=== count_constraint_unit_flat ===
Figure 1. Sequential cells coloured by netlist name (count_constraint_unit_flat).
Other sequential cells in the stronger grey, the rest of the logic in the fainter grey.
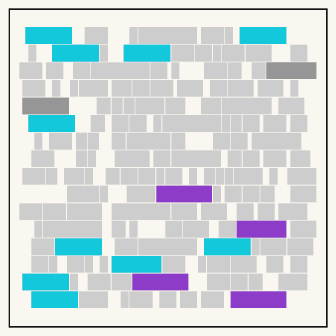

--- config.mk ---
export PLATFORM = sky130hd
export DESIGN_NAME = count_constraint_unit_flat
export DESIGN_NICKNAME = d
export VERILOG_FILES = /design/src/rtl/count_constraint_if.sv /design/src/rtl/count_constraint_unit.sv /design/src/flat_wrapper.sv
export SDC_FILE = /design/constraint.sdc
export NUM_CORES = 1
export LEC_CHECK = 0
export CAP_MARGIN = 0
export CORE_UTILIZATION = 44
export DETAILED_ROUTE_END_ITERATION = 10
export HOLD_SLACK_MARGIN = 0.12
export PLACE_DENSITY = 0.72
export SETUP_SLACK_MARGIN = 0.5
export SLEW_MARGIN = 10
export SYNTH_ARGS = -nofsm -noshare
export SYNTH_HDL_FRONTEND = slang
export SYNTH_SLANG_ARGS = --single-unit
--- constraint.sdc ---
create_clock -name clk -period 1.8 [get_ports clk]
set_input_delay 0.27 -clock clk [delete_from_list [all_inputs] [get_ports clk]]
set_output_delay 0.27 -clock clk [all_outputs]
set_load 0.005 [all_outputs]
--- src/rtl/count_constraint_if.sv ---
// Bus between the NFA engine and a counted-repetition unit.
// Carries the per-cycle control (en/inc/clr), the runtime bound
// programming port (cfg_*) and the unit's results (out/count/over).
//   master : engine side, drives control and configuration
//   slave  : count_constraint_unit side, drives results
interface count_constraint_if #(
   parameter int K = 4
);
   logic         en;
   logic         inc;
   logic         clr;
   logic         cfg_we;
   logic [K-1:0] cfg_min;
   logic [K-1:0] cfg_max;
   logic [1:0]   cfg_mode;
   logic         out;
   logic [K-1:0] count;
   logic         over;

   modport master (
      output en, inc, clr, cfg_we, cfg_min, cfg_max, cfg_mode,
      input  out, count, over
   );

   modport slave (
      input  en, inc, clr, cfg_we, cfg_min, cfg_max, cfg_mode,
      output out, count, over
   );
endinterface

--- src/rtl/count_constraint_unit.sv ---
// Counted-repetition unit for the NFA engine. Counts consecutive matches of
// a constrained sub-pattern and flags when the count satisfies a runtime
// programmable {min,max} bound.
// Ports:
//   clk  : clock, all state updates on the rising edge
//   rst  : synchronous active-high reset (bounds revert to parameter defaults)
//   bus  : count_constraint_if slave
//          en       global enable, gates clr and inc
//          inc      one matched repetition this cycle
//          clr      run broken, restart count (clr+inc restarts at 1)
//          cfg_we   load cfg_min/cfg_max/cfg_mode, clears count and over
//          out      bound satisfied (registered state only)
//          count    current repetition count, saturating
//          over     sticky, run exceeded max (modes 0/1)
// Modes: 0 = at-most, 1 (and 3) = between/exactly, 2 = at-least.
module count_constraint_unit #(
   parameter int K        = 4,
   parameter int MIN_DEF  = 3,
   parameter int MAX_DEF  = 3,
   parameter int MODE_DEF = 1
) (
   input logic              clk,
   input logic              rst,
   count_constraint_if.slave bus
);

   localparam logic [K-1:0] CNT_ONE  = K'(1);
   localparam logic [K-1:0] CNT_TOP  = '1;
   localparam logic [K-1:0] MIN_INIT = K'(MIN_DEF);
   localparam logic [K-1:0] MAX_INIT = K'(MAX_DEF);
   localparam logic [1:0]   MODE_INIT = 2'(MODE_DEF);

   typedef struct packed {
      logic [1:0]   mode;
      logic [K-1:0] max;
      logic [K-1:0] min;
   } bound_t;

   bound_t       bnd;
   logic [K-1:0] cnt;
   logic         ovr;
   logic         armed;     // low only in the cycle right after reset
   logic [K-1:0] cnt_nxt;
   logic         ovr_nxt;
   logic         at_least;

   assign at_least = (bnd.mode == 2'd2);

   // Run update for the non-reset, non-configuration case.
   always_comb begin
      cnt_nxt = cnt;
      ovr_nxt = ovr;
      if (bus.en) begin
         if (bus.clr) begin
            cnt_nxt = bus.inc ? CNT_ONE : '0;
            ovr_nxt = 1'b0;
         end else if (bus.inc) begin
            if (at_least) begin
               // Saturate at min: further repetitions cannot change out.
               if ((cnt < bnd.min) && (cnt != CNT_TOP))
                  cnt_nxt = cnt + CNT_ONE;
            end else begin
               // At or beyond max the count holds and the run is marked bad.
               if ((cnt < bnd.max) && (cnt != CNT_TOP))
                  cnt_nxt = cnt + CNT_ONE;
               else
                  ovr_nxt = 1'b1;
            end
         end
      end
   end

   always_ff @(posedge clk) begin
      if (rst) begin
         cnt      <= '0;
         ovr      <= 1'b0;
         armed    <= 1'b0;
         bnd.min  <= MIN_INIT;
         bnd.max  <= MAX_INIT;
         bnd.mode <= MODE_INIT;
      end else begin
         armed <= 1'b1;
         if (bus.cfg_we) begin
            cnt      <= '0;
            ovr      <= 1'b0;
            bnd.min  <= bus.cfg_min;
            bnd.max  <= bus.cfg_max;
            bnd.mode <= bus.cfg_mode;
         end else begin
            cnt <= cnt_nxt;
            ovr <= ovr_nxt;
         end
      end
   end

   // Result depends on registers only, so it trails the completing inc by one cycle.
   always_comb begin
      bus.out = 1'b0;
      if (armed) begin
         case (bnd.mode)
            2'd0:    bus.out = (cnt >= CNT_ONE) && (cnt <= bnd.max) && !ovr;
            2'd2:    bus.out = (cnt >= bnd.min);
            default: bus.out = (cnt >= bnd.min) && (cnt <= bnd.max) && !ovr;
         endcase
      end
   end

   assign bus.count = cnt;
   assign bus.over  = ovr;

endmodule

--- src/flat_wrapper.sv ---
// flat-port wrapper written by rule: the top's interface ports become plain ports
module count_constraint_unit_flat 
#(
   parameter int K        = 4,
   parameter int MIN_DEF  = 3,
   parameter int MAX_DEF  = 3,
   parameter int MODE_DEF = 1
)
  (clk, rst, bus_en, bus_inc, bus_clr, bus_cfg_we, bus_cfg_min, bus_cfg_max, bus_cfg_mode, bus_out, bus_count, bus_over);
  count_constraint_if #(.K(K)) bus_i ();
  input logic clk;
  input logic rst;
  input wire logic [$bits(bus_i.en)-1:0] bus_en;
  input wire logic [$bits(bus_i.inc)-1:0] bus_inc;
  input wire logic [$bits(bus_i.clr)-1:0] bus_clr;
  input wire logic [$bits(bus_i.cfg_we)-1:0] bus_cfg_we;
  input wire logic [$bits(bus_i.cfg_min)-1:0] bus_cfg_min;
  input wire logic [$bits(bus_i.cfg_max)-1:0] bus_cfg_max;
  input wire logic [$bits(bus_i.cfg_mode)-1:0] bus_cfg_mode;
  output wire logic [$bits(bus_i.out)-1:0] bus_out;
  output wire logic [$bits(bus_i.count)-1:0] bus_count;
  output wire logic [$bits(bus_i.over)-1:0] bus_over;
  assign bus_i.en = bus_en;
  assign bus_i.inc = bus_inc;
  assign bus_i.clr = bus_clr;
  assign bus_i.cfg_we = bus_cfg_we;
  assign bus_i.cfg_min = bus_cfg_min;
  assign bus_i.cfg_max = bus_cfg_max;
  assign bus_i.cfg_mode = bus_cfg_mode;
  assign bus_out = bus_i.out;
  assign bus_count = bus_i.count;
  assign bus_over = bus_i.over;
  count_constraint_unit #(.K(K), .MIN_DEF(MIN_DEF), .MAX_DEF(MAX_DEF), .MODE_DEF(MODE_DEF)) u_core (.clk(clk), .rst(rst), .bus(bus_i));
endmodule
=== mem_access_sequencer_flat ===
`src/rtl/mem_access_sequencer_pkg.sv`:
```
// Shared encodings for the memory-access sequencer: MemSize codes, FSM states,
// lane masks and small helpers for access width and word-crossing detection.
package mem_access_pkg;

    localparam logic [1:0] SIZE_BYTE  = 2'b00;
    localparam logic [1:0] SIZE_HWORD = 2'b01;
    localparam logic [1:0] SIZE_WORD  = 2'b10;
    localparam logic [1:0] SIZE_BAD   = 2'b11;

    localparam logic [3:0] MASK_BYTE  = 4'b0001;
    localparam logic [3:0] MASK_HWORD = 4'b0011;
    localparam logic [3:0] MASK_WORD  = 4'b1111;

    typedef enum logic [1:0] {
        IDLE  = 2'd0,
        BEAT1 = 2'd1,
        BEAT2 = 2'd2,
        DONE  = 2'd3
    } state_t;

    function automatic logic [3:0] size_mask(input logic [1:0] size);
        case (size)
            SIZE_BYTE:  return MASK_BYTE;
            SIZE_HWORD: return MASK_HWORD;
            SIZE_WORD:  return MASK_WORD;
            default:    return 4'b0000;
        endcase
    endfunction

    function automatic logic [2:0] size_bytes(input logic [1:0] size);
        case (size)
            SIZE_BYTE:  return 3'd1;
            SIZE_HWORD: return 3'd2;
            SIZE_WORD:  return 3'd4;
            default:    return 3'd0;
        endcase
    endfunction

    // An access crosses into the next word when its last byte lies past lane 3.
    function automatic logic crosses_word(input logic [1:0] off, input logic [1:0] size);
        return ({1'b0, off} + size_bytes(size)) > 3'd4;
    endfunction

endpackage

```
`src/rtl/mem_access_sequencer_if.sv`:
```
// Word-wide ready/ack data-memory port between the sequencer (master) and memory (slave).
interface mem_access_sequencer_if;

    logic        mem_req;
    logic        mem_we;
    logic [31:0] mem_addr;
    logic [3:0]  mem_be;
    logic [31:0] mem_wdata;
    logic [31:0] mem_rdata;
    logic        mem_ack;

    modport master (
        output mem_req, mem_we, mem_addr, mem_be, mem_wdata,
        input  mem_rdata, mem_ack
    );

    modport slave (
        input  mem_req, mem_we, mem_addr, mem_be, mem_wdata,
        output mem_rdata, mem_ack
    );

endinterface

```
`src/rtl/mem_access_sequencer_lane_align.sv`:
```
// Combinational lane steering: byte enables and write shifts for the current beat,
// plus merge, masking and sign/zero extension of the (up to two) read beats.
module mem_lane_align
    import mem_access_pkg::*;
(
    input  logic [1:0]  off,
    input  logic [1:0]  size,
    input  logic        sign_ext,
    input  logic        second_beat,
    input  logic [31:0] wdata,
    input  logic [31:0] rdata_lo,
    input  logic [31:0] rdata_hi,
    output logic [3:0]  be,
    output logic [31:0] lane_wdata,
    output logic [31:0] load_value
);

    logic [5:0]  sh_lo;
    logic [5:0]  sh_hi;
    logic [3:0]  mask;
    logic [31:0] merged;

    assign sh_lo  = {1'b0, off, 3'b000};
    assign sh_hi  = 6'd32 - sh_lo;
    assign mask   = size_mask(size);
    // With off == 0 the high shift is a full 32 bits, which yields zero.
    assign merged = (rdata_lo >> sh_lo) | (rdata_hi << sh_hi);

    always_comb begin
        if (second_beat) begin
            be         = mask >> (3'd4 - {1'b0, off});
            lane_wdata = wdata >> sh_hi;
        end else begin
            be         = mask << off;
            lane_wdata = wdata << sh_lo;
        end
    end

    always_comb begin
        load_value = merged;
        case (size)
            SIZE_BYTE:  load_value = {{24{sign_ext & merged[7]}}, merged[7:0]};
            SIZE_HWORD: load_value = {{16{sign_ext & merged[15]}}, merged[15:0]};
            default:    load_value = merged;
        endcase
    end

endmodule

```
`src/rtl/mem_access_sequencer.sv`:
```
// Memory-stage load/store sequencer with stall, timeout and lane alignment.
// Define MISALIGN_SPLIT_EN to split word-crossing accesses into two beats.
module mem_access_sequencer
    import mem_access_pkg::*;
#(
    parameter int unsigned TIMEOUT_CYCLES = 64
) (
    input  logic                   clock,
    input  logic                   reset,
    input  logic                   op_valid,
    input  logic                   op_load,
    input  logic                   op_store,
    input  logic [1:0]             op_size,
    input  logic                   op_signed,
    input  logic [31:0]            op_addr,
    input  logic [31:0]            op_wdata,
    output logic                   stall,
    output logic                   done,
    output logic [31:0]            load_data,
    output logic                   misalign_err,
    output logic                   bus_err,
    mem_access_sequencer_if.master mem
);

    localparam logic [31:0] TMO_LAST = (TIMEOUT_CYCLES == 0) ? 32'd0 : TIMEOUT_CYCLES - 32'd1;

    state_t      state;
    state_t      next_state;
    logic        accept;
    logic        crossing;
    logic        reject;
    logic        tmo_hit;
    logic        second_beat;
    logic [31:0] addr_q;
    logic [31:0] wdata_q;
    logic [1:0]  size_q;
    logic        signed_q;
    logic        store_q;
    logic        misalign_q;
    logic        bus_err_q;
    logic [31:0] rdata1_q;
    logic [31:0] rdata_hi;
    logic [31:0] tmo_count;
    logic [3:0]  lane_be;
    logic [31:0] lane_wdata;
    logic [31:0] load_value;

    assign accept   = (state == IDLE) && op_valid && (op_load || op_store);
    assign crossing = crosses_word(op_addr[1:0], op_size);
    assign tmo_hit  = (TIMEOUT_CYCLES != 0) && !mem.mem_ack && (tmo_count == TMO_LAST);

`ifdef MISALIGN_SPLIT_EN
    logic cross_q;
    assign reject      = (op_size == SIZE_BAD);
    assign second_beat = (state == BEAT2);
`else
    assign reject      = (op_size == SIZE_BAD) || crossing;
    assign second_beat = 1'b0;
    assign rdata_hi    = '0;
`endif

    mem_lane_align u_lane_align (
        .off        (addr_q[1:0]),
        .size       (size_q),
        .sign_ext   (signed_q),
        .second_beat(second_beat),
        .wdata      (wdata_q),
        .rdata_lo   (rdata1_q),
        .rdata_hi   (rdata_hi),
        .be         (lane_be),
        .lane_wdata (lane_wdata),
        .load_value (load_value)
    );

    always_ff @(posedge clock) begin
        if (reset) begin
            state <= IDLE;
        end else begin
            state <= next_state;
        end
    end

    always_comb begin
        next_state = state;
        case (state)
            IDLE: begin
                if (accept) begin
                    next_state = reject ? DONE : BEAT1;
                end
            end
            BEAT1: begin
                if (mem.mem_ack) begin
`ifdef MISALIGN_SPLIT_EN
                    next_state = cross_q ? BEAT2 : DONE;
`else
                    next_state = DONE;
`endif
                end else if (tmo_hit) begin
                    next_state = DONE;
                end
            end
            BEAT2: begin
`ifdef MISALIGN_SPLIT_EN
                if (mem.mem_ack || tmo_hit) begin
                    next_state = DONE;
                end
`else
                next_state = IDLE;
`endif
            end
            DONE:    next_state = IDLE;
            default: next_state = IDLE;
        endcase
    end

    // Operation capture, beat data and the per-beat timeout counter.
    always_ff @(posedge clock) begin
        if (reset) begin
            addr_q     <= '0;
            wdata_q    <= '0;
            size_q     <= SIZE_BYTE;
            signed_q   <= 1'b0;
            store_q    <= 1'b0;
            misalign_q <= 1'b0;
            bus_err_q  <= 1'b0;
            rdata1_q   <= '0;
            tmo_count  <= '0;
`ifdef MISALIGN_SPLIT_EN
            cross_q    <= 1'b0;
            rdata_hi   <= '0;
`endif
        end else begin
            case (state)
                IDLE: begin
                    if (accept) begin
                        addr_q     <= op_addr;
                        wdata_q    <= op_wdata;
                        size_q     <= op_size;
                        signed_q   <= op_signed;
                        store_q    <= op_store;
                        misalign_q <= reject;
                        bus_err_q  <= 1'b0;
                        rdata1_q   <= '0;
                        tmo_count  <= '0;
`ifdef MISALIGN_SPLIT_EN
                        cross_q    <= crossing;
                        rdata_hi   <= '0;
`endif
                    end
                end
                BEAT1: begin
                    if (mem.mem_ack) begin
                        rdata1_q  <= mem.mem_rdata;
                        tmo_count <= '0;
                    end else if (tmo_hit) begin
                        bus_err_q <= 1'b1;
                    end else begin
                        tmo_count <= tmo_count + 32'd1;
                    end
                end
`ifdef MISALIGN_SPLIT_EN
                BEAT2: begin
                    if (mem.mem_ack) begin
                        rdata_hi <= mem.mem_rdata;
                    end else if (tmo_hit) begin
                        bus_err_q <= 1'b1;
                    end else begin
                        tmo_count <= tmo_count + 32'd1;
                    end
                end
`endif
                default: ;
            endcase
        end
    end

    always_comb begin
        stall         = accept;
        done          = 1'b0;
        load_data     = '0;
        misalign_err  = 1'b0;
        bus_err       = 1'b0;
        mem.mem_req   = 1'b0;
        mem.mem_we    = 1'b0;
        mem.mem_addr  = '0;
        mem.mem_be    = '0;
        mem.mem_wdata = '0;
        case (state)
            BEAT1: begin
                stall         = 1'b1;
                mem.mem_req   = 1'b1;
                mem.mem_we    = store_q;
                mem.mem_addr  = {addr_q[31:2], 2'b00};
                mem.mem_be    = lane_be;
                mem.mem_wdata = lane_wdata;
            end
`ifdef MISALIGN_SPLIT_EN
            BEAT2: begin
                stall         = 1'b1;
                mem.mem_req   = 1'b1;
                mem.mem_we    = store_q;
                mem.mem_addr  = {addr_q[31:2], 2'b00} + 32'd4;
                mem.mem_be    = lane_be;
                mem.mem_wdata = lane_wdata;
            end
`endif
            DONE: begin
                done         = 1'b1;
                misalign_err = misalign_q;
                bus_err      = bus_err_q;
                load_data    = (store_q || misalign_q || bus_err_q) ? '0 : load_value;
            end
            default: ;
        endcase
    end

endmodule

```
`src/flat_wrapper.sv`:
```
// flat-port wrapper written by rule: the top's interface ports become plain ports
module mem_access_sequencer_flat import mem_access_pkg::*;
#(
    parameter int unsigned TIMEOUT_CYCLES = 64
)
  (clock, reset, op_valid, op_load, op_store, op_size, op_signed, op_addr, op_wdata, stall, done, load_data, misalign_err, bus_err, mem_mem_req, mem_mem_we, mem_mem_addr, mem_mem_be, mem_mem_wdata, mem_mem_rdata, mem_mem_ack);
  mem_access_sequencer_if mem_i ();
  input  logic clock;
  input  logic reset;
  input  logic op_valid;
  input  logic op_load;
  input  logic op_store;
  input  logic [1:0] op_size;
  input  logic op_signed;
  input  logic [31:0] op_addr;
  input  logic [31:0] op_wdata;
  output logic stall;
  output logic done;
  output logic [31:0] load_data;
  output logic misalign_err;
  output logic bus_err;
  output wire logic [$bits(mem_i.mem_req)-1:0] mem_mem_req;
  output wire logic [$bits(mem_i.mem_we)-1:0] mem_mem_we;
  output wire logic [$bits(mem_i.mem_addr)-1:0] mem_mem_addr;
  output wire logic [$bits(mem_i.mem_be)-1:0] mem_mem_be;
  output wire logic [$bits(mem_i.mem_wdata)-1:0] mem_mem_wdata;
  input wire logic [$bits(mem_i.mem_rdata)-1:0] mem_mem_rdata;
  input wire logic [$bits(mem_i.mem_ack)-1:0] mem_mem_ack;
  assign mem_mem_req = mem_i.mem_req;
  assign mem_mem_we = mem_i.mem_we;
  assign mem_mem_addr = mem_i.mem_addr;
  assign mem_mem_be = mem_i.mem_be;
  assign mem_mem_wdata = mem_i.mem_wdata;
  assign mem_i.mem_rdata = mem_mem_rdata;
  assign mem_i.mem_ack = mem_mem_ack;
  mem_access_sequencer #(.TIMEOUT_CYCLES(TIMEOUT_CYCLES)) u_core (.clock(clock), .reset(reset), .op_valid(op_valid), .op_load(op_load), .op_store(op_store), .op_size(op_size), .op_signed(op_signed), .op_addr(op_addr), .op_wdata(op_wdata), .stall(stall), .done(done), .load_data(load_data), .misalign_err(misalign_err), .bus_err(bus_err), .mem(mem_i));
endmodule
```
`config.mk`:
```
export PLATFORM = sky130hd
export DESIGN_NAME = mem_access_sequencer_flat
export DESIGN_NICKNAME = d
export VERILOG_FILES = /design/src/rtl/mem_access_sequencer_pkg.sv /design/src/rtl/mem_access_sequencer_if.sv /design/src/rtl/mem_access_sequencer_lane_align.sv /design/src/rtl/mem_access_sequencer.sv /design/src/flat_wrapper.sv
export SDC_FILE = /design/constraint.sdc
export NUM_CORES = 1
export LEC_CHECK = 0
export CAP_MARGIN = 20
export CORE_MARGIN = 2
export CORE_UTILIZATION = 43
export CTS_CLUSTER_DIAMETER = 150
export CTS_CLUSTER_SIZE = 12
export DETAILED_ROUTE_END_ITERATION = 12
export PLACE_DENSITY = 0.82
export SYNTH_ARGS = -nofsm -noshare
export SYNTH_HDL_FRONTEND = slang
export SYNTH_SLANG_ARGS = --single-unit
```
`constraint.sdc`:
```
create_clock -name clock -period 2.6 [get_ports clock]
set_input_delay 0.26 -clock clock [delete_from_list [all_inputs] [get_ports clock]]
set_output_delay 0.26 -clock clock [all_outputs]
set_load 0.05 [all_outputs]
```
=== if_id_queue ===
==> src/rtl/if_id_queue.sv <==
// IF/ID queue: DEPTH-entry circular buffer between fetch and decode with
// valid/ready handshakes, branch/jump flush, head-entry field decode and stall statistics.
module if_id_queue #(
   parameter int DEPTH  = 2,
   parameter int PC_W   = 32,
   parameter int SIDE_W = 1
) (
   input  logic                       clk,
   input  logic                       reset,
   input  logic                       in_valid,
   output logic                       in_ready,
   input  logic [PC_W-1:0]            in_pc,
   input  logic [31:0]                in_instr,
   input  logic [SIDE_W-1:0]          in_side,
   input  logic                       flush_branch,
   input  logic                       flush_jump,
   output logic                       out_valid,
   input  logic                       out_ready,
   output logic [PC_W-1:0]            out_pc,
   output logic [31:0]                out_instr,
   output logic [SIDE_W-1:0]          out_side,
   output logic [5:0]                 op_code,
   output logic [4:0]                 rs,
   output logic [4:0]                 rt,
   output logic [4:0]                 rd,
   output logic [15:0]                imm,
   output logic [25:0]                jump_offset,
   output logic [$clog2(DEPTH+1)-1:0] occupancy,
   output logic [15:0]                stall_cycles
);

   localparam int PTR_W = $clog2(DEPTH);
   localparam int OCC_W = $clog2(DEPTH+1);
   localparam logic [OCC_W-1:0] OCC_FULL = OCC_W'(DEPTH);

   logic [PC_W-1:0]   r_pc_mem    [DEPTH];
   logic [31:0]       r_instr_mem [DEPTH];
   logic [SIDE_W-1:0] r_side_mem  [DEPTH];

   logic [PTR_W-1:0] r_wr_ptr;
   logic [PTR_W-1:0] r_rd_ptr;
   logic [OCC_W-1:0] r_occ;
   logic [15:0]      r_stall;

   logic w_flush;
   logic w_in_ready;
   logic w_out_valid;
   logic w_push;
   logic w_pop;

   logic [PC_W-1:0]   w_head_pc;
   logic [31:0]       w_head_instr;
   logic [SIDE_W-1:0] w_head_side;

   assign w_flush     = flush_branch | flush_jump;
   // in_ready comes only from registered occupancy, so out_ready never reaches it
   assign w_in_ready  = (r_occ != OCC_FULL);
   assign w_out_valid = (r_occ != '0) & ~w_flush;
   assign w_push      = in_valid & w_in_ready & ~w_flush;
   assign w_pop       = w_out_valid & out_ready;

   // Head is zeroed whenever it is not valid, giving decode a NOP bubble
   assign w_head_pc    = w_out_valid ? r_pc_mem[r_rd_ptr]    : '0;
   assign w_head_instr = w_out_valid ? r_instr_mem[r_rd_ptr] : '0;
   assign w_head_side  = w_out_valid ? r_side_mem[r_rd_ptr]  : '0;

   always_ff @(posedge clk) begin
      if (w_push & ~reset) begin
         r_pc_mem[r_wr_ptr]    <= in_pc;
         r_instr_mem[r_wr_ptr] <= in_instr;
         r_side_mem[r_wr_ptr]  <= in_side;
      end
   end

   always_ff @(posedge clk) begin
      if (reset) begin
         r_wr_ptr <= '0;
         r_rd_ptr <= '0;
         r_occ    <= '0;
         r_stall  <= '0;
      end else begin
         if (w_flush) begin
            r_wr_ptr <= '0;
            r_rd_ptr <= '0;
            r_occ    <= '0;
         end else begin
            if (w_push) r_wr_ptr <= r_wr_ptr + 1'b1;
            if (w_pop)  r_rd_ptr <= r_rd_ptr + 1'b1;
            case ({w_push, w_pop})
               2'b10:   r_occ <= r_occ + 1'b1;
               2'b01:   r_occ <= r_occ - 1'b1;
               default: r_occ <= r_occ;
            endcase
         end
         // Statistics survive flushes; only reset clears them
         if (in_valid & ~w_in_ready & ~w_flush & (r_stall != 16'hFFFF))
            r_stall <= r_stall + 16'd1;
      end
   end

   assign in_ready     = w_in_ready;
   assign out_valid    = w_out_valid;
   assign out_pc       = w_head_pc;
   assign out_instr    = w_head_instr;
   assign out_side     = w_head_side;
   assign op_code      = w_head_instr[31:26];
   assign rs           = w_head_instr[25:21];
   assign rt           = w_head_instr[20:16];
   assign rd           = w_head_instr[15:11];
   assign imm          = w_head_instr[15:0];
   assign jump_offset  = w_head_instr[25:0];
   assign occupancy    = r_occ;
   assign stall_cycles = r_stall;

endmodule
==> config.mk <==
export PLATFORM = sky130hd
export DESIGN_NAME = if_id_queue
export DESIGN_NICKNAME = d
export VERILOG_FILES = /design/src/rtl/if_id_queue.sv
export SDC_FILE = /design/constraint.sdc
export NUM_CORES = 1
export LEC_CHECK = 0
export CAP_MARGIN = 5
export CORE_MARGIN = 2
export CORE_UTILIZATION = 35
export DETAILED_ROUTE_END_ITERATION = 7
export GPL_ROUTABILITY_DRIVEN = 0
export GPL_TIMING_DRIVEN = 0
export PLACE_DENSITY_LB_ADDON = 0.15
export SLEW_MARGIN = 20
export SYNTH_ARGS = -nofsm -noshare
export SYNTH_HDL_FRONTEND = slang
export SYNTH_SLANG_ARGS = --single-unit
export TNS_END_PERCENT = 10
==> constraint.sdc <==
create_clock -name clk -period 8 [get_ports clk]
set_input_delay 1.2 -clock clk [delete_from_list [all_inputs] [get_ports clk]]
set_output_delay 1.2 -clock clk [all_outputs]
set_load 0.05 [all_outputs]
=== fb_sram_arbiter ===
$ cat src/rtl/fb_sram_arbiter.sv
// Frame-buffer SRAM arbiter: serialises display reads (priority) and producer writes
// onto one external 24-bit SRAM and tracks the front/back bank bit.
module fb_sram_arbiter #(
  parameter int unsigned READ_LAT   = 2,
  parameter int unsigned STARVE_LIM = 64
) (
  input  logic        clk,
  input  logic        rst,
  input  logic        rd_req,
  input  logic [19:0] rd_addr,
  output logic        rd_valid,
  output logic [23:0] rd_data,
  output logic        rd_overrun,
  input  logic        wr_req,
  input  logic [18:0] wr_addr,
  input  logic [23:0] wr_data,
  output logic        wr_ack,
  output logic        wr_starved,
  input  logic        frame_swap,
  output logic        front_bank,
  output logic [19:0] sram_addr,
  output logic [23:0] sram_wdata,
  input  logic [23:0] sram_rdata,
  output logic        sram_ce,
  output logic        sram_oe,
  output logic        sram_we
);

  localparam int unsigned LAT_W = 3;
  localparam int unsigned CNT_W = 8;

  typedef enum logic [2:0] {IDLE, RD_ISSUE, RD_WAIT, WR_SETUP, WR_STROBE} state_t;

  state_t           state, state_nxt;
  logic [LAT_W-1:0] lat_cnt, lat_cnt_nxt;
  logic             rd_pend, rd_pend_nxt;
  logic [19:0]      pend_addr, pend_addr_nxt;
  logic [CNT_W-1:0] starve_cnt, starve_cnt_nxt;
  logic             rd_valid_nxt, rd_overrun_nxt, wr_ack_nxt, wr_starved_nxt, front_bank_nxt;
  logic [23:0]      rd_data_nxt, sram_wdata_nxt;
  logic [19:0]      sram_addr_nxt;
  logic             sram_ce_nxt, sram_oe_nxt, sram_we_nxt;

  // State and registered outputs
  always_ff @(posedge clk) begin
    if (rst) begin
      state      <= IDLE;
      lat_cnt    <= '0;
      rd_pend    <= 1'b0;
      pend_addr  <= '0;
      starve_cnt <= '0;
      rd_valid   <= 1'b0;
      rd_data    <= '0;
      rd_overrun <= 1'b0;
      wr_ack     <= 1'b0;
      wr_starved <= 1'b0;
      front_bank <= 1'b0;
      sram_addr  <= '0;
      sram_wdata <= '0;
      sram_ce    <= 1'b0;
      sram_oe    <= 1'b0;
      sram_we    <= 1'b0;
    end else begin
      state      <= state_nxt;
      lat_cnt    <= lat_cnt_nxt;
      rd_pend    <= rd_pend_nxt;
      pend_addr  <= pend_addr_nxt;
      starve_cnt <= starve_cnt_nxt;
      rd_valid   <= rd_valid_nxt;
      rd_data    <= rd_data_nxt;
      rd_overrun <= rd_overrun_nxt;
      wr_ack     <= wr_ack_nxt;
      wr_starved <= wr_starved_nxt;
      front_bank <= front_bank_nxt;
      sram_addr  <= sram_addr_nxt;
      sram_wdata <= sram_wdata_nxt;
      sram_ce    <= sram_ce_nxt;
      sram_oe    <= sram_oe_nxt;
      sram_we    <= sram_we_nxt;
    end
  end

  // Next state; strobes are computed for the state being entered
  always_comb begin
    state_nxt      = state;
    lat_cnt_nxt    = lat_cnt;
    rd_pend_nxt    = rd_pend;
    pend_addr_nxt  = pend_addr;
    rd_overrun_nxt = rd_overrun;
    rd_valid_nxt   = 1'b0;
    rd_data_nxt    = rd_data;
    wr_ack_nxt     = 1'b0;
    sram_addr_nxt  = sram_addr;
    sram_wdata_nxt = sram_wdata;
    sram_ce_nxt    = 1'b0;
    sram_oe_nxt    = 1'b0;
    sram_we_nxt    = 1'b0;
    front_bank_nxt = front_bank ^ frame_swap;

    if (rd_req) begin
      pend_addr_nxt = rd_addr;
      rd_pend_nxt   = 1'b1;
      if (rd_pend) rd_overrun_nxt = 1'b1;
    end

    case (state)
      IDLE: begin
        if (rd_req || rd_pend) begin
          state_nxt     = RD_ISSUE;
          sram_ce_nxt   = 1'b1;
          sram_oe_nxt   = 1'b1;
          sram_addr_nxt = rd_req ? rd_addr : pend_addr;
          rd_pend_nxt   = 1'b0;
        end else if (wr_req) begin
          state_nxt      = WR_SETUP;
          sram_ce_nxt    = 1'b1;
          sram_addr_nxt  = {~front_bank, wr_addr};
          sram_wdata_nxt = wr_data;
        end
      end
      RD_ISSUE: begin
        state_nxt   = RD_WAIT;
        sram_ce_nxt = 1'b1;
        sram_oe_nxt = 1'b1;
        lat_cnt_nxt = LAT_W'(READ_LAT);
      end
      RD_WAIT: begin
        lat_cnt_nxt = lat_cnt - LAT_W'(1);
        if (lat_cnt == LAT_W'(1)) begin
          state_nxt    = IDLE;
          rd_valid_nxt = 1'b1;
          rd_data_nxt  = sram_rdata;
        end else begin
          sram_ce_nxt = 1'b1;
          sram_oe_nxt = 1'b1;
        end
      end
      WR_SETUP: begin
        state_nxt   = WR_STROBE;
        sram_ce_nxt = 1'b1;
        sram_we_nxt = 1'b1;
        wr_ack_nxt  = 1'b1;
      end
      WR_STROBE: state_nxt = IDLE;
      default:   state_nxt = IDLE;
    endcase

    // Write wait counter: frozen while the write is on the pins, cleared on commit
    starve_cnt_nxt = starve_cnt;
    if (!wr_req || state == WR_STROBE) begin
      starve_cnt_nxt = '0;
    end else if (state != WR_SETUP && starve_cnt != '1) begin
      starve_cnt_nxt = starve_cnt + CNT_W'(1);
    end
    wr_starved_nxt = (starve_cnt_nxt >= CNT_W'(STARVE_LIM));
  end

endmodule

$ cat config.mk
export PLATFORM = sky130hd
export DESIGN_NAME = fb_sram_arbiter
export DESIGN_NICKNAME = d
export VERILOG_FILES = /design/src/rtl/fb_sram_arbiter.sv
export SDC_FILE = /design/constraint.sdc
export NUM_CORES = 1
export LEC_CHECK = 0
export CAP_MARGIN = 20
export CORE_UTILIZATION = 47
export DETAILED_ROUTE_END_ITERATION = 6
export GPL_TIMING_DRIVEN = 0
export PLACE_DENSITY = 0.84
export REMOVE_ABC_BUFFERS = 1
export SLEW_MARGIN = 20
export SYNTH_ARGS = -nofsm -noshare
export SYNTH_HDL_FRONTEND = slang
export SYNTH_SLANG_ARGS = --single-unit
$ cat constraint.sdc
create_clock -name clk -period 2.4 [get_ports clk]
set_input_delay 0.36 -clock clk [delete_from_list [all_inputs] [get_ports clk]]
set_output_delay 0.36 -clock clk [all_outputs]
set_load 0.02 [all_outputs]
Figure 2. Close-up of the layout (fb_sram_arbiter).
Region (62, 12) to (87, 37) um. Cells in grey, sequential cells in the stronger grey; small squares are vias.
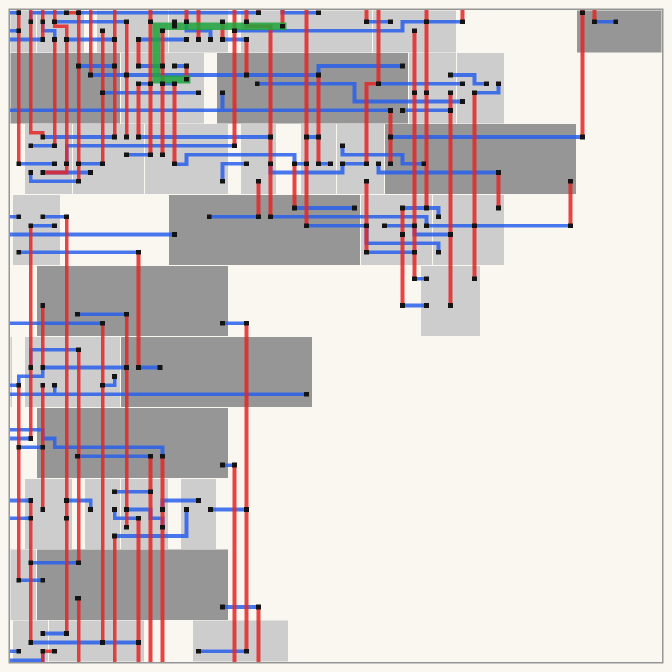
| layer | colour |
|---|---|
| met2 | red |
| met1 | blue |
| met3 | green |
cells with their middle in the window: 35
most frequent: dfxtp_1 (8), a21oi_1 (5), nand2_1 (4)
sequential cells in the window: 8
netlist names of flops here include: starve_cnt (4), pend_addr (2), sram_addr (2)

==> job_summary.md, fb_sram_arbiter <==
### Yosys + OpenROAD results

| Metric | Value |
|---|---|
| Max-capacitance violation count | `0` |
| Synthesized flop and latch total | `110` |
| Inserted Diodes | `0` |
| Non-clock buffers | `170` |
| Sequential share of cell area | `35.09%` |
| Gr ovfl total | `0` |
| Die Wd | `98.86 um` |
| Outcome | `finished, final reports clean` |
| Pin count of the biggest net entering global routing | `65` |
| Syn_area_per_cell | `8.105 sq um` |
| Flip-flops | `110` |
| Crit path time final | `2.085 ns` |
| Pleak | `2.211 nW` |
| Hold Crit Start | `rd_req` |
| Dominant kind of combinational cell | `simple AND/OR/NAND/NOR gates` |
| Unique cell types | `42` |
| Metal3 WL | `938 um` |
| Post-CTS setup buffers | `0` |
| EDFF count, synth | `0` |
| Yosys cell count | `544` |
| Nets@finish | `781` |
| Worst Slack Setup Final | `0.3147 ns` |
| GPL Wtd Cong | `0.8323` |
| Post-Place Cells | `783` |
| Initial Util | `49.59%` |
| Most Used Layer, Global Route | `met2` |
| Total Power Consumption | `3.984 mW` |
| Worst Path Required | `2.69 ns` |
| Final HPWL DP | `8087 um` |
[fb_sram_arbiter: power by group through the flow]
stage	combinational, mW	clock [mW]	sequential, mW
4_1_cts	0.910	1.04	2.06
5_1_grt	0.985	1.11	2.08
3_5_place_dp	0.907	0	2.10
3_3_place_gp	0.864	0	2.09
6_report	0.909	1.01	2.06
2_1_floorplan	0.322	0	2.19
[fb_sram_arbiter: worst max-delay path, cell delays in order, from the launching register on]
cell and delay [ns]:
dfxtp_2 0.86, o31a_1 0.78, nor2_1 0.08, a211oi_1 0.25
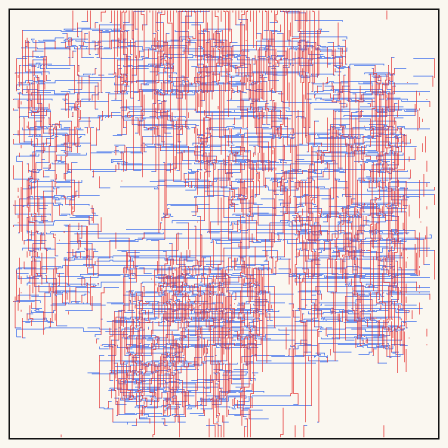
Figure 3: mem_access_sequencer_flat, metal layers overlaid.
Only two layers are drawn.
| layer | colour | wire length |
|---|---|---|
| met1 | blue | 9550 um |
| met2 | red | 10900 um |

Figure 4. Close-up of the layout (mem_access_sequencer_flat).
Region (87, 21) to (112, 46) um. Cells in grey, sequential cells in the stronger grey; small squares are vias.
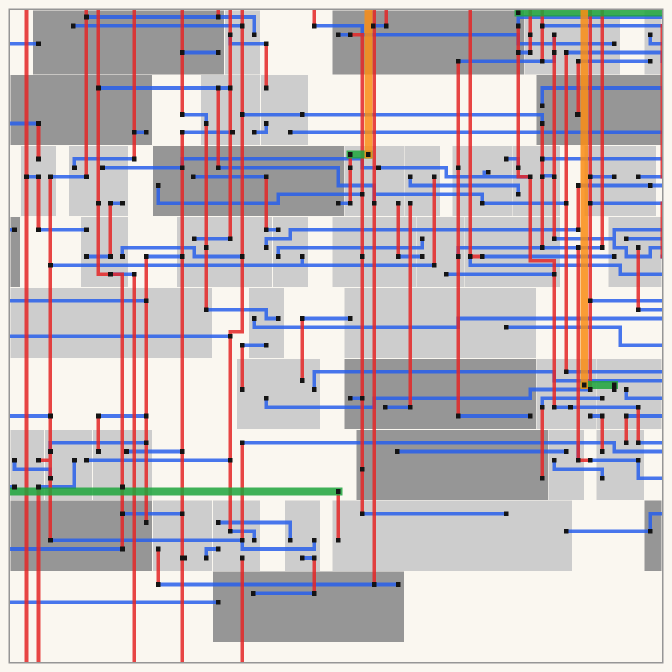
| layer | colour |
|---|---|
| met3 | green |
| met2 | red |
| met1 | blue |
| met4 | orange |
sequential cells in the window: 9
netlist names of flops here include: u_core.rdata1_q (9)
cells with their middle in the window: 42
most frequent: dfxtp_1 (9)

==> job_summary.md, mem_access_sequencer_flat <==
### Yosys + OpenROAD results

| Metric | Value |
|---|---|
| Critical path class | `reg2out` |
| Complex Gates by Area | `19.20%` |
| Count of hold-fix buffers inserted at cts | `0` |
| Pin count of the biggest net entering global routing | `69` |
| H-tree depth | `4` |
| Outcome | `finished, final reports clean` |
| Post-Place Cells | `1334` |
| Worst Slack Setup Final | `0.1299 ns` |
| Pleak | `3.881 nW` |
| Yosys top cell by area | `dfxtp_1` |
| Initial antenna violation count | `0` |
| Max-capacitance violation count | `0` |
| Post-CTS Resized | `0` |
| Gr ovfl total | `0` |
| Fmax | `404.8 MHz` |
| Metal2 WL | `10920 um` |
| Register share of total power | `39.9%` |
| WL final | `23250 um` |
| Port bufs | `208` |
| CTS tree | `built` |
| Core Rows | `47` |
| Xor/xnor share | `0.8575%` |
| Post-synth ARST share | `0%` |
| GPL Wtd Cong | `0.9425` |
| Yosys cell count | `959` |
| DR iter-0 viols | `583` |
| Met3 Usage GRT | `6.858%` |
| Yosys warning tally | `0` |
| Top Layout Cells | `nand2_1, a21oi_1, dfxtp_1` |
| EDFF count, synth | `0` |
| Cells after Synth | `959` |
| Post-Route M1 WL | `9546 um` |
| Vias in the first global route | `7280` |
| Setup crit end | `load_data[24]` |
==> mem_access_sequencer_flat: worst max-delay path: cells and delay by family, from the launching register on <==
family | cells | cell delay, ns
compound gates | 2 | 0.67
simple gates | 2 | 0.33
buf+inv | 1 | 0.18
flops | 1 | 0.60
==> mem_access_sequencer_flat: layout make-up <==
type | count | area, sq um
tap | 220 | 275.3
timing repair buffer | 229 | 2848
fill | 1363 | 5851
sequential | 136 | 2725
inverter | 13 | 51.30
multi-input combinational | 736 | 4079
clock inverter | 15 | 152.6
clock buffer | 17 | 425.4
Figure 5. Metal layers overlaid (count_constraint_unit_flat).
Only two layers are drawn.
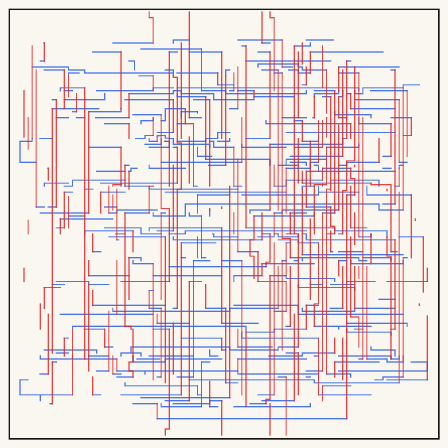
| layer | colour | wire length |
|---|---|---|
| met1 | blue | 1330 um |
| met2 | red | 1440 um |
via count: 970
WL final: 2901 um

Notes on Figure 1 above:
| name in the netlist | colour | placed flops |
|---|---|---|
| u_core.bnd | cyan | 10 |
| u_core.bus.count | purple | 4 |

==> job_summary.md, count_constraint_unit_flat <==
### Yosys + OpenROAD results

| Metric | Value |
|---|---|
| Outcome | `finished, violations left` |
| Violated checks | `setup timing` |
| Largest stage delay, worst path | `0.35 ns` |
| Post-CTS setup buffers | `5` |
| Share of cells above drive strength 1 | `40.88%` |
| Count of hold-fix buffers inserted at cts | `0` |
| Initial Util | `48.19%` |
| Clock sinks | `16` |
| Sequential share of cell area | `20.58%` |
| Wire per inst | `15.60 um` |
| DR DRC count | `0` |
| Complex Gates by Area | `15.95%` |
| Seq pwr | `0.376 mW` |
| Port bufs | `21` |
| Core Rows | `16` |
| Unique cell types | `33` |
| Worst Slack Setup Final | `-0.3600 ns` |
| Metal3 WL | `93 um` |
| Die Wd | `48.83 um` |
| CP Capture Type | `output port` |
| Area growth syn-to-layout | `68.87%` |
| Pint | `0.5583 mW` |
| Synth Cell Area | `964.7 sq um` |
| # Taps | `27` |
| GRT Resource Usage Total | `25.86%` |
| Met1 Use GR | `32.16%` |
| Synthesized flop and latch total | `16` |
| Largest area class, layout | `combinational gates` |
| Worst hold path class | `reg2reg` |
| Non-Clock Buffer Area Fraction | `26.88%` |
| Top power group | `registers` |
| Top-area cell share | `33.20%` |
| Net count after synthesis | `139` |
| Setup-failing EPs final | `5` |
| Pin count of the biggest net entering global routing | `11` |
-- count_constraint_unit_flat: final timing paths --
check | from | endpoint | slack, ns | depth (start not counted)
setup / recovery | u_core.bnd[6] | bus_out | -0.36 | 9
hold / removal | u_core.bnd[4] | u_core.bnd[4] | 0.51 | 2
setup reg to reg | u_core.bnd[6] | u_core.bus.count[3] | -0.35 | 10
hold reg to reg | u_core.bnd[4] | u_core.bnd[4] | 0.51 | 2
-- count_constraint_unit_flat: sequential cells by signal, summed over array words and instances, names as in the netlist --
name,count
u_core.armed,1
u_core.bnd,10
u_core.bus.count,4
u_core.bus.over,1
Figure 6. Routing congestion (if_id_queue).
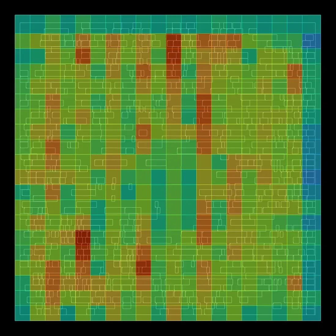
Most Used Layer, Global Route: met2
wire per inst: 15.33 um
met3 Usage GRT: 4.542%

Figure 7. The metal 4 layer (if_id_queue).
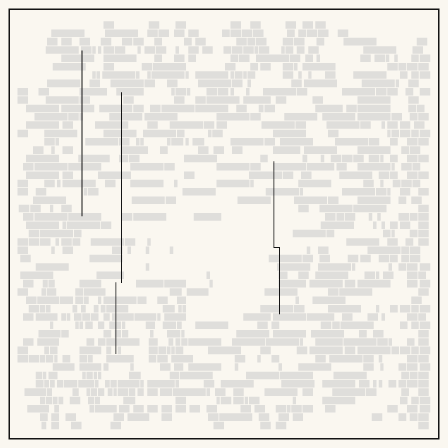
longest straight run: 61.9 um
wire length on this layer: 190 um
nets with wire on the layer: 2

==> job_summary.md, if_id_queue <==
### Yosys + OpenROAD results

| Metric | Value |
|---|---|
| Initial antenna violation count | `0` |
| Complex Gates by Area | `2.647%` |
| Clk tree area frac | `6.324%` |
| Ys flop type | `edfxtp_1` |
| Outcome | `finished, final reports clean` |
| Die Wd | `139.5 um` |
| Switch Pwr | `0.3269 mW` |
| Metal2 WL | `7636 um` |
| Yosys warning tally | `0` |
| Pin count of the biggest net entering global routing | `17` |
| TritonCTS Buffers | `17` |
| CP top delay family | `buffers and inverters` |
| IR Drop Worst-Case VDD | `0.1373 mV` |
| Gr ovfl total | `0` |
| Inserted Diodes | `0` |
-- if_id_queue: power groups by stage --
stage / clock network (mW) / logic (mW) / registers (mW)
finish: 0.821 / 0.0630 / 0.863
global route: 0.877 / 0.0679 / 0.863
CTS: 0.845 / 0.0638 / 0.863
detailed placement: 0 / 0.0634 / 0.880
global placement: 0 / 0.0591 / 0.881
floorplan: 0 / 0.0154 / 0.881
-- if_id_queue: routing by layer --
layer,track usage (%),up-vias
li1,-,2156
met1,17.74,2109
met2,26.57,150
met3,4.542,12
met4,5.263,0
met5,0,-

=== fifo_to_sdram_writer ===
$ cat src/rtl/fifo_to_sdram_writer_pkg.sv
// SDRAM frame-buffer address map shared by the upload writer and the display reader.
package fifo_to_sdram_writer_pkg;

    localparam int FRAME_W   = 6;
    localparam int LINE_W    = 10;
    localparam int WORD_W    = 9;
    localparam int ADDR_W    = FRAME_W + LINE_W + WORD_W;

    localparam int WORD_LSB  = 0;
    localparam int LINE_LSB  = WORD_LSB + WORD_W;
    localparam int FRAME_LSB = LINE_LSB + LINE_W;

    localparam int DEF_WORDS_PER_LINE  = 512;
    localparam int DEF_LINES_PER_FRAME = 1024;

    function automatic logic [ADDR_W-1:0] make_sdram_addr(
        input logic [FRAME_W-1:0] frame,
        input logic [LINE_W-1:0]  line,
        input logic [WORD_W-1:0]  word
    );
        return {frame, line, word};
    endfunction

endpackage

$ cat src/rtl/fifo_to_sdram_writer_addr_counter.sv
// Line/word position counter over one frame; o_last flags the final word of the frame.
module fifo_to_sdram_writer_addr_counter
    import fifo_to_sdram_writer_pkg::*;
#(
    parameter int WORDS_PER_LINE  = DEF_WORDS_PER_LINE,
    parameter int LINES_PER_FRAME = DEF_LINES_PER_FRAME
) (
    input  logic              i_clk,
    input  logic              i_rst_n,
    input  logic              i_clear,
    input  logic              i_advance,
    output logic [WORD_W-1:0] o_word,
    output logic [LINE_W-1:0] o_line,
    output logic              o_last
);

    localparam logic [WORD_W-1:0] LP_WORD_LAST = WORD_W'(WORDS_PER_LINE - 1);
    localparam logic [LINE_W-1:0] LP_LINE_LAST = LINE_W'(LINES_PER_FRAME - 1);

    logic [WORD_W-1:0] r_word;
    logic [LINE_W-1:0] r_line;
    logic              w_line_end;

    assign w_line_end = (r_word == LP_WORD_LAST);

    always_ff @(posedge i_clk or negedge i_rst_n) begin
        if (!i_rst_n) begin
            r_word <= '0;
            r_line <= '0;
        end else if (i_clear) begin
            r_word <= '0;
            r_line <= '0;
        end else if (i_advance) begin
            if (w_line_end) begin
                r_word <= '0;
                r_line <= r_line + 1'b1;
            end else begin
                r_word <= r_word + 1'b1;
            end
        end
    end

    assign o_word = r_word;
    assign o_line = r_line;
    assign o_last = w_line_end && (r_line == LP_LINE_LAST);

endmodule

$ cat src/rtl/fifo_to_sdram_writer.sv
// Packs byte pairs from a show-ahead FIFO into 16-bit words and writes one frame over Avalon-MM.
// Optional FRAME_CHECKSUM_EN adds oCHECKSUM, the mod-2^16 sum of the words written.
module fifo_to_sdram_writer
    import fifo_to_sdram_writer_pkg::*;
#(
    parameter int WORDS_PER_LINE  = DEF_WORDS_PER_LINE,
    parameter int LINES_PER_FRAME = DEF_LINES_PER_FRAME
) (
    input  logic               iCLK,
    input  logic               iRST_N,
    input  logic               iSTART,
    input  logic [FRAME_W-1:0] iFRAME_ID,
    input  logic               iABORT,
    output logic               oBUSY,
    output logic               oDONE,
    input  logic               iFIFO_EMPTY,
    input  logic [7:0]         iFIFO_RDATA,
    output logic               oFIFO_REN,
    input  logic               iWAIT_REQUEST,
    output logic               oWR_EN,
    output logic [ADDR_W-1:0]  oWR_ADDR,
    output logic [15:0]        oWR_DATA
`ifdef FRAME_CHECKSUM_EN
    ,
    output logic [15:0]        oCHECKSUM
`endif
);

    typedef enum logic [2:0] {
        S_IDLE,
        S_FETCH_HI,
        S_FETCH_LO,
        S_WRITE,
        S_DONE
    } state_t;

    state_t             r_state;
    state_t             w_next_state;
    logic               w_pop;
    logic               w_start;
    logic               w_accept;
    logic               w_last;
    logic [WORD_W-1:0]  w_word;
    logic [LINE_W-1:0]  w_line;
    logic [FRAME_W-1:0] r_frame;
    logic [15:0]        r_data;

    assign w_start  = (r_state == S_IDLE) && iSTART && !iABORT;
    assign w_accept = (r_state == S_WRITE) && !iWAIT_REQUEST;

    always_ff @(posedge iCLK or negedge iRST_N) begin
        if (!iRST_N) begin
            r_state <= S_IDLE;
        end else begin
            r_state <= w_next_state;
        end
    end

    // A pending Avalon write is never dropped: abort only takes effect once it is accepted.
    always_comb begin
        w_next_state = r_state;
        w_pop        = 1'b0;
        case (r_state)
            S_IDLE: begin
                if (iSTART && !iABORT) w_next_state = S_FETCH_HI;
            end
            S_FETCH_HI: begin
                if (iABORT) begin
                    w_next_state = S_IDLE;
                end else if (!iFIFO_EMPTY) begin
                    w_pop        = 1'b1;
                    w_next_state = S_FETCH_LO;
                end
            end
            S_FETCH_LO: begin
                if (iABORT) begin
                    w_next_state = S_IDLE;
                end else if (!iFIFO_EMPTY) begin
                    w_pop        = 1'b1;
                    w_next_state = S_WRITE;
                end
            end
            S_WRITE: begin
                if (!iWAIT_REQUEST) begin
                    if (iABORT)      w_next_state = S_IDLE;
                    else if (w_last) w_next_state = S_DONE;
                    else             w_next_state = S_FETCH_HI;
                end
            end
            S_DONE: begin
                w_next_state = S_IDLE;
            end
            default: begin
                w_next_state = S_IDLE;
            end
        endcase
    end

    always_ff @(posedge iCLK or negedge iRST_N) begin
        if (!iRST_N) begin
            r_frame <= '0;
            r_data  <= '0;
        end else begin
            if (w_start) r_frame <= iFRAME_ID;
            if (w_pop && (r_state == S_FETCH_HI)) r_data[15:8] <= iFIFO_RDATA;
            if (w_pop && (r_state == S_FETCH_LO)) r_data[7:0]  <= iFIFO_RDATA;
        end
    end

    fifo_to_sdram_writer_addr_counter #(
        .WORDS_PER_LINE  (WORDS_PER_LINE),
        .LINES_PER_FRAME (LINES_PER_FRAME)
    ) u_addr_counter (
        .i_clk     (iCLK),
        .i_rst_n   (iRST_N),
        .i_clear   (w_start),
        .i_advance (w_accept),
        .o_word    (w_word),
        .o_line    (w_line),
        .o_last    (w_last)
    );

`ifdef FRAME_CHECKSUM_EN
    logic [15:0] r_checksum;

    always_ff @(posedge iCLK or negedge iRST_N) begin
        if (!iRST_N) begin
            r_checksum <= '0;
        end else if (w_start) begin
            r_checksum <= '0;
        end else if (w_accept) begin
            r_checksum <= r_checksum + r_data;
        end
    end

    assign oCHECKSUM = r_checksum;
`endif

    assign oBUSY     = (r_state != S_IDLE);
    assign oDONE     = (r_state == S_DONE);
    assign oWR_EN    = (r_state == S_WRITE);
    assign oFIFO_REN = w_pop;
    assign oWR_ADDR  = make_sdram_addr(r_frame, w_line, w_word);
    assign oWR_DATA  = r_data;

endmodule
$ cat config.mk
export PLATFORM = sky130hd
export DESIGN_NAME = fifo_to_sdram_writer
export DESIGN_NICKNAME = d
export VERILOG_FILES = /design/src/rtl/fifo_to_sdram_writer_pkg.sv /design/src/rtl/fifo_to_sdram_writer_addr_counter.sv /design/src/rtl/fifo_to_sdram_writer.sv
export SDC_FILE = /design/constraint.sdc
export NUM_CORES = 1
export LEC_CHECK = 0
export ABC_AREA = 1
export CAP_MARGIN = 20
export CORE_ASPECT_RATIO = 0.6
export CORE_MARGIN = 3
export CORE_UTILIZATION = 35
export DETAILED_ROUTE_END_ITERATION = 12
export PLACE_DENSITY = 0.66
export RECOVER_POWER = 25
export SLEW_MARGIN = 20
export SYNTH_ARGS = -nofsm -noshare
export SYNTH_HDL_FRONTEND = slang
export SYNTH_SLANG_ARGS = --single-unit
export TNS_END_PERCENT = 30
$ cat constraint.sdc
create_clock -name iCLK -period 2.1 [get_ports iCLK]
set_input_delay 0.42 -clock iCLK [delete_from_list [all_inputs] [get_ports iCLK]]
set_output_delay 0.42 -clock iCLK [all_outputs]
set_load 0.01 [all_outputs]
=== hazard_ctrl_fsm ===
[src/rtl/hazard_pkg.sv]
// Shared constants and types for the D-stage hazard controller.
package hazard_pkg;

  localparam logic [5:0] OP_RTYPE = 6'd0;
  localparam logic [5:0] FN_JR    = 6'd8;

  localparam int unsigned OP_HI = 31;
  localparam int unsigned OP_LO = 26;
  localparam int unsigned RS_HI = 25;
  localparam int unsigned RS_LO = 21;
  localparam int unsigned RT_HI = 20;
  localparam int unsigned RT_LO = 16;
  localparam int unsigned FN_HI = 5;
  localparam int unsigned FN_LO = 0;

  typedef enum logic [0:0] {
    ST_RUN     = 1'b0,
    ST_BR_WAIT = 1'b1
  } state_t;

endpackage

[src/rtl/hazard_detect.sv]
// Combinational load-use / jr data-hazard compare for the instruction in D.
module hazard_detect
  import hazard_pkg::*;
#(
  parameter int REG_AW = 5
) (
  input  logic [31:0]       instr_d,
  input  logic [REG_AW-1:0] rd_e,
  input  logic              regwrite_e,
  input  logic [REG_AW-1:0] rt_e,
  input  logic              memread_e,
  input  logic [REG_AW-1:0] rd_m,
  input  logic              memread_m,
  output logic              data_stall
);

  logic              jr;
  logic [REG_AW-1:0] rs;
  logic [REG_AW-1:0] rt;
  logic              unused_instr_bits;

  // Register fields stay at the MIPS bit positions regardless of REG_AW.
  assign rs = REG_AW'(instr_d[RS_HI:RS_LO]);
  assign rt = REG_AW'(instr_d[RT_HI:RT_LO]);
  assign jr = (instr_d[OP_HI:OP_LO] == OP_RTYPE) && (instr_d[FN_HI:FN_LO] == FN_JR);
  assign unused_instr_bits = ^instr_d[15:6];

  always_comb begin
    data_stall = (jr && regwrite_e && (rs == rd_e))
              || (jr && memread_m  && (rs == rd_m))
              || (memread_e && ((rs == rt_e) || (rt == rt_e)));
  end

endmodule

[src/rtl/hazard_ctrl_fsm.sv]
// Hazard controller: data stalls, branch-resolution FSM and memory hold.
// Optional perf counters enabled by defining HAZARD_PERF_EN.
module hazard_ctrl_fsm
  import hazard_pkg::*;
#(
  parameter int REG_AW = 5,
  parameter int BR_LAT = 2,
  parameter int CNT_W  = 16
) (
  input  logic              clk,
  input  logic              rst_n,
  input  logic [31:0]       instr_d,
  input  logic              branch_d,
  input  logic [REG_AW-1:0] rd_e,
  input  logic              regwrite_e,
  input  logic [REG_AW-1:0] rt_e,
  input  logic              memread_e,
  input  logic [REG_AW-1:0] rd_m,
  input  logic              memread_m,
  input  logic              br_taken_m,
  input  logic              mem_busy,
  output logic              pc_write,
  output logic              fd_write,
  output logic              fd_flush,
  output logic              de_bubble,
  output logic              pipe_hold
`ifdef HAZARD_PERF_EN
  ,
  output logic [CNT_W-1:0]  stall_cnt,
  output logic [CNT_W-1:0]  flush_cnt
`endif
);

  state_t     state_q, state_d;
  logic [3:0] br_cnt_q, br_cnt_d;
  logic       data_stall;
  logic       resolve;

  hazard_detect #(.REG_AW(REG_AW)) u_detect (
    .instr_d    (instr_d),
    .rd_e       (rd_e),
    .regwrite_e (regwrite_e),
    .rt_e       (rt_e),
    .memread_e  (memread_e),
    .rd_m       (rd_m),
    .memread_m  (memread_m),
    .data_stall (data_stall)
  );

  assign resolve = (state_q == ST_BR_WAIT) && (br_cnt_q == 4'd0);

  always_ff @(posedge clk or negedge rst_n) begin
    if (!rst_n) begin
      state_q  <= ST_RUN;
      br_cnt_q <= '0;
    end else begin
      state_q  <= state_d;
      br_cnt_q <= br_cnt_d;
    end
  end

  always_comb begin
    state_d  = state_q;
    br_cnt_d = br_cnt_q;
    if (!mem_busy) begin
      case (state_q)
        ST_RUN: begin
          if (!data_stall && branch_d) begin
            state_d  = ST_BR_WAIT;
            br_cnt_d = 4'(BR_LAT - 1);
          end
        end
        ST_BR_WAIT: begin
          if (br_cnt_q != 4'd0) br_cnt_d = br_cnt_q - 4'd1;
          else                  state_d  = ST_RUN;
        end
        default: state_d = ST_RUN;
      endcase
    end
  end

  always_comb begin
    pc_write  = 1'b1;
    fd_write  = 1'b1;
    fd_flush  = 1'b0;
    de_bubble = 1'b0;
    pipe_hold = 1'b0;
    if (mem_busy) begin
      pipe_hold = 1'b1;
      pc_write  = 1'b0;
      fd_write  = 1'b0;
    end else begin
      case (state_q)
        ST_RUN: begin
          if (data_stall) begin
            pc_write  = 1'b0;
            fd_write  = 1'b0;
            de_bubble = 1'b1;
          end else if (branch_d) begin
            pc_write = 1'b0;
            fd_flush = 1'b1;
          end
        end
        ST_BR_WAIT: begin
          // Resolve cycle reloads PC; target vs fall-through is the datapath's choice.
          pc_write  = resolve;
          fd_flush  = 1'b1;
          de_bubble = 1'b1;
        end
        default: ;
      endcase
    end
  end

`ifdef HAZARD_PERF_EN
  always_ff @(posedge clk or negedge rst_n) begin
    if (!rst_n) begin
      stall_cnt <= '0;
      flush_cnt <= '0;
    end else if (!mem_busy) begin
      if ((state_q == ST_RUN) && data_stall && (stall_cnt != '1))
        stall_cnt <= stall_cnt + CNT_W'(1);
      if (resolve && br_taken_m && (flush_cnt != '1))
        flush_cnt <= flush_cnt + CNT_W'(1);
    end
  end
`else
  logic [CNT_W-1:0] unused_cnt_w;
  assign unused_cnt_w = '0;
`endif

endmodule

[config.mk]
export PLATFORM = sky130hd
export DESIGN_NAME = hazard_ctrl_fsm
export DESIGN_NICKNAME = d
export VERILOG_FILES = /design/src/rtl/hazard_pkg.sv /design/src/rtl/hazard_detect.sv /design/src/rtl/hazard_ctrl_fsm.sv
export SDC_FILE = /design/constraint.sdc
export NUM_CORES = 1
export LEC_CHECK = 0
export ABC_CLOCK_PERIOD_IN_PS = 1990
export CAP_MARGIN = 20
export CORE_MARGIN = 2
export CORE_UTILIZATION = 30
export CTS_CLUSTER_SIZE = 14
export DETAILED_ROUTE_END_ITERATION = 7
export GPL_ROUTABILITY_DRIVEN = 0
export GPL_TIMING_DRIVEN = 0
export PLACE_DENSITY_LB_ADDON = 0.15
export SLEW_MARGIN = 20
export SYNTH_ARGS = -nofsm -noshare
export SYNTH_HDL_FRONTEND = slang
export SYNTH_SLANG_ARGS = --single-unit
[constraint.sdc]
create_clock -name clk -period 1.99 [get_ports clk]
set_clock_uncertainty 0.15 [all_clocks]
set_input_delay 0.398 -clock clk [delete_from_list [all_inputs] [get_ports clk]]
set_output_delay 0.398 -clock clk [all_outputs]
set_load 0.05 [all_outputs]
=== factor_quiz_judge ===
==> config.mk <==
export PLATFORM = sky130hd
export DESIGN_NAME = factor_quiz_judge
export DESIGN_NICKNAME = d
export VERILOG_FILES = /design/src/rtl/factor_pkg.sv /design/src/rtl/answer_match.sv /design/src/rtl/factor_quiz_judge.sv
export SDC_FILE = /design/constraint.sdc
export NUM_CORES = 1
export LEC_CHECK = 0
export ABC_AREA = 1
export ABC_CLOCK_PERIOD_IN_PS = 2000
export CORE_MARGIN = 2
export CORE_UTILIZATION = 45
export DETAILED_ROUTE_END_ITERATION = 6
export PLACE_DENSITY_LB_ADDON = 0.12
export SLEW_MARGIN = 5
export SYNTH_ARGS = -nofsm -noshare
export SYNTH_HDL_FRONTEND = slang
export SYNTH_SLANG_ARGS = --single-unit
==> constraint.sdc <==
create_clock -name clk_i -period 2 [get_ports clk_i]
set_input_delay 0.4 -clock clk_i [delete_from_list [all_inputs] [get_ports clk_i]]
set_output_delay 0.4 -clock clk_i [all_outputs]
set_load 0.05 [all_outputs]
==> src/rtl/factor_pkg.sv <==
// Shared types and constants for the factorization game question judge.
package factor_pkg;

    // Judge controller states, in the order a question normally walks through them.
    typedef enum logic [2:0] {
        ST_IDLE,
        ST_REQ,
        ST_WAIT1,
        ST_LOAD,
        ST_INPUT,
        ST_JUDGE,
        ST_RESULT,
        ST_DONE
    } state_e;

    // Field positions inside the 24-bit ROM question word.
    localparam int QUE_MSB = 23;
    localparam int QUE_LSB = 12;
    localparam int ANS_MSB = 11;
    localparam int ANS_LSB = 0;

    // Each answer is three 4-bit codes.
    localparam int ANS_W   = 4;
    localparam int ANS_CNT = 3;

    // Score increment that sticks at 15 instead of wrapping.
    function automatic logic [3:0] satInc(input logic [3:0] v);
        return (v == 4'hF) ? v : v + 4'd1;
    endfunction

endpackage

==> src/rtl/answer_match.sv <==
// Order-insensitive comparison of three entered codes against three answer codes.
module answer_match
    import factor_pkg::*;
(
    input  logic [ANS_CNT*ANS_W-1:0] entries_i,
    input  logic [ANS_CNT*ANS_W-1:0] answers_i,
    output logic                     match_o
);

    logic [ANS_CNT-1:0] used;
    logic               found;

    // Greedily pair each entry with the first unused equal answer slot; any unpaired entry fails.
    always_comb begin
        used    = '0;
        found   = 1'b0;
        match_o = 1'b1;
        for (int i = 0; i < ANS_CNT; i++) begin
            found = 1'b0;
            for (int j = 0; j < ANS_CNT; j++) begin
                if (!found && !used[j] &&
                    (entries_i[i*ANS_W +: ANS_W] == answers_i[j*ANS_W +: ANS_W])) begin
                    used[j] = 1'b1;
                    found   = 1'b1;
                end
            end
            if (!found) begin
                match_o = 1'b0;
            end
        end
    end

endmodule

==> src/rtl/factor_quiz_judge.sv <==
// Question ROM consumer: fetches each question, collects three keypad codes,
// judges them and keeps the score for one game of NUM_Q questions.
module factor_quiz_judge
    import factor_pkg::*;
#(
    parameter int unsigned NUM_Q          = 10,
    parameter int unsigned TIMEOUT_CYCLES = 500_000_000,
    parameter int unsigned RESULT_CYCLES  = 50_000_000
) (
    input  logic        clk_i,
    input  logic        rst_i,
    input  logic        start_i,
    input  logic        key_valid_i,
    input  logic [3:0]  key_code_i,
    output logic [3:0]  num_in_o,
    input  logic [23:0] question_i,
    output logic [11:0] que_digits_o,
    output logic [1:0]  entry_cnt_o,
    output logic        correct_o,
    output logic        wrong_o,
    output logic [3:0]  score_o,
    output logic        busy_o,
    output logic        game_over_o
);

    localparam int unsigned TMO_W = (TIMEOUT_CYCLES > 1) ? $clog2(TIMEOUT_CYCLES) : 1;
    localparam int unsigned RES_W = (RESULT_CYCLES > 1) ? $clog2(RESULT_CYCLES) : 1;

    localparam logic [TMO_W-1:0] TMO_LAST = TMO_W'(TIMEOUT_CYCLES - 1);
    localparam logic [RES_W-1:0] RES_LAST = RES_W'(RESULT_CYCLES - 1);
    localparam logic [3:0]       Q_LAST   = 4'(NUM_Q);

    state_e state_q, state_d;

    logic [3:0]             qIdx_q, qIdx_d;
    logic [3:0]             numIn_q, numIn_d;
    logic [11:0]            queDigits_q, queDigits_d;
    logic [11:0]            answer_q, answer_d;
    logic [11:0]            entry_q, entry_d;
    logic [1:0]             entryCnt_q, entryCnt_d;
    logic [TMO_W-1:0]       tmo_q, tmo_d;
    logic [RES_W-1:0]       res_q, res_d;
    logic                   correct_q, correct_d;
    logic                   wrong_q, wrong_d;
    logic [3:0]             score_q, score_d;

    logic keyAccept;
    logic thirdKey;
    logic tmoExpired;
    logic resDone;
    logic lastQ;
    logic match;

    assign keyAccept  = (state_q == ST_INPUT) && key_valid_i;
    assign thirdKey   = keyAccept && (entryCnt_q == 2'd2);
    assign tmoExpired = (tmo_q == TMO_LAST);
    assign resDone    = (res_q == RES_LAST);
    assign lastQ      = (qIdx_q == Q_LAST);

    answer_match u_answer_match (
        .entries_i (entry_q),
        .answers_i (answer_q),
        .match_o   (match)
    );

    // State register with synchronous reset back to IDLE.
    always_ff @(posedge clk_i) begin
        if (rst_i) begin
            state_q <= ST_IDLE;
        end else begin
            state_q <= state_d;
        end
    end

    // Next-state logic; a third key on the expiry cycle takes priority over the timeout.
    always_comb begin
        state_d = state_q;
        case (state_q)
            ST_IDLE, ST_DONE: if (start_i) state_d = ST_REQ;
            ST_REQ:           state_d = ST_WAIT1;
            ST_WAIT1:         state_d = ST_LOAD;
            ST_LOAD:          state_d = ST_INPUT;
            ST_INPUT: begin
                if (thirdKey) begin
                    state_d = ST_JUDGE;
                end else if (tmoExpired) begin
                    state_d = ST_RESULT;
                end
            end
            ST_JUDGE:         state_d = ST_RESULT;
            ST_RESULT: begin
                if (resDone) begin
                    state_d = lastQ ? ST_DONE : ST_REQ;
                end
            end
            default:          state_d = ST_IDLE;
        endcase
    end

    // Datapath next values: question fetch, key capture, timers, verdict and score.
    always_comb begin
        qIdx_d      = qIdx_q;
        numIn_d     = numIn_q;
        queDigits_d = queDigits_q;
        answer_d    = answer_q;
        entry_d     = entry_q;
        entryCnt_d  = entryCnt_q;
        tmo_d       = tmo_q;
        res_d       = res_q;
        correct_d   = correct_q;
        wrong_d     = wrong_q;
        score_d     = score_q;
        case (state_q)
            ST_IDLE, ST_DONE: begin
                if (start_i) begin
                    score_d = 4'd0;
                    qIdx_d  = 4'd1;
                end
            end
            ST_REQ: begin
                numIn_d    = qIdx_q;
                entryCnt_d = 2'd0;
                tmo_d      = '0;
            end
            ST_LOAD: begin
                queDigits_d = question_i[QUE_MSB:QUE_LSB];
                answer_d    = question_i[ANS_MSB:ANS_LSB];
            end
            ST_INPUT: begin
                tmo_d = tmo_q + TMO_W'(1);
                res_d = '0;
                if (keyAccept) begin
                    case (entryCnt_q)
                        2'd0:    entry_d[11:8] = key_code_i;
                        2'd1:    entry_d[7:4]  = key_code_i;
                        default: entry_d[3:0]  = key_code_i;
                    endcase
                    entryCnt_d = entryCnt_q + 2'd1;
                end
                if (!thirdKey && tmoExpired) begin
                    wrong_d = 1'b1;
                end
            end
            ST_JUDGE: begin
                res_d = '0;
                if (match) begin
                    correct_d = 1'b1;
                    score_d   = satInc(score_q);
                end else begin
                    wrong_d = 1'b1;
                end
            end
            ST_RESULT: begin
                res_d = res_q + RES_W'(1);
                if (resDone) begin
                    res_d     = '0;
                    correct_d = 1'b0;
                    wrong_d   = 1'b0;
                    if (lastQ) begin
                        numIn_d = 4'd0;
                    end else begin
                        qIdx_d = qIdx_q + 4'd1;
                    end
                end
            end
            default: begin
            end
        endcase
    end

    // Datapath registers; reset abandons any game in progress without a verdict.
    always_ff @(posedge clk_i) begin
        if (rst_i) begin
            qIdx_q      <= 4'd1;
            numIn_q     <= 4'd0;
            queDigits_q <= 12'd0;
            answer_q    <= 12'd0;
            entry_q     <= 12'd0;
            entryCnt_q  <= 2'd0;
            tmo_q       <= '0;
            res_q       <= '0;
            correct_q   <= 1'b0;
            wrong_q     <= 1'b0;
            score_q     <= 4'd0;
        end else begin
            qIdx_q      <= qIdx_d;
            numIn_q     <= numIn_d;
            queDigits_q <= queDigits_d;
            answer_q    <= answer_d;
            entry_q     <= entry_d;
            entryCnt_q  <= entryCnt_d;
            tmo_q       <= tmo_d;
            res_q       <= res_d;
            correct_q   <= correct_d;
            wrong_q     <= wrong_d;
            score_q     <= score_d;
        end
    end

    // Status outputs decoded from the current state.
    always_comb begin
        busy_o      = !((state_q == ST_IDLE) || (state_q == ST_DONE));
        game_over_o = (state_q == ST_DONE);
    end

    assign num_in_o     = numIn_q;
    assign que_digits_o = queDigits_q;
    assign entry_cnt_o  = entryCnt_q;
    assign correct_o    = correct_q;
    assign wrong_o      = wrong_q;
    assign score_o      = score_q;

endmodule

=== dmem_bus_arbiter ===
**src/rtl/dmem_bus_arbiter.sv**
```systemverilog
// Shares one fixed-latency data-memory port between NUM_CORES L1 caches.
// Round-robin by default; define DMEM_ARB_FIXED_PRIORITY_EN for lowest-index-wins.
module dmem_bus_arbiter #(
    parameter int NUM_CORES = 2,
    parameter int ADDR_W    = 10,
    parameter int DATA_W    = 32,
    parameter int MEM_LAT   = 1
) (
    input  logic                          clk,
    input  logic                          reset,
    input  logic [NUM_CORES-1:0]          req,
    input  logic [NUM_CORES-1:0]          we,
    input  logic [NUM_CORES*ADDR_W-1:0]   addr,
    input  logic [NUM_CORES*DATA_W-1:0]   wdata,
    output logic [NUM_CORES-1:0]          gnt,
    output logic [NUM_CORES-1:0]          done,
    output logic [DATA_W-1:0]             rdata,
    output logic                          mem_rd_en,
    output logic                          mem_wr_en,
    output logic [ADDR_W-1:0]             mem_addr,
    output logic [DATA_W-1:0]             mem_wdata,
    input  logic [DATA_W-1:0]             mem_rdata
);

    localparam int IDX_W = (NUM_CORES > 1) ? $clog2(NUM_CORES) : 1;
    localparam logic [IDX_W:0] NC_W = (IDX_W+1)'(NUM_CORES);
    localparam logic [3:0] LAST_CNT = 4'(MEM_LAT - 1);

    typedef enum logic [1:0] {IDLE, ACCESS, RESP} state_t;

    state_t                 state_reg;
    logic [IDX_W-1:0]       owner_reg;
    logic [3:0]             lat_cnt_reg;
    logic                   txn_we_reg;
    logic [ADDR_W-1:0]      txn_addr_reg;
    logic [DATA_W-1:0]      txn_wdata_reg;
    logic [DATA_W-1:0]      rdata_q;
    logic [NUM_CORES-1:0]   gnt_reg;
    logic [NUM_CORES-1:0]   done_reg;

    logic [ADDR_W-1:0]      addr_arr  [NUM_CORES];
    logic [DATA_W-1:0]      wdata_arr [NUM_CORES];
    logic [NUM_CORES-1:0]   win_onehot;
    logic [NUM_CORES-1:0]   rot_req;
    logic [IDX_W-1:0]       win_off;
    logic [IDX_W-1:0]       win_idx;
    logic [IDX_W:0]         win_sum;
    logic                   last_access;

    genvar gi;
    generate
        for (gi = 0; gi < NUM_CORES; gi++) begin : g_slice
            assign addr_arr[gi]   = addr[gi*ADDR_W +: ADDR_W];
            assign wdata_arr[gi]  = wdata[gi*DATA_W +: DATA_W];
            assign win_onehot[gi] = (win_idx == IDX_W'(gi));
        end
    endgenerate

`ifdef DMEM_ARB_FIXED_PRIORITY_EN
    assign rot_req = req;
    assign win_sum = {1'b0, win_off};
`else
    logic [IDX_W-1:0] rr_ptr_reg;
    // Rotate so that bit 0 is the core rr_ptr points at; the lowest set bit then wins.
    assign rot_req = NUM_CORES'({req, req} >> rr_ptr_reg);
    assign win_sum = {1'b0, rr_ptr_reg} + {1'b0, win_off};
`endif

    always_comb begin
        win_off = '0;
        for (int j = NUM_CORES - 1; j >= 0; j--) begin
            if (rot_req[j]) begin
                win_off = IDX_W'(j);
            end
        end
    end

    assign win_idx = (win_sum >= NC_W) ? IDX_W'(win_sum - NC_W) : IDX_W'(win_sum);

    assign last_access = (state_reg == ACCESS) && (lat_cnt_reg == LAST_CNT);

    always_ff @(posedge clk) begin
        if (reset) begin
            state_reg     <= IDLE;
            owner_reg     <= '0;
            lat_cnt_reg   <= '0;
            txn_we_reg    <= 1'b0;
            txn_addr_reg  <= '0;
            txn_wdata_reg <= '0;
            rdata_q       <= '0;
            gnt_reg       <= '0;
            done_reg      <= '0;
`ifndef DMEM_ARB_FIXED_PRIORITY_EN
            rr_ptr_reg    <= '0;
`endif
        end else begin
            case (state_reg)
                IDLE: begin
                    done_reg <= '0;
                    if (req != '0) begin
                        state_reg     <= ACCESS;
                        owner_reg     <= win_idx;
                        gnt_reg       <= win_onehot;
                        txn_we_reg    <= we[win_idx];
                        txn_addr_reg  <= addr_arr[win_idx];
                        txn_wdata_reg <= wdata_arr[win_idx];
                        lat_cnt_reg   <= '0;
                    end
                end
                ACCESS: begin
                    lat_cnt_reg <= lat_cnt_reg + 4'd1;
                    if (lat_cnt_reg == LAST_CNT) begin
                        if (!txn_we_reg) begin
                            rdata_q <= mem_rdata;
                        end
                        done_reg  <= gnt_reg;
                        state_reg <= RESP;
                    end
                end
                RESP: begin
                    done_reg  <= '0;
                    gnt_reg   <= '0;
                    state_reg <= IDLE;
`ifndef DMEM_ARB_FIXED_PRIORITY_EN
                    rr_ptr_reg <= (owner_reg == IDX_W'(NUM_CORES - 1)) ? '0 : owner_reg + 1'b1;
`endif
                end
                default: begin
                    state_reg <= IDLE;
                end
            endcase
        end
    end

    assign gnt       = gnt_reg;
    assign done      = done_reg;
    assign rdata     = (state_reg == RESP) ? rdata_q : '0;
    assign mem_rd_en = (state_reg == ACCESS) && !txn_we_reg;
    // Gated by reset so an abandoned write never reaches memory, even in the reset cycle.
    assign mem_wr_en = last_access && txn_we_reg && !reset;
    assign mem_addr  = (state_reg == ACCESS) ? txn_addr_reg : '0;
    assign mem_wdata = (state_reg == ACCESS) ? txn_wdata_reg : '0;

endmodule

```
**config.mk**
```make
export PLATFORM = sky130hd
export DESIGN_NAME = dmem_bus_arbiter
export DESIGN_NICKNAME = d
export VERILOG_FILES = /design/src/rtl/dmem_bus_arbiter.sv
export SDC_FILE = /design/constraint.sdc
export NUM_CORES = 1
export LEC_CHECK = 0
export CORE_ASPECT_RATIO = 0.5
export CORE_MARGIN = 2
export CORE_UTILIZATION = 42
export DETAILED_ROUTE_END_ITERATION = 10
export HOLD_SLACK_MARGIN = 0.1
export PLACE_DENSITY = 0.88
export SKIP_CTS_REPAIR_TIMING = 1
export SYNTH_ARGS = -nofsm -noshare
export SYNTH_HDL_FRONTEND = slang
export SYNTH_SLANG_ARGS = --single-unit
```
**constraint.sdc**
```tcl
create_clock -name clk -period 2.1 [get_ports clk]
set_clock_uncertainty 0.2 [all_clocks]
set_input_delay 0.63 -clock clk [delete_from_list [all_inputs] [get_ports clk]]
set_output_delay 0.63 -clock clk [all_outputs]
set_load 0.005 [all_outputs]
```
Figure 8. Supply network (hazard_ctrl_fsm).
Bar = 20 um. Pins as bars on the die edge. Tap cells in grey.
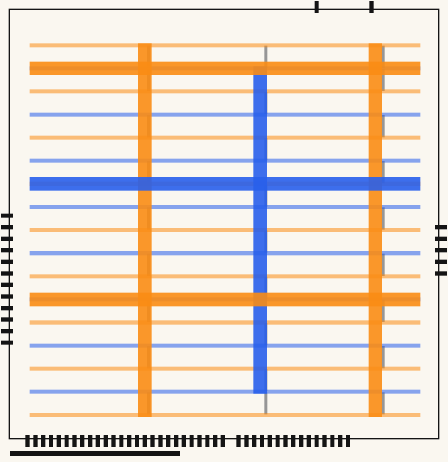
| net | colour |
|---|---|
| VDD | blue |
| VSS | orange |
met1 rails: 17
signal pins: 60
tap cells: 27
met5 straps: 3

Figure 9. Routing congestion (hazard_ctrl_fsm).
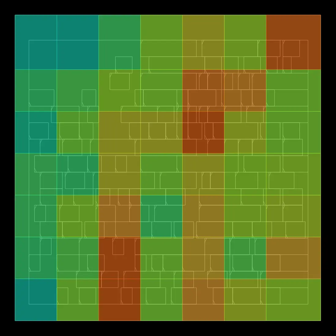
wire per inst: 13.29 um
GRT Resource Usage Total: 18.13%
met3 Usage GRT: 5.060%

==> job_summary.md, hazard_ctrl_fsm <==
### Yosys + OpenROAD results

| Metric | Value |
|---|---|
| Outcome | `finished, violations left` |
| Violated checks | `setup timing` |
| Yosys warning tally | `0` |
| Worst Slack Setup Final | `-0.2610 ns` |
| Setup-failing EPs final | `4` |
| Count of hold-fix buffers inserted at cts | `0` |
| Tool warnings | `40` |
| Top-area cell share | `19.38%` |
| Critical path origin | `rd_m[0]` |
| Top Layout Cells | `dlygate4sd2_1, xnor2_1, buf_4` |
| Final HPWL DP | `1692 um` |
| Pleak | `0.5999 nW` |
| Top post-synthesis cells by area | `dfrtp_1, xnor2_1, xor2_1, nor4_1, a21oi_1` |
| Via count | `805` |
| Pre-CTS setup slack | `-1.484 ns` |
| Switch Pwr | `0.3274 mW` |
| Seq share, synth | `19.38%` |
| Net count after synthesis | `134` |
| Post-Place Cells | `153` |
| Worst Path Required | `1.44 ns` |
| Clock-net power | `0.123 mW` |
| Core Area | `0.002002 sq mm` |
| Pint | `0.4648 mW` |
| Worst hold path class | `in2async` |
| Register share of total power | `24.7%` |
| Clk network pwr share | `15.5%` |
| WL final | `2180 um` |
| Core Rows | `16` |
| # Taps | `27` |
[hazard_ctrl_fsm: cell families (layout without fill, tap and decap cells)]
logic type,Yosys count,after routing,share of synthesized area (%)
AND/OR/NAND/NOR,23,23,20.54
AND-OR/OR-AND,21,21,25.00
XOR/XNOR,21,21,28.49
buffers and inverters,7,66,4.651
flip-flops,5,5,19.38
adder cells (fa/ha/maj),1,1,1.938
[hazard_ctrl_fsm: worst reg2reg max path: stages (launching register included)]
cell and delay [ns]:
dfrtp_1 0.41, inv_1 0.06, ha_1 0.23, nand3b_1 0.22, nor2b_1 0.33, xnor2_1 0.18
o41ai_2 0.10
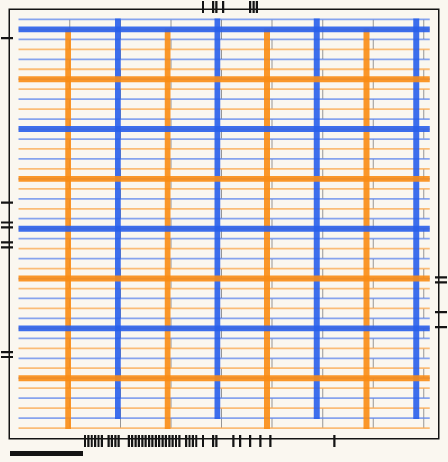
Figure 10: factor_quiz_judge, supply network.
Bar = 20 um. Pins as bars on the die edge. Tap cells in grey.
| net | colour |
|---|---|
| VDD | blue |
| VSS | orange |
tap cells: 172
met1 rails: 42
rows: 41
met5 straps: 8
met4 straps: 8

Figure 11. The metal 4 layer (factor_quiz_judge).
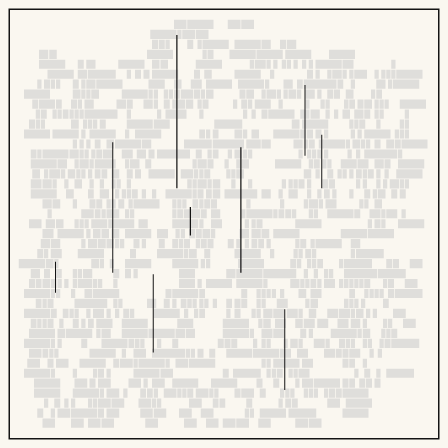
wire length on this layer: 203 um
main direction: vertical
nets with wire on the layer: 7
share of all routed wire: 1.4%
WL final: 14940 um
via count: 5655

==> job_summary.md, factor_quiz_judge <==
### Yosys + OpenROAD results

| Metric | Value |
|---|---|
| Hold depth | `2` |
| Worst Path Required | `1.60 ns` |
| Synth Cell Area | `0.005727 sq mm` |
| EDFF count, synth | `0` |
| Iteration tally of the first detailed-router pass | `5` |
| Clock-net power | `1.65 mW` |
| Setup crit end | `correct_o` |
| CP top delay family | `buffers and inverters` |
| Met1 Use GR | `28.45%` |
| Hold Crit Start | `num_in_o[3]` |
| Slowest CP cell | `clkdlybuf4s50_1` |
| Non-Clock Buffer Area Fraction | `10.83%` |
| Clk network pwr share | `25.2%` |
| Switch Pwr | `2.512 mW` |
| Most Used Layer, Global Route | `met2` |
| Metal3 WL | `507 um` |
| Pleak | `2.555 nW` |
| Setup-failing EPs final | `0` |
| Worst-path clk slew | `0.08 ns` |
| Vias in the first global route | `5303` |
| Pin count of the biggest net entering global routing | `44` |
| TritonCTS Buffers | `9` |
| Yosys warning tally | `0` |
| Worst relative slew slack | `65.94%` |
| Post-Layout Cell Count | `1084` |
| Outcome | `finished, final reports clean` |
| CTS tree | `built` |
| Tool warnings | `29` |
| Die area | `0.01364 sq mm` |
## factor_quiz_judge: flip-flops by register name, summed over array words and instances, names as in the netlist
| signal | flops |
|---|---|
| wrong_o | 1 |
| num_in_o | 4 |
| correct_o | 1 |
| tmo_q | 29 |
| entry_cnt_o | 2 |
| qIdx_q | 4 |
| state_q | 3 |
| res_q | 26 |
| que_digits_o | 12 |
| entry_q | 12 |
| answer_q | 12 |
| score_o | 4 |
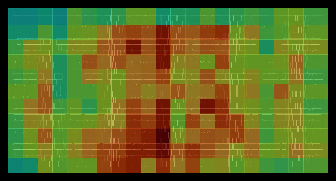
Figure 12: dmem_bus_arbiter, routing congestion.
Most Used Layer, Global Route: met2
Post-Route Utilization: 72.48%
met1 Use GR: 26.83%

==> job_summary.md, dmem_bus_arbiter <==
### Yosys + OpenROAD results

| Metric | Value |
|---|---|
| Share of cells above drive strength 1 | `40.00%` |
| Setup-failing EPs final | `75` |
| Worst Slack Setup Final | `-0.3390 ns` |
| Vias in the first global route | `4275` |
| Port bufs | `201` |
| Outcome | `finished, violations left` |
| Fill cells | `729` |
| Initial antenna violation count | `0` |
| CP Capture Type | `output port` |
| DR iter-0 viols | `254` |
| Synth top cell by count | `nand2_1` |
| Mux share | `0%` |
| CTS root buffer | `clkbuf_16` |
| Flip-flops | `87` |
| Global-route wire length before repair | `21050 um` |
| Post-Place Cells | `860` |
| GPL Wtd Cong | `0.8221` |
| Violated checks | `setup timing` |
| Fmax | `410.0 MHz` |
| Via count | `4584` |
| Final Cycle Share | `116.1%` |
-- dmem_bus_arbiter: routing by layer --
layer  wire, um  vias to the layer above  part of all wire (%)  global-route usage (%)
met5          0                        -                     0                       0
met4        381                        0                   2.4                   7.143
met3        821                       36                   5.3                   5.893
met2       8019                      157                    52                   40.78
met1       6331                     2176                    41                   26.83
li1           -                     2215                     -                       -
-- dmem_bus_arbiter: power by group --
group	leakage (nW)	total (mW)	switching, mW	internal (mW)
registers	0.718	1.99	0.126	1.86
logic	2.21	1.85	0.889	0.958
clock network	0.145	1.62	0.641	0.979
total	3.08	5.45	1.66	3.80
Figure 13. Routing congestion (fifo_to_sdram_writer).
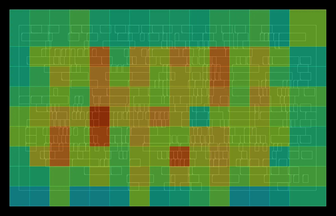
wire per inst: 12.64 um
Most Used Layer, Global Route: met1

==> job_summary.md, fifo_to_sdram_writer <==
### Yosys + OpenROAD results

| Metric | Value |
|---|---|
| Outcome | `finished, final reports clean` |
| Initial Util | `38.18%` |
| Count of hold-fix buffers inserted at cts | `0` |
| Crit path DAT | `1.58 ns` |
| Register share of total power | `38.5%` |
| Top-area cell share | `49.22%` |
| Final Max-Slew Violation Tally | `0` |
| # IOs | `65` |
| Metal3 WL | `356 um` |
| Adder share | `1.678%` |
| CP top delay family | `buffers and inverters` |
| Startpoint Class | `register` |
| Final HPWL DP | `4211 um` |
| Final Cycle Share | `95.34%` |
| Synthesized flop and latch total | `44` |
| Non-Clock Buffer Area Fraction | `23.54%` |
| Slowest CP cell | `clkdlybuf4s50_1` |
| RSZ-0062 raised after global routing | `false` |
| Ys flop type | `dfrtp_1` |
| CP Cell Sequence | `buf_4, nand2_2, nor2_4, clkdlybuf4s50_1` |
| Area growth syn-to-layout | `40.44%` |
| Post-Route Utilization | `53.62%` |
| Die area | `0.007419 sq mm` |
| Register Area | `0.001102 sq mm` |
| Met3 Usage GRT | `3.770%` |
| Post-Place Cells | `436` |
| Gr ovfl total | `0` |
| EDFF count, synth | `0` |
## fifo_to_sdram_writer: power by group through the flow
stage	clock, mW	combinational [mW]	sequential, mW
2_1_floorplan	0	0.510	1.39
3_3_place_gp	0	1.34	1.28
3_5_place_dp	0	1.36	1.29
4_1_cts	0.673	1.40	1.26
5_1_grt	0.708	1.53	1.30
6_report	0.646	1.37	1.26
## fifo_to_sdram_writer: timing repair
action                     4_1_cts  5_1_grt
setup endpoints to repair        1        1
setup buffers                    3        0
gates resized                    3        1

==> gallery <==
Close-up of the layout.
picture 1
Region (69, 4) to (94, 29) um. Cells in grey, sequential cells in the stronger grey; small squares are vias.
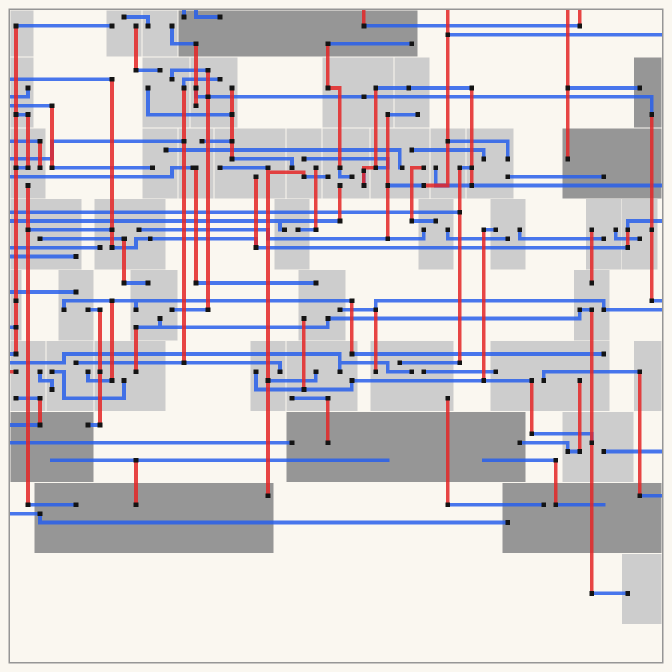
picture 2
Region (75, 17) to (100, 42) um. Cells in grey, sequential cells in the stronger grey; small squares are vias.
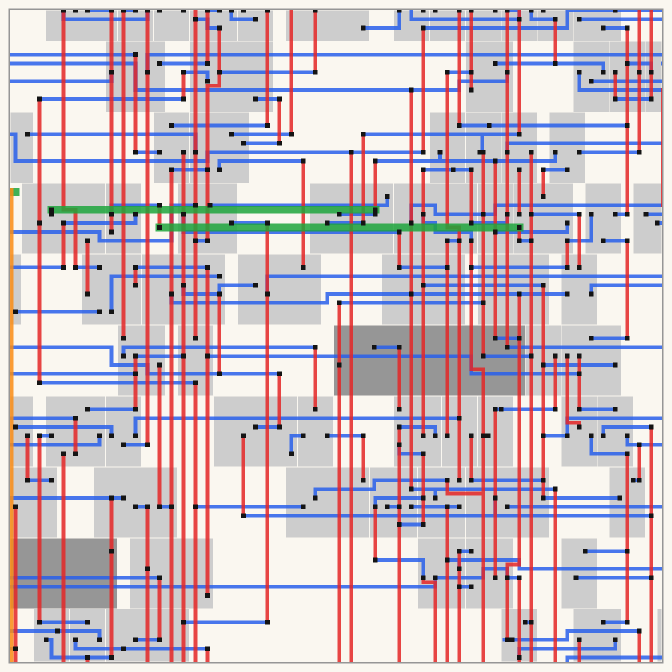
picture 3
Region (25, 0) to (50, 25) um. Cells in grey, sequential cells in the stronger grey; small squares are vias.
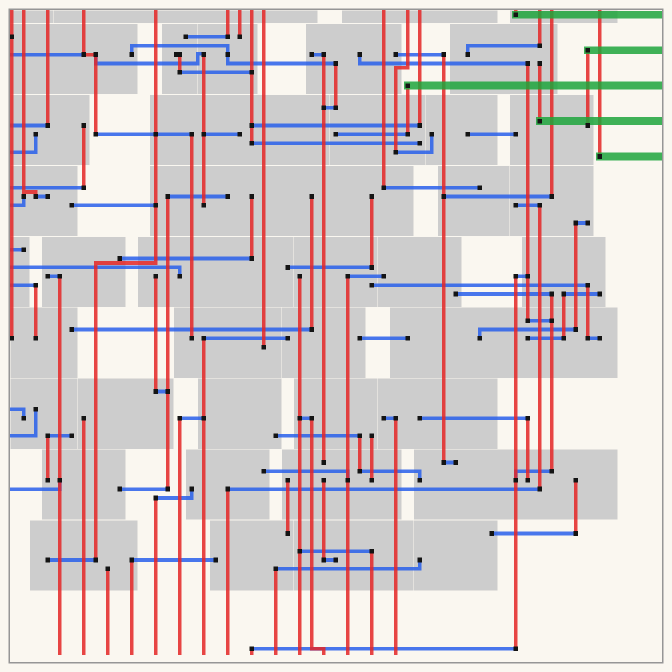
picture 4
Region (100, 7) to (125, 32) um. Cells in grey, sequential cells in the stronger grey; small squares are vias.
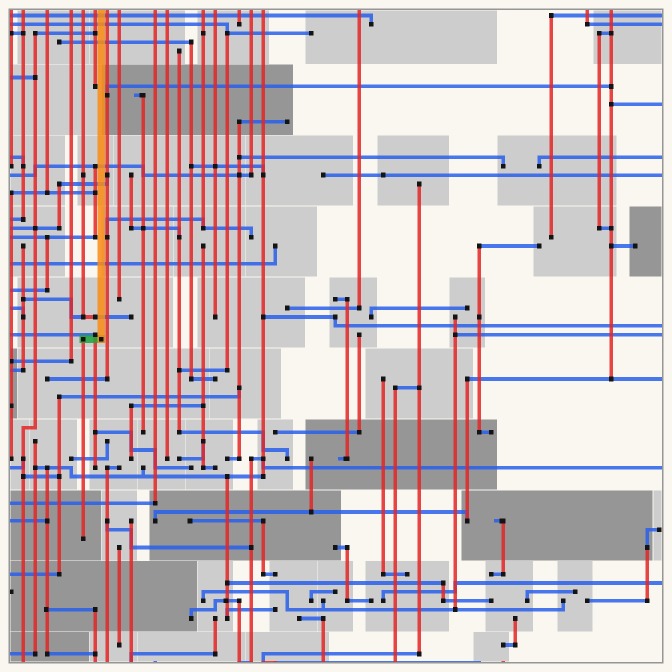
- fifo_to_sdram_writer = picture 1
- dmem_bus_arbiter = picture 4
- hazard_ctrl_fsm = picture 3
- factor_quiz_judge = picture 2


=== mips_insn_encoder ===
<file path="src/rtl/mips_insn_encoder.sv">
// Encodes symbolic MIPS32 requests into instruction words and streams them into
// an instruction memory at an auto-incrementing address; LI expands to LUI/ORI.
module mips_insn_encoder #(
  parameter int ADDR_W = 10,
  parameter int DEPTH  = 1024
) (
  input  logic              clk,
  input  logic              reset,
  input  logic              clear,
  input  logic              req_valid,
  output logic              req_ready,
  input  logic [4:0]        req_op,
  input  logic [4:0]        req_rd,
  input  logic [4:0]        req_rs,
  input  logic [4:0]        req_rt,
  input  logic [31:0]       req_imm,
  output logic              imem_we,
  output logic [ADDR_W-1:0] imem_addr,
  output logic [31:0]       imem_data,
  output logic [ADDR_W:0]   wr_ptr,
  output logic              full,
  output logic              overflow,
  output logic              illegal
);

  localparam logic [ADDR_W:0] LP_DEPTH = (ADDR_W+1)'(DEPTH);
  localparam logic [ADDR_W:0] LP_LAST  = (ADDR_W+1)'(DEPTH - 1);

  typedef enum logic [1:0] {S_IDLE, S_EMIT2, S_FULL} state_t;

  state_t            r_state;
  state_t            w_state_next;
  logic [ADDR_W:0]   r_wr_ptr;
  logic              r_we;
  logic [ADDR_W-1:0] r_addr;
  logic [31:0]       r_data;
  logic [31:0]       r_pend;
  logic              r_overflow;
  logic              r_illegal;

  logic [31:0]       w_word0;
  logic [31:0]       w_word1;
  logic [1:0]        w_nwords;
  logic              w_illegal;
  logic              w_ready;
  logic              w_write;
  logic [31:0]       w_wdata;
  logic              w_set_ovf;
  logic              w_set_ill;
  logic              w_load_pend;
  logic [ADDR_W:0]   w_ptr_inc;

  function automatic logic [31:0] f_r(input logic [4:0] rs, input logic [4:0] rt,
                                      input logic [4:0] rd, input logic [4:0] sh,
                                      input logic [5:0] fn);
    return {6'd0, rs, rt, rd, sh, fn};
  endfunction

  function automatic logic [31:0] f_i(input logic [5:0] opc, input logic [4:0] rs,
                                      input logic [4:0] rt, input logic [15:0] im);
    return {opc, rs, rt, im};
  endfunction

  // Instruction encoding of the request currently on the inputs.
  always_comb begin
    w_word0   = '0;
    w_word1   = '0;
    w_nwords  = 2'd1;
    w_illegal = 1'b0;
    case (req_op)
      5'd0:  w_word0 = 32'h0000_000D;
      5'd1:  w_word0 = f_r(req_rs, req_rt, req_rd, 5'd0, 6'd32);
      5'd2:  w_word0 = f_r(req_rs, req_rt, req_rd, 5'd0, 6'd34);
      5'd3:  w_word0 = f_r(req_rs, req_rt, req_rd, 5'd0, 6'd36);
      5'd4:  w_word0 = f_r(req_rs, req_rt, req_rd, 5'd0, 6'd37);
      5'd5:  w_word0 = f_r(req_rs, req_rt, req_rd, 5'd0, 6'd38);
      5'd6:  w_word0 = f_r(req_rs, req_rt, req_rd, 5'd0, 6'd39);
      5'd7:  w_word0 = f_r(req_rs, req_rt, req_rd, 5'd0, 6'd42);
      5'd8:  w_word0 = f_r(5'd0, req_rt, req_rd, req_imm[4:0], 6'd0);
      5'd9:  w_word0 = f_r(5'd0, req_rt, req_rd, req_imm[4:0], 6'd2);
      5'd10: w_word0 = f_r(5'd0, req_rt, req_rd, req_imm[4:0], 6'd3);
      5'd11: w_word0 = f_r(req_rs, req_rt, req_rd, 5'd0, 6'd4);
      5'd12: w_word0 = f_r(req_rs, req_rt, req_rd, 5'd0, 6'd6);
      5'd13: w_word0 = f_r(req_rs, req_rt, req_rd, 5'd0, 6'd7);
      5'd14: w_word0 = f_i(6'd8,  req_rs, req_rt, req_imm[15:0]);
      5'd15: w_word0 = f_i(6'd10, req_rs, req_rt, req_imm[15:0]);
      5'd16: w_word0 = f_i(6'd12, req_rs, req_rt, req_imm[15:0]);
      5'd17: w_word0 = f_i(6'd13, req_rs, req_rt, req_imm[15:0]);
      5'd18: w_word0 = f_i(6'd14, req_rs, req_rt, req_imm[15:0]);
      5'd19: w_word0 = f_i(6'd15, 5'd0,   req_rt, req_imm[15:0]);
      5'd20: w_word0 = f_i(6'd35, req_rs, req_rt, req_imm[15:0]);
      5'd21: w_word0 = f_i(6'd43, req_rs, req_rt, req_imm[15:0]);
      5'd22: w_word0 = f_i(6'd4,  req_rs, req_rt, req_imm[15:0]);
      5'd23: w_word0 = {6'd2, req_imm[25:0]};
      5'd24: begin
        // Shortest LI form wins; a zero immediate takes the ORI path.
        if (req_imm[31:16] == 16'd0) begin
          w_word0 = f_i(6'd13, 5'd0, req_rt, req_imm[15:0]);
        end else if (req_imm[15:0] == 16'd0) begin
          w_word0 = f_i(6'd15, 5'd0, req_rt, req_imm[31:16]);
        end else begin
          w_word0  = f_i(6'd15, 5'd0, req_rt, req_imm[31:16]);
          w_word1  = f_i(6'd13, req_rt, req_rt, req_imm[15:0]);
          w_nwords = 2'd2;
        end
      end
      default: begin
        w_illegal = 1'b1;
        w_nwords  = 2'd0;
      end
    endcase
  end

  always_ff @(posedge clk or posedge reset) begin
    if (reset) begin
      r_state <= S_IDLE;
    end else begin
      r_state <= w_state_next;
    end
  end

  always_comb begin
    w_state_next = r_state;
    w_ready      = 1'b0;
    w_write      = 1'b0;
    w_wdata      = r_pend;
    w_set_ovf    = 1'b0;
    w_set_ill    = 1'b0;
    w_load_pend  = 1'b0;
    w_ptr_inc    = r_wr_ptr + 1'b1;
    case (r_state)
      S_IDLE: begin
        w_ready = (r_wr_ptr != LP_DEPTH);
        if (req_valid && w_ready && !clear) begin
          if (w_illegal) begin
            w_set_ill = 1'b1;
          end else if (w_nwords == 2'd2 && r_wr_ptr == LP_LAST) begin
            w_set_ovf = 1'b1;
          end else begin
            w_write = 1'b1;
            w_wdata = w_word0;
            if (w_nwords == 2'd2) begin
              w_load_pend  = 1'b1;
              w_state_next = S_EMIT2;
            end else if (w_ptr_inc == LP_DEPTH) begin
              w_state_next = S_FULL;
            end
          end
        end
      end
      S_EMIT2: begin
        w_write      = 1'b1;
        w_state_next = (w_ptr_inc == LP_DEPTH) ? S_FULL : S_IDLE;
      end
      default: begin
        w_state_next = S_FULL;
      end
    endcase
    if (clear) begin
      w_state_next = S_IDLE;
    end
  end

  always_ff @(posedge clk or posedge reset) begin
    if (reset) begin
      r_wr_ptr   <= '0;
      r_we       <= 1'b0;
      r_addr     <= '0;
      r_data     <= '0;
      r_pend     <= '0;
      r_overflow <= 1'b0;
      r_illegal  <= 1'b0;
    end else if (clear) begin
      r_wr_ptr   <= '0;
      r_we       <= 1'b0;
      r_addr     <= '0;
      r_data     <= '0;
      r_pend     <= '0;
      r_overflow <= 1'b0;
      r_illegal  <= 1'b0;
    end else begin
      r_we <= w_write;
      if (w_write) begin
        r_addr   <= r_wr_ptr[ADDR_W-1:0];
        r_data   <= w_wdata;
        r_wr_ptr <= w_ptr_inc;
      end
      if (w_load_pend) begin
        r_pend <= w_word1;
      end
      if (w_set_ovf) begin
        r_overflow <= 1'b1;
      end
      if (w_set_ill) begin
        r_illegal <= 1'b1;
      end
    end
  end

  assign req_ready = w_ready;
  assign imem_we   = r_we;
  assign imem_addr = r_addr;
  assign imem_data = r_data;
  assign wr_ptr    = r_wr_ptr;
  assign full      = (r_wr_ptr == LP_DEPTH);
  assign overflow  = r_overflow;
  assign illegal   = r_illegal;

endmodule

</file>
<file path="config.mk">
export PLATFORM = sky130hd
export DESIGN_NAME = mips_insn_encoder
export DESIGN_NICKNAME = d
export VERILOG_FILES = /design/src/rtl/mips_insn_encoder.sv
export SDC_FILE = /design/constraint.sdc
export NUM_CORES = 1
export LEC_CHECK = 0
export ABC_AREA = 1
export CORE_ASPECT_RATIO = 1.5
export CORE_UTILIZATION = 47
export DETAILED_ROUTE_END_ITERATION = 12
export PLACE_DENSITY_LB_ADDON = 0.25
export SLEW_MARGIN = 40
export SYNTH_ARGS = -nofsm -noshare
export SYNTH_HDL_FRONTEND = slang
export SYNTH_SLANG_ARGS = --single-unit
</file>
<file path="constraint.sdc">
create_clock -name clk -period 2.5 [get_ports clk]
set_input_delay 0.5 -clock clk [delete_from_list [all_inputs] [get_ports clk]]
set_output_delay 0.5 -clock clk [all_outputs]
set_load 0.01 [all_outputs]
</file>
=== clear_engine_flat ===
<file path="config.mk">
export PLATFORM = sky130hd
export DESIGN_NAME = clear_engine_flat
export DESIGN_NICKNAME = d
export VERILOG_FILES = /design/src/rtl/clear_engine_if.sv /design/src/rtl/clear_engine.sv /design/src/flat_wrapper.sv
export SDC_FILE = /design/constraint.sdc
export NUM_CORES = 1
export LEC_CHECK = 0
export CORE_UTILIZATION = 48
export DETAILED_ROUTE_END_ITERATION = 16
export PLACE_DENSITY_LB_ADDON = 0.2
export RECOVER_POWER = 25
export SKIP_CTS_REPAIR_TIMING = 1
export SYNTH_ARGS = -nofsm -noshare
export SYNTH_HDL_FRONTEND = slang
export SYNTH_SLANG_ARGS = --single-unit
export TNS_END_PERCENT = 30
</file>
<file path="constraint.sdc">
create_clock -name clk -period 1.88 [get_ports clk]
set_input_delay 0.376 -clock clk [delete_from_list [all_inputs] [get_ports clk]]
set_output_delay 0.376 -clock clk [all_outputs]
set_load 0.01 [all_outputs]
</file>
<file path="src/rtl/clear_engine_if.sv">
// Clear-engine bus: clear request from the command decoder plus the framebuffer
// write port toward the video-RAM arbiter. Write handshake: a cell is transferred on a rising edge where wr_en & wr_ready; wr_addr/wr_data hold until then.
interface clear_engine_if #(
  parameter int ADDR_W = 12,
  parameter int ROW_W  = 5
);
  logic              clear_start;
  logic              mode;
  logic [ROW_W-1:0]  line_row;
  logic [15:0]       color_data;
  logic              wr_en;
  logic [ADDR_W-1:0] wr_addr;
  logic [23:0]       wr_data;
  logic              wr_ready;
  logic              busy;
  logic              done;

  // Request/arbiter side.
  modport master (
    output clear_start, mode, line_row, color_data, wr_ready,
    input  wr_en, wr_addr, wr_data, busy, done
  );

  // Clear engine side.
  modport slave (
    input  clear_start, mode, line_row, color_data, wr_ready,
    output wr_en, wr_addr, wr_data, busy, done
  );
endinterface

</file>
<file path="src/rtl/clear_engine.sv">
// Screen/line clear engine: on a rising clear_start edge seen in IDLE, writes blank
// cells in the latched colours over the whole framebuffer or one row, then pulses done.
module clear_engine #(
  parameter int          COLS      = 80,
  parameter int          ROWS      = 30,
  parameter logic [7:0]  FILL_CHAR = 8'h20,
  parameter int          ADDR_W    = $clog2(COLS*ROWS),
  parameter int          ROW_W     = $clog2(ROWS)
) (
  input  logic                clk,
  input  logic                rst,
  clear_engine_if.slave       bus,
  output logic [1:0]          o_dbg_state
);

  typedef enum logic [1:0] {
    S_IDLE = 2'd0,
    S_RUN  = 2'd1,
    S_DONE = 2'd2
  } state_t;

  localparam logic [ADDR_W-1:0] L_LAST    = ADDR_W'(COLS*ROWS-1);
  localparam logic [ADDR_W-1:0] L_COLS    = ADDR_W'(COLS);
  localparam logic [ADDR_W-1:0] L_COLS_M1 = ADDR_W'(COLS-1);
  localparam logic [ADDR_W-1:0] L_ONE     = ADDR_W'(1);

  state_t            r_state;
  logic              r_start_q;
  logic [15:0]       r_color;
  logic [ADDR_W-1:0] r_addr;
  logic [ADDR_W-1:0] r_end;
  logic              r_wr_en;
  logic              r_busy;
  logic              r_done;

  logic              w_start;
  logic              w_row_ok;
  logic [ADDR_W-1:0] w_line_base;

  assign w_start     = bus.clear_start & ~r_start_q;
  assign w_row_ok    = int'(bus.line_row) < ROWS;
  assign w_line_base = ADDR_W'(bus.line_row) * L_COLS;

  // start_q resets high so a request level held across reset is not an edge.
  always_ff @(posedge clk or posedge rst) begin
    if (rst) begin
      r_state   <= S_IDLE;
      r_start_q <= 1'b1;
      r_color   <= 16'hFF00;
      r_addr    <= '0;
      r_end     <= '0;
      r_wr_en   <= 1'b0;
      r_busy    <= 1'b0;
      r_done    <= 1'b0;
    end else begin
      r_start_q <= bus.clear_start;
      r_done    <= 1'b0;
      case (r_state)
        S_IDLE: begin
          if (w_start) begin
            r_color <= bus.color_data;
            r_busy  <= 1'b1;
            if (!bus.mode) begin
              r_addr  <= '0;
              r_end   <= L_LAST;
              r_wr_en <= 1'b1;
              r_state <= S_RUN;
            end else if (w_row_ok) begin
              r_addr  <= w_line_base;
              r_end   <= w_line_base + L_COLS_M1;
              r_wr_en <= 1'b1;
              r_state <= S_RUN;
            end else begin
              // Row off-screen: acknowledge the request without touching memory.
              r_done  <= 1'b1;
              r_state <= S_DONE;
            end
          end
        end
        S_RUN: begin
          if (bus.wr_ready) begin
            if (r_addr == r_end) begin
              r_wr_en <= 1'b0;
              r_done  <= 1'b1;
              r_state <= S_DONE;
            end else begin
              r_addr <= r_addr + L_ONE;
            end
          end
        end
        S_DONE: begin
          r_busy  <= 1'b0;
          r_state <= S_IDLE;
        end
        default: begin
          r_wr_en <= 1'b0;
          r_busy  <= 1'b0;
          r_state <= S_IDLE;
        end
      endcase
    end
  end

  assign bus.wr_en   = r_wr_en;
  assign bus.wr_addr = r_addr;
  assign bus.wr_data = {FILL_CHAR, r_color};
  assign bus.busy    = r_busy;
  assign bus.done    = r_done;
  assign o_dbg_state = r_state;

endmodule

</file>
<file path="src/flat_wrapper.sv">
// flat-port wrapper written by rule: the top's interface ports become plain ports
module clear_engine_flat 
#(
  parameter int          COLS      = 80,
  parameter int          ROWS      = 30,
  parameter logic [7:0]  FILL_CHAR = 8'h20,
  parameter int          ADDR_W    = $clog2(COLS*ROWS),
  parameter int          ROW_W     = $clog2(ROWS)
)
  (clk, rst, o_dbg_state, bus_clear_start, bus_mode, bus_line_row, bus_color_data, bus_wr_ready, bus_wr_en, bus_wr_addr, bus_wr_data, bus_busy, bus_done);
  clear_engine_if #(.ADDR_W(ADDR_W), .ROW_W(ROW_W)) bus_i ();
  input  logic clk;
  input  logic rst;
  output logic [1:0] o_dbg_state;
  input wire logic [$bits(bus_i.clear_start)-1:0] bus_clear_start;
  input wire logic [$bits(bus_i.mode)-1:0] bus_mode;
  input wire logic [$bits(bus_i.line_row)-1:0] bus_line_row;
  input wire logic [$bits(bus_i.color_data)-1:0] bus_color_data;
  input wire logic [$bits(bus_i.wr_ready)-1:0] bus_wr_ready;
  output wire logic [$bits(bus_i.wr_en)-1:0] bus_wr_en;
  output wire logic [$bits(bus_i.wr_addr)-1:0] bus_wr_addr;
  output wire logic [$bits(bus_i.wr_data)-1:0] bus_wr_data;
  output wire logic [$bits(bus_i.busy)-1:0] bus_busy;
  output wire logic [$bits(bus_i.done)-1:0] bus_done;
  assign bus_i.clear_start = bus_clear_start;
  assign bus_i.mode = bus_mode;
  assign bus_i.line_row = bus_line_row;
  assign bus_i.color_data = bus_color_data;
  assign bus_i.wr_ready = bus_wr_ready;
  assign bus_wr_en = bus_i.wr_en;
  assign bus_wr_addr = bus_i.wr_addr;
  assign bus_wr_data = bus_i.wr_data;
  assign bus_busy = bus_i.busy;
  assign bus_done = bus_i.done;
  clear_engine #(.COLS(COLS), .ROWS(ROWS), .FILL_CHAR(FILL_CHAR), .ADDR_W(ADDR_W), .ROW_W(ROW_W)) u_core (.clk(clk), .rst(rst), .bus(bus_i), .o_dbg_state(o_dbg_state));
endmodule
</file>
=== shift_load_sequencer ===
### src/rtl/shift_ctrl_pkg.sv
// Shared definitions for the shift-register load sequencer.
// State encoding and a width helper.
package shift_ctrl_pkg;

  typedef enum logic [1:0] {
    IDLE  = 2'd0,
    SHIFT = 2'd1,
    CHECK = 2'd2,
    DONE  = 2'd3
  } state_t;

  // Counter width helper; never returns less than one bit.
  function automatic int clog2(input int n);
    int r;
    r = 0;
    while ((1 << r) < n) r++;
    if (r < 1) r = 1;
    return r;
  endfunction

endpackage

### src/rtl/shift_load_sequencer.sv
// Serially loads a word LSB-first into the right-shift register,
// then reads Q back and reports Done with a Match flag.
module shift_load_sequencer
  import shift_ctrl_pkg::*;
#(
  parameter int W = 4
) (
  input  logic         Ck,
  input  logic         Reset,
  input  logic         Start,
  input  logic [W-1:0] DataIn,
  input  logic         Abort,
  input  logic [W-1:0] Q,
  output logic         Shift,
  output logic         SI,
  output logic         Busy,
  output logic         Done,
  output logic         Match
);

  localparam int CW = clog2(W);
  localparam logic [CW-1:0] LAST = CW'(W - 1);

  state_t        state;
  logic [CW-1:0] count;
  logic [CW-1:0] count_nxt;
  logic [W-1:0]  dreg;

  assign count_nxt = count + 1'b1;

  // Outputs are computed for the state being entered, so they
  // line up with that state's cycle while staying registered.
  always_ff @(posedge Ck) begin
    if (Reset) begin
      state <= IDLE;
      count <= '0;
      dreg  <= '0;
      Shift <= 1'b0;
      SI    <= 1'b0;
      Busy  <= 1'b0;
      Done  <= 1'b0;
      Match <= 1'b0;
    end else begin
      unique case (state)
        IDLE: begin
          Done <= 1'b0;
          if (Start) begin
            dreg  <= DataIn;
            count <= '0;
            state <= SHIFT;
            Shift <= 1'b1;
            SI    <= DataIn[0];
            Busy  <= 1'b1;
          end
        end
        SHIFT: begin
          if (Abort) begin
            state <= IDLE;
            count <= '0;
            Shift <= 1'b0;
            SI    <= 1'b0;
            Busy  <= 1'b0;
          end else if (count == LAST) begin
            state <= CHECK;
            count <= '0;
            Shift <= 1'b0;
            SI    <= 1'b0;
          end else begin
            count <= count_nxt;
            SI    <= dreg[count_nxt];
          end
        end
        CHECK: begin
          if (Abort) begin
            state <= IDLE;
            Busy  <= 1'b0;
          end else begin
            Match <= (Q == dreg);
            Done  <= 1'b1;
            state <= DONE;
          end
        end
        DONE: begin
          Done  <= 1'b0;
          Busy  <= 1'b0;
          state <= IDLE;
        end
        default: begin
          state <= IDLE;
          Shift <= 1'b0;
          SI    <= 1'b0;
          Busy  <= 1'b0;
          Done  <= 1'b0;
        end
      endcase
    end
  end

endmodule
### config.mk
export PLATFORM = sky130hd
export DESIGN_NAME = shift_load_sequencer
export DESIGN_NICKNAME = d
export VERILOG_FILES = /design/src/rtl/shift_ctrl_pkg.sv /design/src/rtl/shift_load_sequencer.sv
export SDC_FILE = /design/constraint.sdc
export NUM_CORES = 1
export LEC_CHECK = 0
export ABC_AREA = 1
export CORE_ASPECT_RATIO = 1.5
export CORE_UTILIZATION = 35
export CTS_CLUSTER_DIAMETER = 30
export DETAILED_ROUTE_END_ITERATION = 6
export DONT_BUFFER_PORTS = 1
export GPL_TIMING_DRIVEN = 0
export MAX_ROUTING_LAYER = met4
export PLACE_DENSITY = 0.59
export SYNTH_ARGS = -nofsm -noshare
export SYNTH_HDL_FRONTEND = slang
export SYNTH_SLANG_ARGS = --single-unit
### constraint.sdc
create_clock -name Ck -period 2 [get_ports Ck]
set_input_delay 0.4 -clock Ck [delete_from_list [all_inputs] [get_ports Ck]]
set_output_delay 0.4 -clock Ck [all_outputs]
set_load 0.01 [all_outputs]
Figure 14. Routing congestion (mips_insn_encoder).
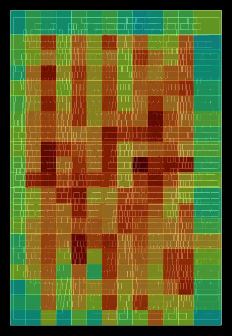
GRT Resource Usage Total: 31.88%
met3 Usage GRT: 3.365%
met2 Usage GRT: 57.41%
wire per inst: 15.48 um

==> job_summary.md, mips_insn_encoder <==
### Yosys + OpenROAD results

| Metric | Value |
|---|---|
| CTS tree | `built` |
| Cells after Synth | `997` |
| DR iter-0 viols | `460` |
| # IOs | `114` |
| Nets@finish | `1251` |
| Register-to-register setup slack | `0.35 ns` |
| Ys flop type | `dfrtp_1` |
| Switch Pwr | `0.9325 mW` |
| Clock-net power | `1.18 mW` |
| Share of cells above drive strength 1 | `14.86%` |
| Yosys synthesis chip area | `0.006138 sq mm` |
| Global-route wire length before repair | `33200 um` |
| R2R depth | `13` |
| Post-Route Utilization | `66.85%` |
| Slowest CP cell | `dfrtp_2` |
| Worst-path clk slew | `0.06 ns` |
| CP top delay family | `simple AND/OR/NAND/NOR gates` |
| MI comb area | `0.003612 sq mm` |
| Startpoint Class | `register` |
| RSZ-0062 raised after global routing | `false` |
| Net count after synthesis | `1055` |
| Pre-CTS setup slack | `-0.1513 ns` |
| Iteration tally of the first detailed-router pass | `5` |
| Hold_ws | `0.4732 ns` |
| Mux share | `0%` |
| Hold Path End | `imem_data[17]` |
| Die Wd | `95.31 um` |
| Port bufs | `112` |
| Critical path origin | `wr_ptr[0]` |
| Post-Place Cells | `1337` |
| Critical path class | `reg2out` |
| Outcome | `finished, final reports clean` |
[mips_insn_encoder: routing by layer]
| layer | wire length [um] | share of wire, % | GRT usage, % |
|---|---|---|---|
| met2 | 10940 | 52 | 57.41 |
| met5 | 0 | 0 | 0 |
| met4 | 1129 | 5.4 | 18.50 |
| met3 | 1086 | 5.2 | 3.365 |
| met1 | 7802 | 37 | 35.36 |
[mips_insn_encoder: area by class of cell]
type | instances | share of cell area, %
clock buffer | 9 | 2.666
clock inverter | 7 | 0.4739
sequential | 79 | 23.42
tap | 156 | 2.310
multi-input combinational | 797 | 42.76
timing repair buffer | 233 | 25.06
inverter | 73 | 3.318
Figure 15. Sequential cells coloured by netlist name (shift_load_sequencer).
Other sequential cells in the stronger grey, the rest of the logic in the fainter grey.
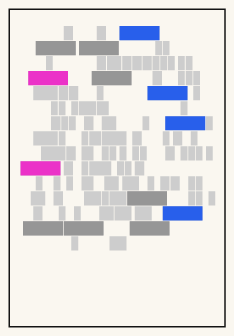
| name in the netlist | colour | placed flops |
|---|---|---|
| dreg | blue | 4 |
| state | magenta | 2 |
not coloured: 7

==> job_summary.md, shift_load_sequencer <==
### Yosys + OpenROAD results

| Metric | Value |
|---|---|
| CTS root buffer | `clkbuf_4` |
| Fill cells | `208` |
| Comb_multi_in | `70` |
| Seq pwr | `0.318 mW` |
| Post-DP Area | `738.2 sq um` |
| Max-capacitance violation count | `0` |
| Yosys synthesis chip area | `711.9 sq um` |
| Critical R2R Launch | `state[0]` |
| Net count after synthesis | `117` |
| CP Cell Sequence | `inv_1, ha_1, inv_2, nand2_2, nand2_4, o21ai_2, o21ai_2, nor2_1` |
| GPL Wtd Cong | `0.7685` |
| Metal3 WL | `80 um` |
| Largest stage delay, worst path | `0.35 ns` |
| Vias in the first global route | `626` |
| Count of hold-fix buffers inserted at cts | `0` |
| R2R depth | `8` |
| CTS tree | `built` |
| Post-synth top cells | `nand2_1, inv_1, dfxtp_1` |
| CP Capture Type | `register` |
| Core Area | `0.001878 sq mm` |
| Clock Skews | `0.0003488 ns` |
| Synth Cell Area | `711.9 sq um` |
| Core Rows | `19` |
| Clock-net power | `0.161 mW` |
| Synth top cell by count | `nand2_1` |
| Top post-synthesis cells by area | `dfxtp_1, nand2_1, inv_1, ha_1, a21oi_1` |
| Die Wd | `38.83 um` |
| Top-area cell share | `36.56%` |
| Crit path DAT | `1.43 ns` |
| Mux share | `0%` |
| Critical path origin | `state[0]` |
| Clk tree area frac | `3.437%` |
| Post-Route M1 WL | `565 um` |
| Outcome | `finished, final reports clean` |
| Top power group | `registers` |
| TritonCTS Buffers | `3` |
| Post-Place Cells | `122` |
| Non-clock buffers | `0` |
| Register Area | `260.3 sq um` |
| And+or+nand+nor area frac | `22.67%` |
| Die area | `0.002222 sq mm` |
| Total Power Consumption | `0.6649 mW` |
| Antenna viol nets, final | `0` |
| WL final | `1361 um` |
| Register-to-register setup slack | `0.75 ns` |
## shift_load_sequencer: critical path: cells and delay by family (launching register included)
kind	cells	cell delay [ns]
buf+inv	2	0.20
simple gates	3	0.22
compound gates	2	0.12
flops	1	0.35
fa+ha+maj	1	0.25
## shift_load_sequencer: flip-flops by register name (all words and copies together), names as in the netlist
| register | cells |
|---|---|
| count | 2 |
| Done | 1 |
| Match | 1 |
| SI | 1 |
| dreg | 4 |
| Shift | 1 |
| state | 2 |
| Busy | 1 |
Figure 16. Metal layers overlaid (clear_engine_flat).
Only two layers are drawn.
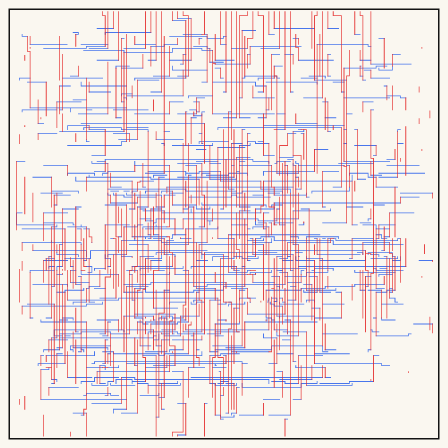
| layer | colour | wire length |
|---|---|---|
| met2 | red | 2980 um |
| met1 | blue | 2640 um |
wire per inst: 15.23 um
WL final: 5923 um
via count: 2107

==> job_summary.md, clear_engine_flat <==
### Yosys + OpenROAD results

| Metric | Value |
|---|---|
| CP Cell Sequence | `dlymetal6s2s_1, ha_4, ha_4, inv_2, fa_2, nand3b_1, nor2_1, nand2_1, a41oi_2` |
| CTS root buffer | `clkbuf_8` |
| Die Y | `73.39 um` |
| Max clock buf depth | `2` |
| CP Capture Type | `register` |
| Complex Gates by Area | `13.76%` |
| Outcome | `finished, final reports clean` |
| Buffers & Inverters on Critical Path | `2` |
| Clk ins delay skew pair | `0.30 ns` |
| Sw Share | `35.74%` |
| CTS tree | `built` |
| Combinational share of power | `50.8%` |
| Worst Slack Setup Final | `0.06517 ns` |
| Final TNS setup | `0 ns` |
| CP top delay family | `adder cells` |
| Register-to-register setup slack | `0.11 ns` |
| Antenna viol nets, final | `0` |
| Max-capacitance violation count | `0` |
| Largest area class, layout | `combinational gates` |
| Top power group | `combinational cells` |
| # IOs | `67` |
-- clear_engine_flat: metal layers --
layer	share of wire (%)	routed length, um	global-route usage [%]	vias to the layer above
met5	0	0	0	-
met4	1.5	87	8.974	0
met3	3.6	216	4.527	9
met2	50	2979	37.76	58
met1	45	2640	30.38	1046
li1	-	-	-	994
-- clear_engine_flat: sequential cells by signal (all words and copies together), names as in the netlist --
register            flops
u_core.bus.busy         1
u_core.bus.done         1
u_core.r_start_q        1
u_core.bus.wr_addr     12
u_core.bus.wr_en        1
u_core.r_color         16
u_core.o_dbg_state      2
u_core.r_end            9

=== sr_bank_arbiter ===
<file path="src/rtl/sr_bank_arbiter.sv">
// sr_bank_arbiter
// Round-robin arbiter/sequencer sharing a bank of SR flip-flops among NREQ
// requesters. Each transaction runs IDLE -> DRIVE -> DONE. DRIVE issues one
// S or R strobe and DONE issues the ack. A shadow copy of the bank is kept
// in q_o. Because the strobes are decoded from a single latched command,
// S and R can never both be high.
//
// Ports:
//   clk        rising-edge clock
//   rst_n      asynchronous active-low reset
//   req_i      per-requester request, held until ack
//   req_set_i  per-requester command (1 = set, 0 = reset)
//   req_idx_i  packed bit indices, requester k at [k*IDXW +: IDXW]
//   gnt_o      one-hot grant (DRIVE and DONE)
//   ack_o      one-hot completion pulse (DONE)
//   s_bus_o    one-hot set strobe (DRIVE, set command)
//   r_bus_o    one-hot reset strobe (DRIVE, reset command)
//   q_o        shadow bank state
//   busy_o     high whenever not IDLE
module sr_bank_arbiter #(
  parameter int unsigned NREQ  = 4,
  parameter int unsigned NBITS = 8,
  parameter int unsigned IDXW  = (NBITS > 1) ? $clog2(NBITS) : 1
) (
  input  logic                 clk,
  input  logic                 rst_n,
  input  logic [NREQ-1:0]      req_i,
  input  logic [NREQ-1:0]      req_set_i,
  input  logic [NREQ*IDXW-1:0] req_idx_i,
  output logic [NREQ-1:0]      gnt_o,
  output logic [NREQ-1:0]      ack_o,
  output logic [NBITS-1:0]     s_bus_o,
  output logic [NBITS-1:0]     r_bus_o,
  output logic [NBITS-1:0]     q_o,
  output logic                 busy_o
);

  localparam int unsigned PtrW = (NREQ > 1) ? $clog2(NREQ) : 1;

  localparam logic [1:0] StIdle  = 2'd0;
  localparam logic [1:0] StDrive = 2'd1;
  localparam logic [1:0] StDone  = 2'd2;

  logic [1:0]       state_q, state_d;
  logic [PtrW-1:0]  ptr_q, ptr_d;
  logic [PtrW-1:0]  win_q, win_d;
  logic             set_q, set_d;
  logic [IDXW-1:0]  idx_q, idx_d;
  logic [NBITS-1:0] q_q, q_d;

  logic [PtrW-1:0]  pick;
  logic             pick_vld;
  logic             sel_set;
  logic [IDXW-1:0]  sel_idx;

  // Round-robin pick: first scan requesters above the pointer, then wrap
  // around to those at or below it. Command and index of the winner are
  // selected alongside so they can be latched in IDLE.
  always_comb begin
    pick     = '0;
    pick_vld = 1'b0;
    sel_set  = 1'b0;
    sel_idx  = '0;
    for (int unsigned j = 0; j < NREQ; j++) begin
      if (!pick_vld && (j > 32'(ptr_q)) && req_i[j]) begin
        pick_vld = 1'b1;
        pick     = PtrW'(j);
        sel_set  = req_set_i[j];
        sel_idx  = req_idx_i[j*IDXW +: IDXW];
      end
    end
    for (int unsigned j = 0; j < NREQ; j++) begin
      if (!pick_vld && (j <= 32'(ptr_q)) && req_i[j]) begin
        pick_vld = 1'b1;
        pick     = PtrW'(j);
        sel_set  = req_set_i[j];
        sel_idx  = req_idx_i[j*IDXW +: IDXW];
      end
    end
  end

  always_comb begin
    state_d = state_q;
    ptr_d   = ptr_q;
    win_d   = win_q;
    set_d   = set_q;
    idx_d   = idx_q;
    q_d     = q_q;
    case (state_q)
      StIdle: begin
        if (pick_vld) begin
          win_d   = pick;
          set_d   = sel_set;
          idx_d   = sel_idx;
          state_d = StDrive;
        end
      end
      StDrive: state_d = StDone;
      StDone: begin
        // Out-of-range indices match no bit, leaving the shadow unchanged.
        for (int unsigned b = 0; b < NBITS; b++) begin
          if (32'(idx_q) == b) q_d[b] = set_q;
        end
        ptr_d   = win_q;
        state_d = StIdle;
      end
      default: state_d = StIdle;
    endcase
  end

  always_ff @(posedge clk or negedge rst_n) begin
    if (!rst_n) begin
      state_q <= StIdle;
      ptr_q   <= PtrW'(NREQ - 1);
      win_q   <= '0;
      set_q   <= 1'b0;
      idx_q   <= '0;
      q_q     <= '0;
    end else begin
      state_q <= state_d;
      ptr_q   <= ptr_d;
      win_q   <= win_d;
      set_q   <= set_d;
      idx_q   <= idx_d;
      q_q     <= q_d;
    end
  end

  // Outputs decode from registered state only, so reset clears them at once.
  always_comb begin
    gnt_o   = '0;
    ack_o   = '0;
    s_bus_o = '0;
    r_bus_o = '0;
    for (int unsigned k = 0; k < NREQ; k++) begin
      gnt_o[k] = ((state_q == StDrive) || (state_q == StDone)) && (32'(win_q) == k);
      ack_o[k] = (state_q == StDone) && (32'(win_q) == k);
    end
    for (int unsigned b = 0; b < NBITS; b++) begin
      s_bus_o[b] = (state_q == StDrive) && set_q && (32'(idx_q) == b);
      r_bus_o[b] = (state_q == StDrive) && !set_q && (32'(idx_q) == b);
    end
  end

  assign busy_o = (state_q != StIdle);
  assign q_o    = q_q;

endmodule

</file>
<file path="config.mk">
export PLATFORM = sky130hd
export DESIGN_NAME = sr_bank_arbiter
export DESIGN_NICKNAME = d
export VERILOG_FILES = /design/src/rtl/sr_bank_arbiter.sv
export SDC_FILE = /design/constraint.sdc
export NUM_CORES = 1
export LEC_CHECK = 0
export CAP_MARGIN = 40
export CORE_MARGIN = 1
export CORE_UTILIZATION = 38
export DETAILED_ROUTE_END_ITERATION = 12
export GPL_ROUTABILITY_DRIVEN = 0
export GPL_TIMING_DRIVEN = 0
export PLACE_DENSITY_LB_ADDON = 0.08
export REMOVE_ABC_BUFFERS = 1
export SETUP_SLACK_MARGIN = 0.3
export SLEW_MARGIN = 0
export SYNTH_ARGS = -nofsm -noshare
export SYNTH_HDL_FRONTEND = slang
export SYNTH_SLANG_ARGS = --single-unit
</file>
<file path="constraint.sdc">
create_clock -name clk -period 4.85 [get_ports clk]
set_clock_uncertainty 0.2 [all_clocks]
set_input_delay 0.97 -clock clk [delete_from_list [all_inputs] [get_ports clk]]
set_output_delay 0.97 -clock clk [all_outputs]
set_load 0.005 [all_outputs]
</file>
==> job_summary.md <==
### Yosys + OpenROAD results

| Metric | Value |
|---|---|
| Global-route wire length before repair | `6078 um` |
| Seq share, synth | `31.48%` |
| Post-CTS Resized | `0` |
| Max-capacitance violation count | `0` |
| Number of vias per cell | `5.444` |
| Outcome | `finished, final reports clean` |
| Area growth syn-to-layout | `42.35%` |
| Crit path DAT | `2.12 ns` |
| Ys flop type | `dfrtp_1` |
| Register-to-register setup slack | `2.67 ns` |
| Worst-path clk slew | `0.07 ns` |
| Synth Cell Area | `0.001439 sq mm` |
| Post-Route M1 WL | `1633 um` |
| Seq pwr | `0.333 mW` |
| IR Drop Worst-Case VDD | `0.2509 mV` |
| Design area | `0.002048 sq mm` |
| # IOs | `55` |
| Pleak | `0.8249 nW` |
| Crit Path Max Fanout | `4` |
| Port bufs | `54` |
| Unique cell types | `43` |
| Crit path time final | `3.292 ns` |
| Setup-failing EPs final | `0` |
| Share of cells above drive strength 1 | `13.95%` |
| Critical R2R Launch | `ptr_q[1]` |
[cells by family (layout without fill, tap and decap cells)]
family          after synthesis  after routing
buf+inv                      16             66
simple gates                 81             81
flops                        18             18
fa+ha+maj                     4              4
mux                          12             12
compound gates               34             34
[final cells by class]
type | count | area (sq um)
fill | 335 | 1420
tap | 46 | 57.56
inverter | 8 | 30.03
sequential | 18 | 452.9
multi-input combinational | 131 | 912.1
clock buffer | 4 | 55.05
timing repair buffer | 54 | 540.5
[sequential cells by signal, indices dropped and copies added (netlist names)]
signal,count
q_o,8
win_q,2
state_q,2
ptr_q,2
idx_q,3
set_q,1
Figure 17. Sequential cells coloured by netlist name (sr_bank_arbiter).
Other sequential cells in the stronger grey, the rest of the logic in the fainter grey.
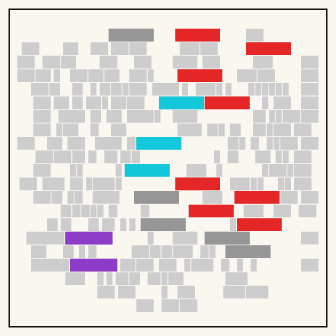
| name in the netlist | colour | placed flops |
|---|---|---|
| idx_q | cyan | 3 |
| ptr_q | purple | 2 |
| q_o | red | 8 |

Figure 18. Metal layers overlaid (sr_bank_arbiter).
Only two layers are drawn.
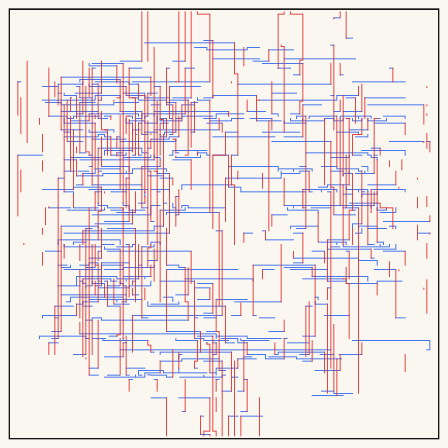
| layer | colour | wire length |
|---|---|---|
| met1 | blue | 1630 um |
| met2 | red | 1680 um |
WL final: 3602 um
wire per inst: 13.80 um
via count: 1421
GRT Resource Usage Total: 18.91%



==> layout pictures side by side <==
Routing congestion.
shot_01.png
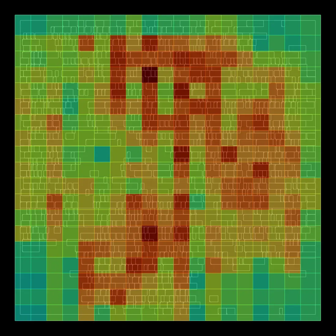
shot_02.png
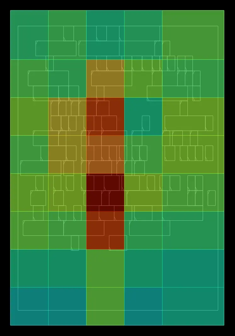
shot_03.png
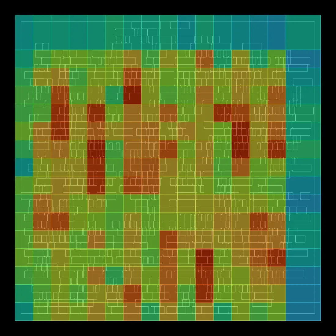
shot_04.png
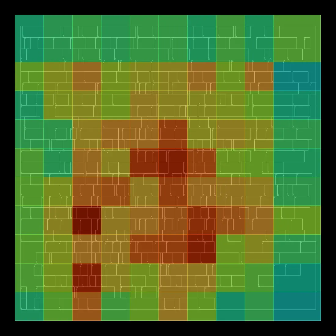
shot_05.png
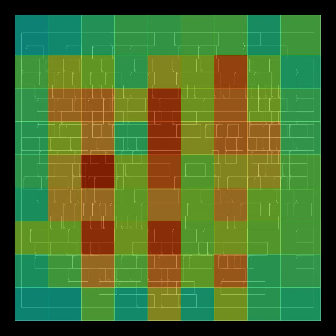
shot_06.png
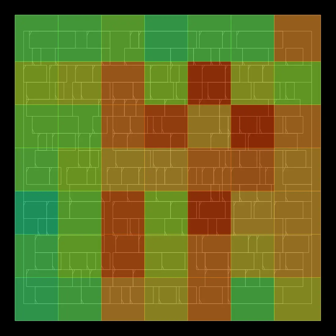
shot_04.png is clear_engine_flat.
shot_06.png is count_constraint_unit_flat.
shot_01.png is mem_access_sequencer_flat.
shot_03.png is factor_quiz_judge.
shot_05.png is sr_bank_arbiter.
shot_02.png is shift_load_sequencer.


==> screenshots <==
Supply network.
image #1
Bar = 20 um. Pins as bars on the die edge. Tap cells in grey.
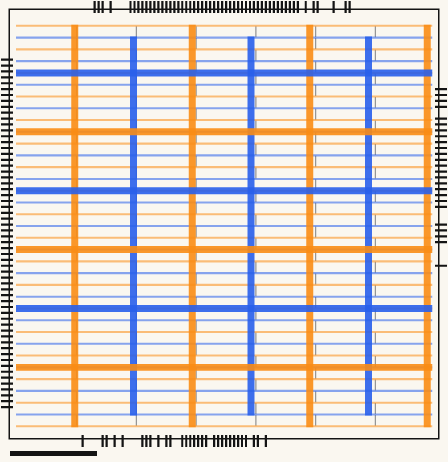
image #2
Bar = 50 um. Pins as bars on the die edge. Tap cells in grey.
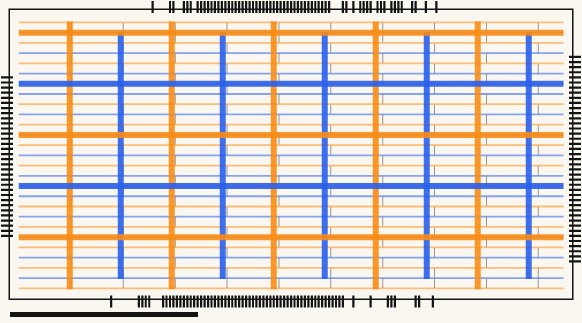
image #3
Bar = 10 um. Pins as bars on the die edge. Tap cells in grey.
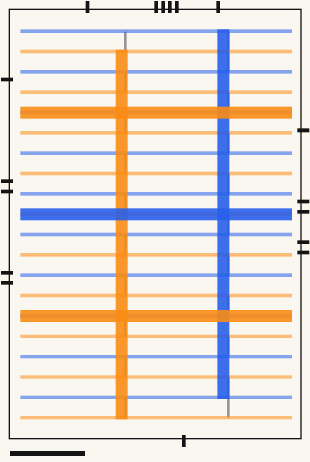
image #4
Bar = 10 um. Pins as bars on the die edge. Tap cells in grey.
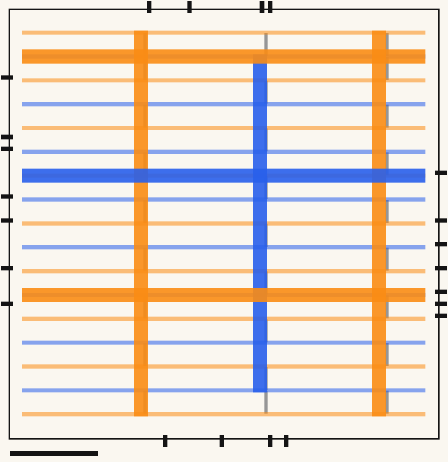
image #5
Bar = 50 um. Pins as bars on the die edge. Tap cells in grey.
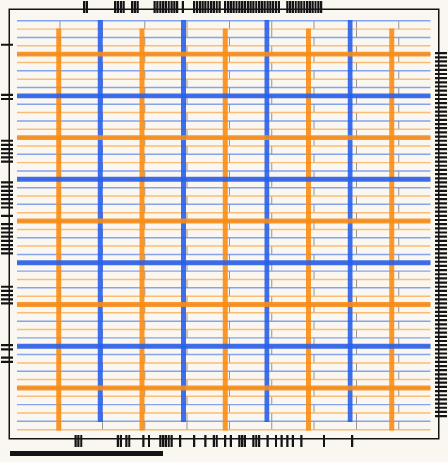
image #6
Bar = 20 um. Pins as bars on the die edge. Tap cells in grey.
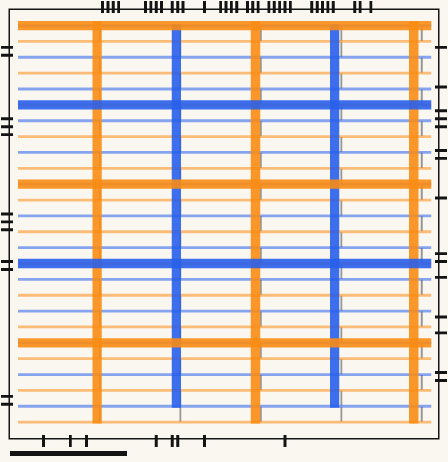
fb_sram_arbiter is image #1.
if_id_queue is image #5.
count_constraint_unit_flat is image #4.
shift_load_sequencer is image #3.
dmem_bus_arbiter is image #2.
clear_engine_flat is image #6.
The one with the largest die is image #5.
The one with the fewest pins is image #3.

Key to image #2:
| net | colour |
|---|---|
| VSS | orange |
| VDD | blue |
rows: 26
met5 straps: 5
tap cells: 140

Power is estimated from default activity; no workload was simulated.
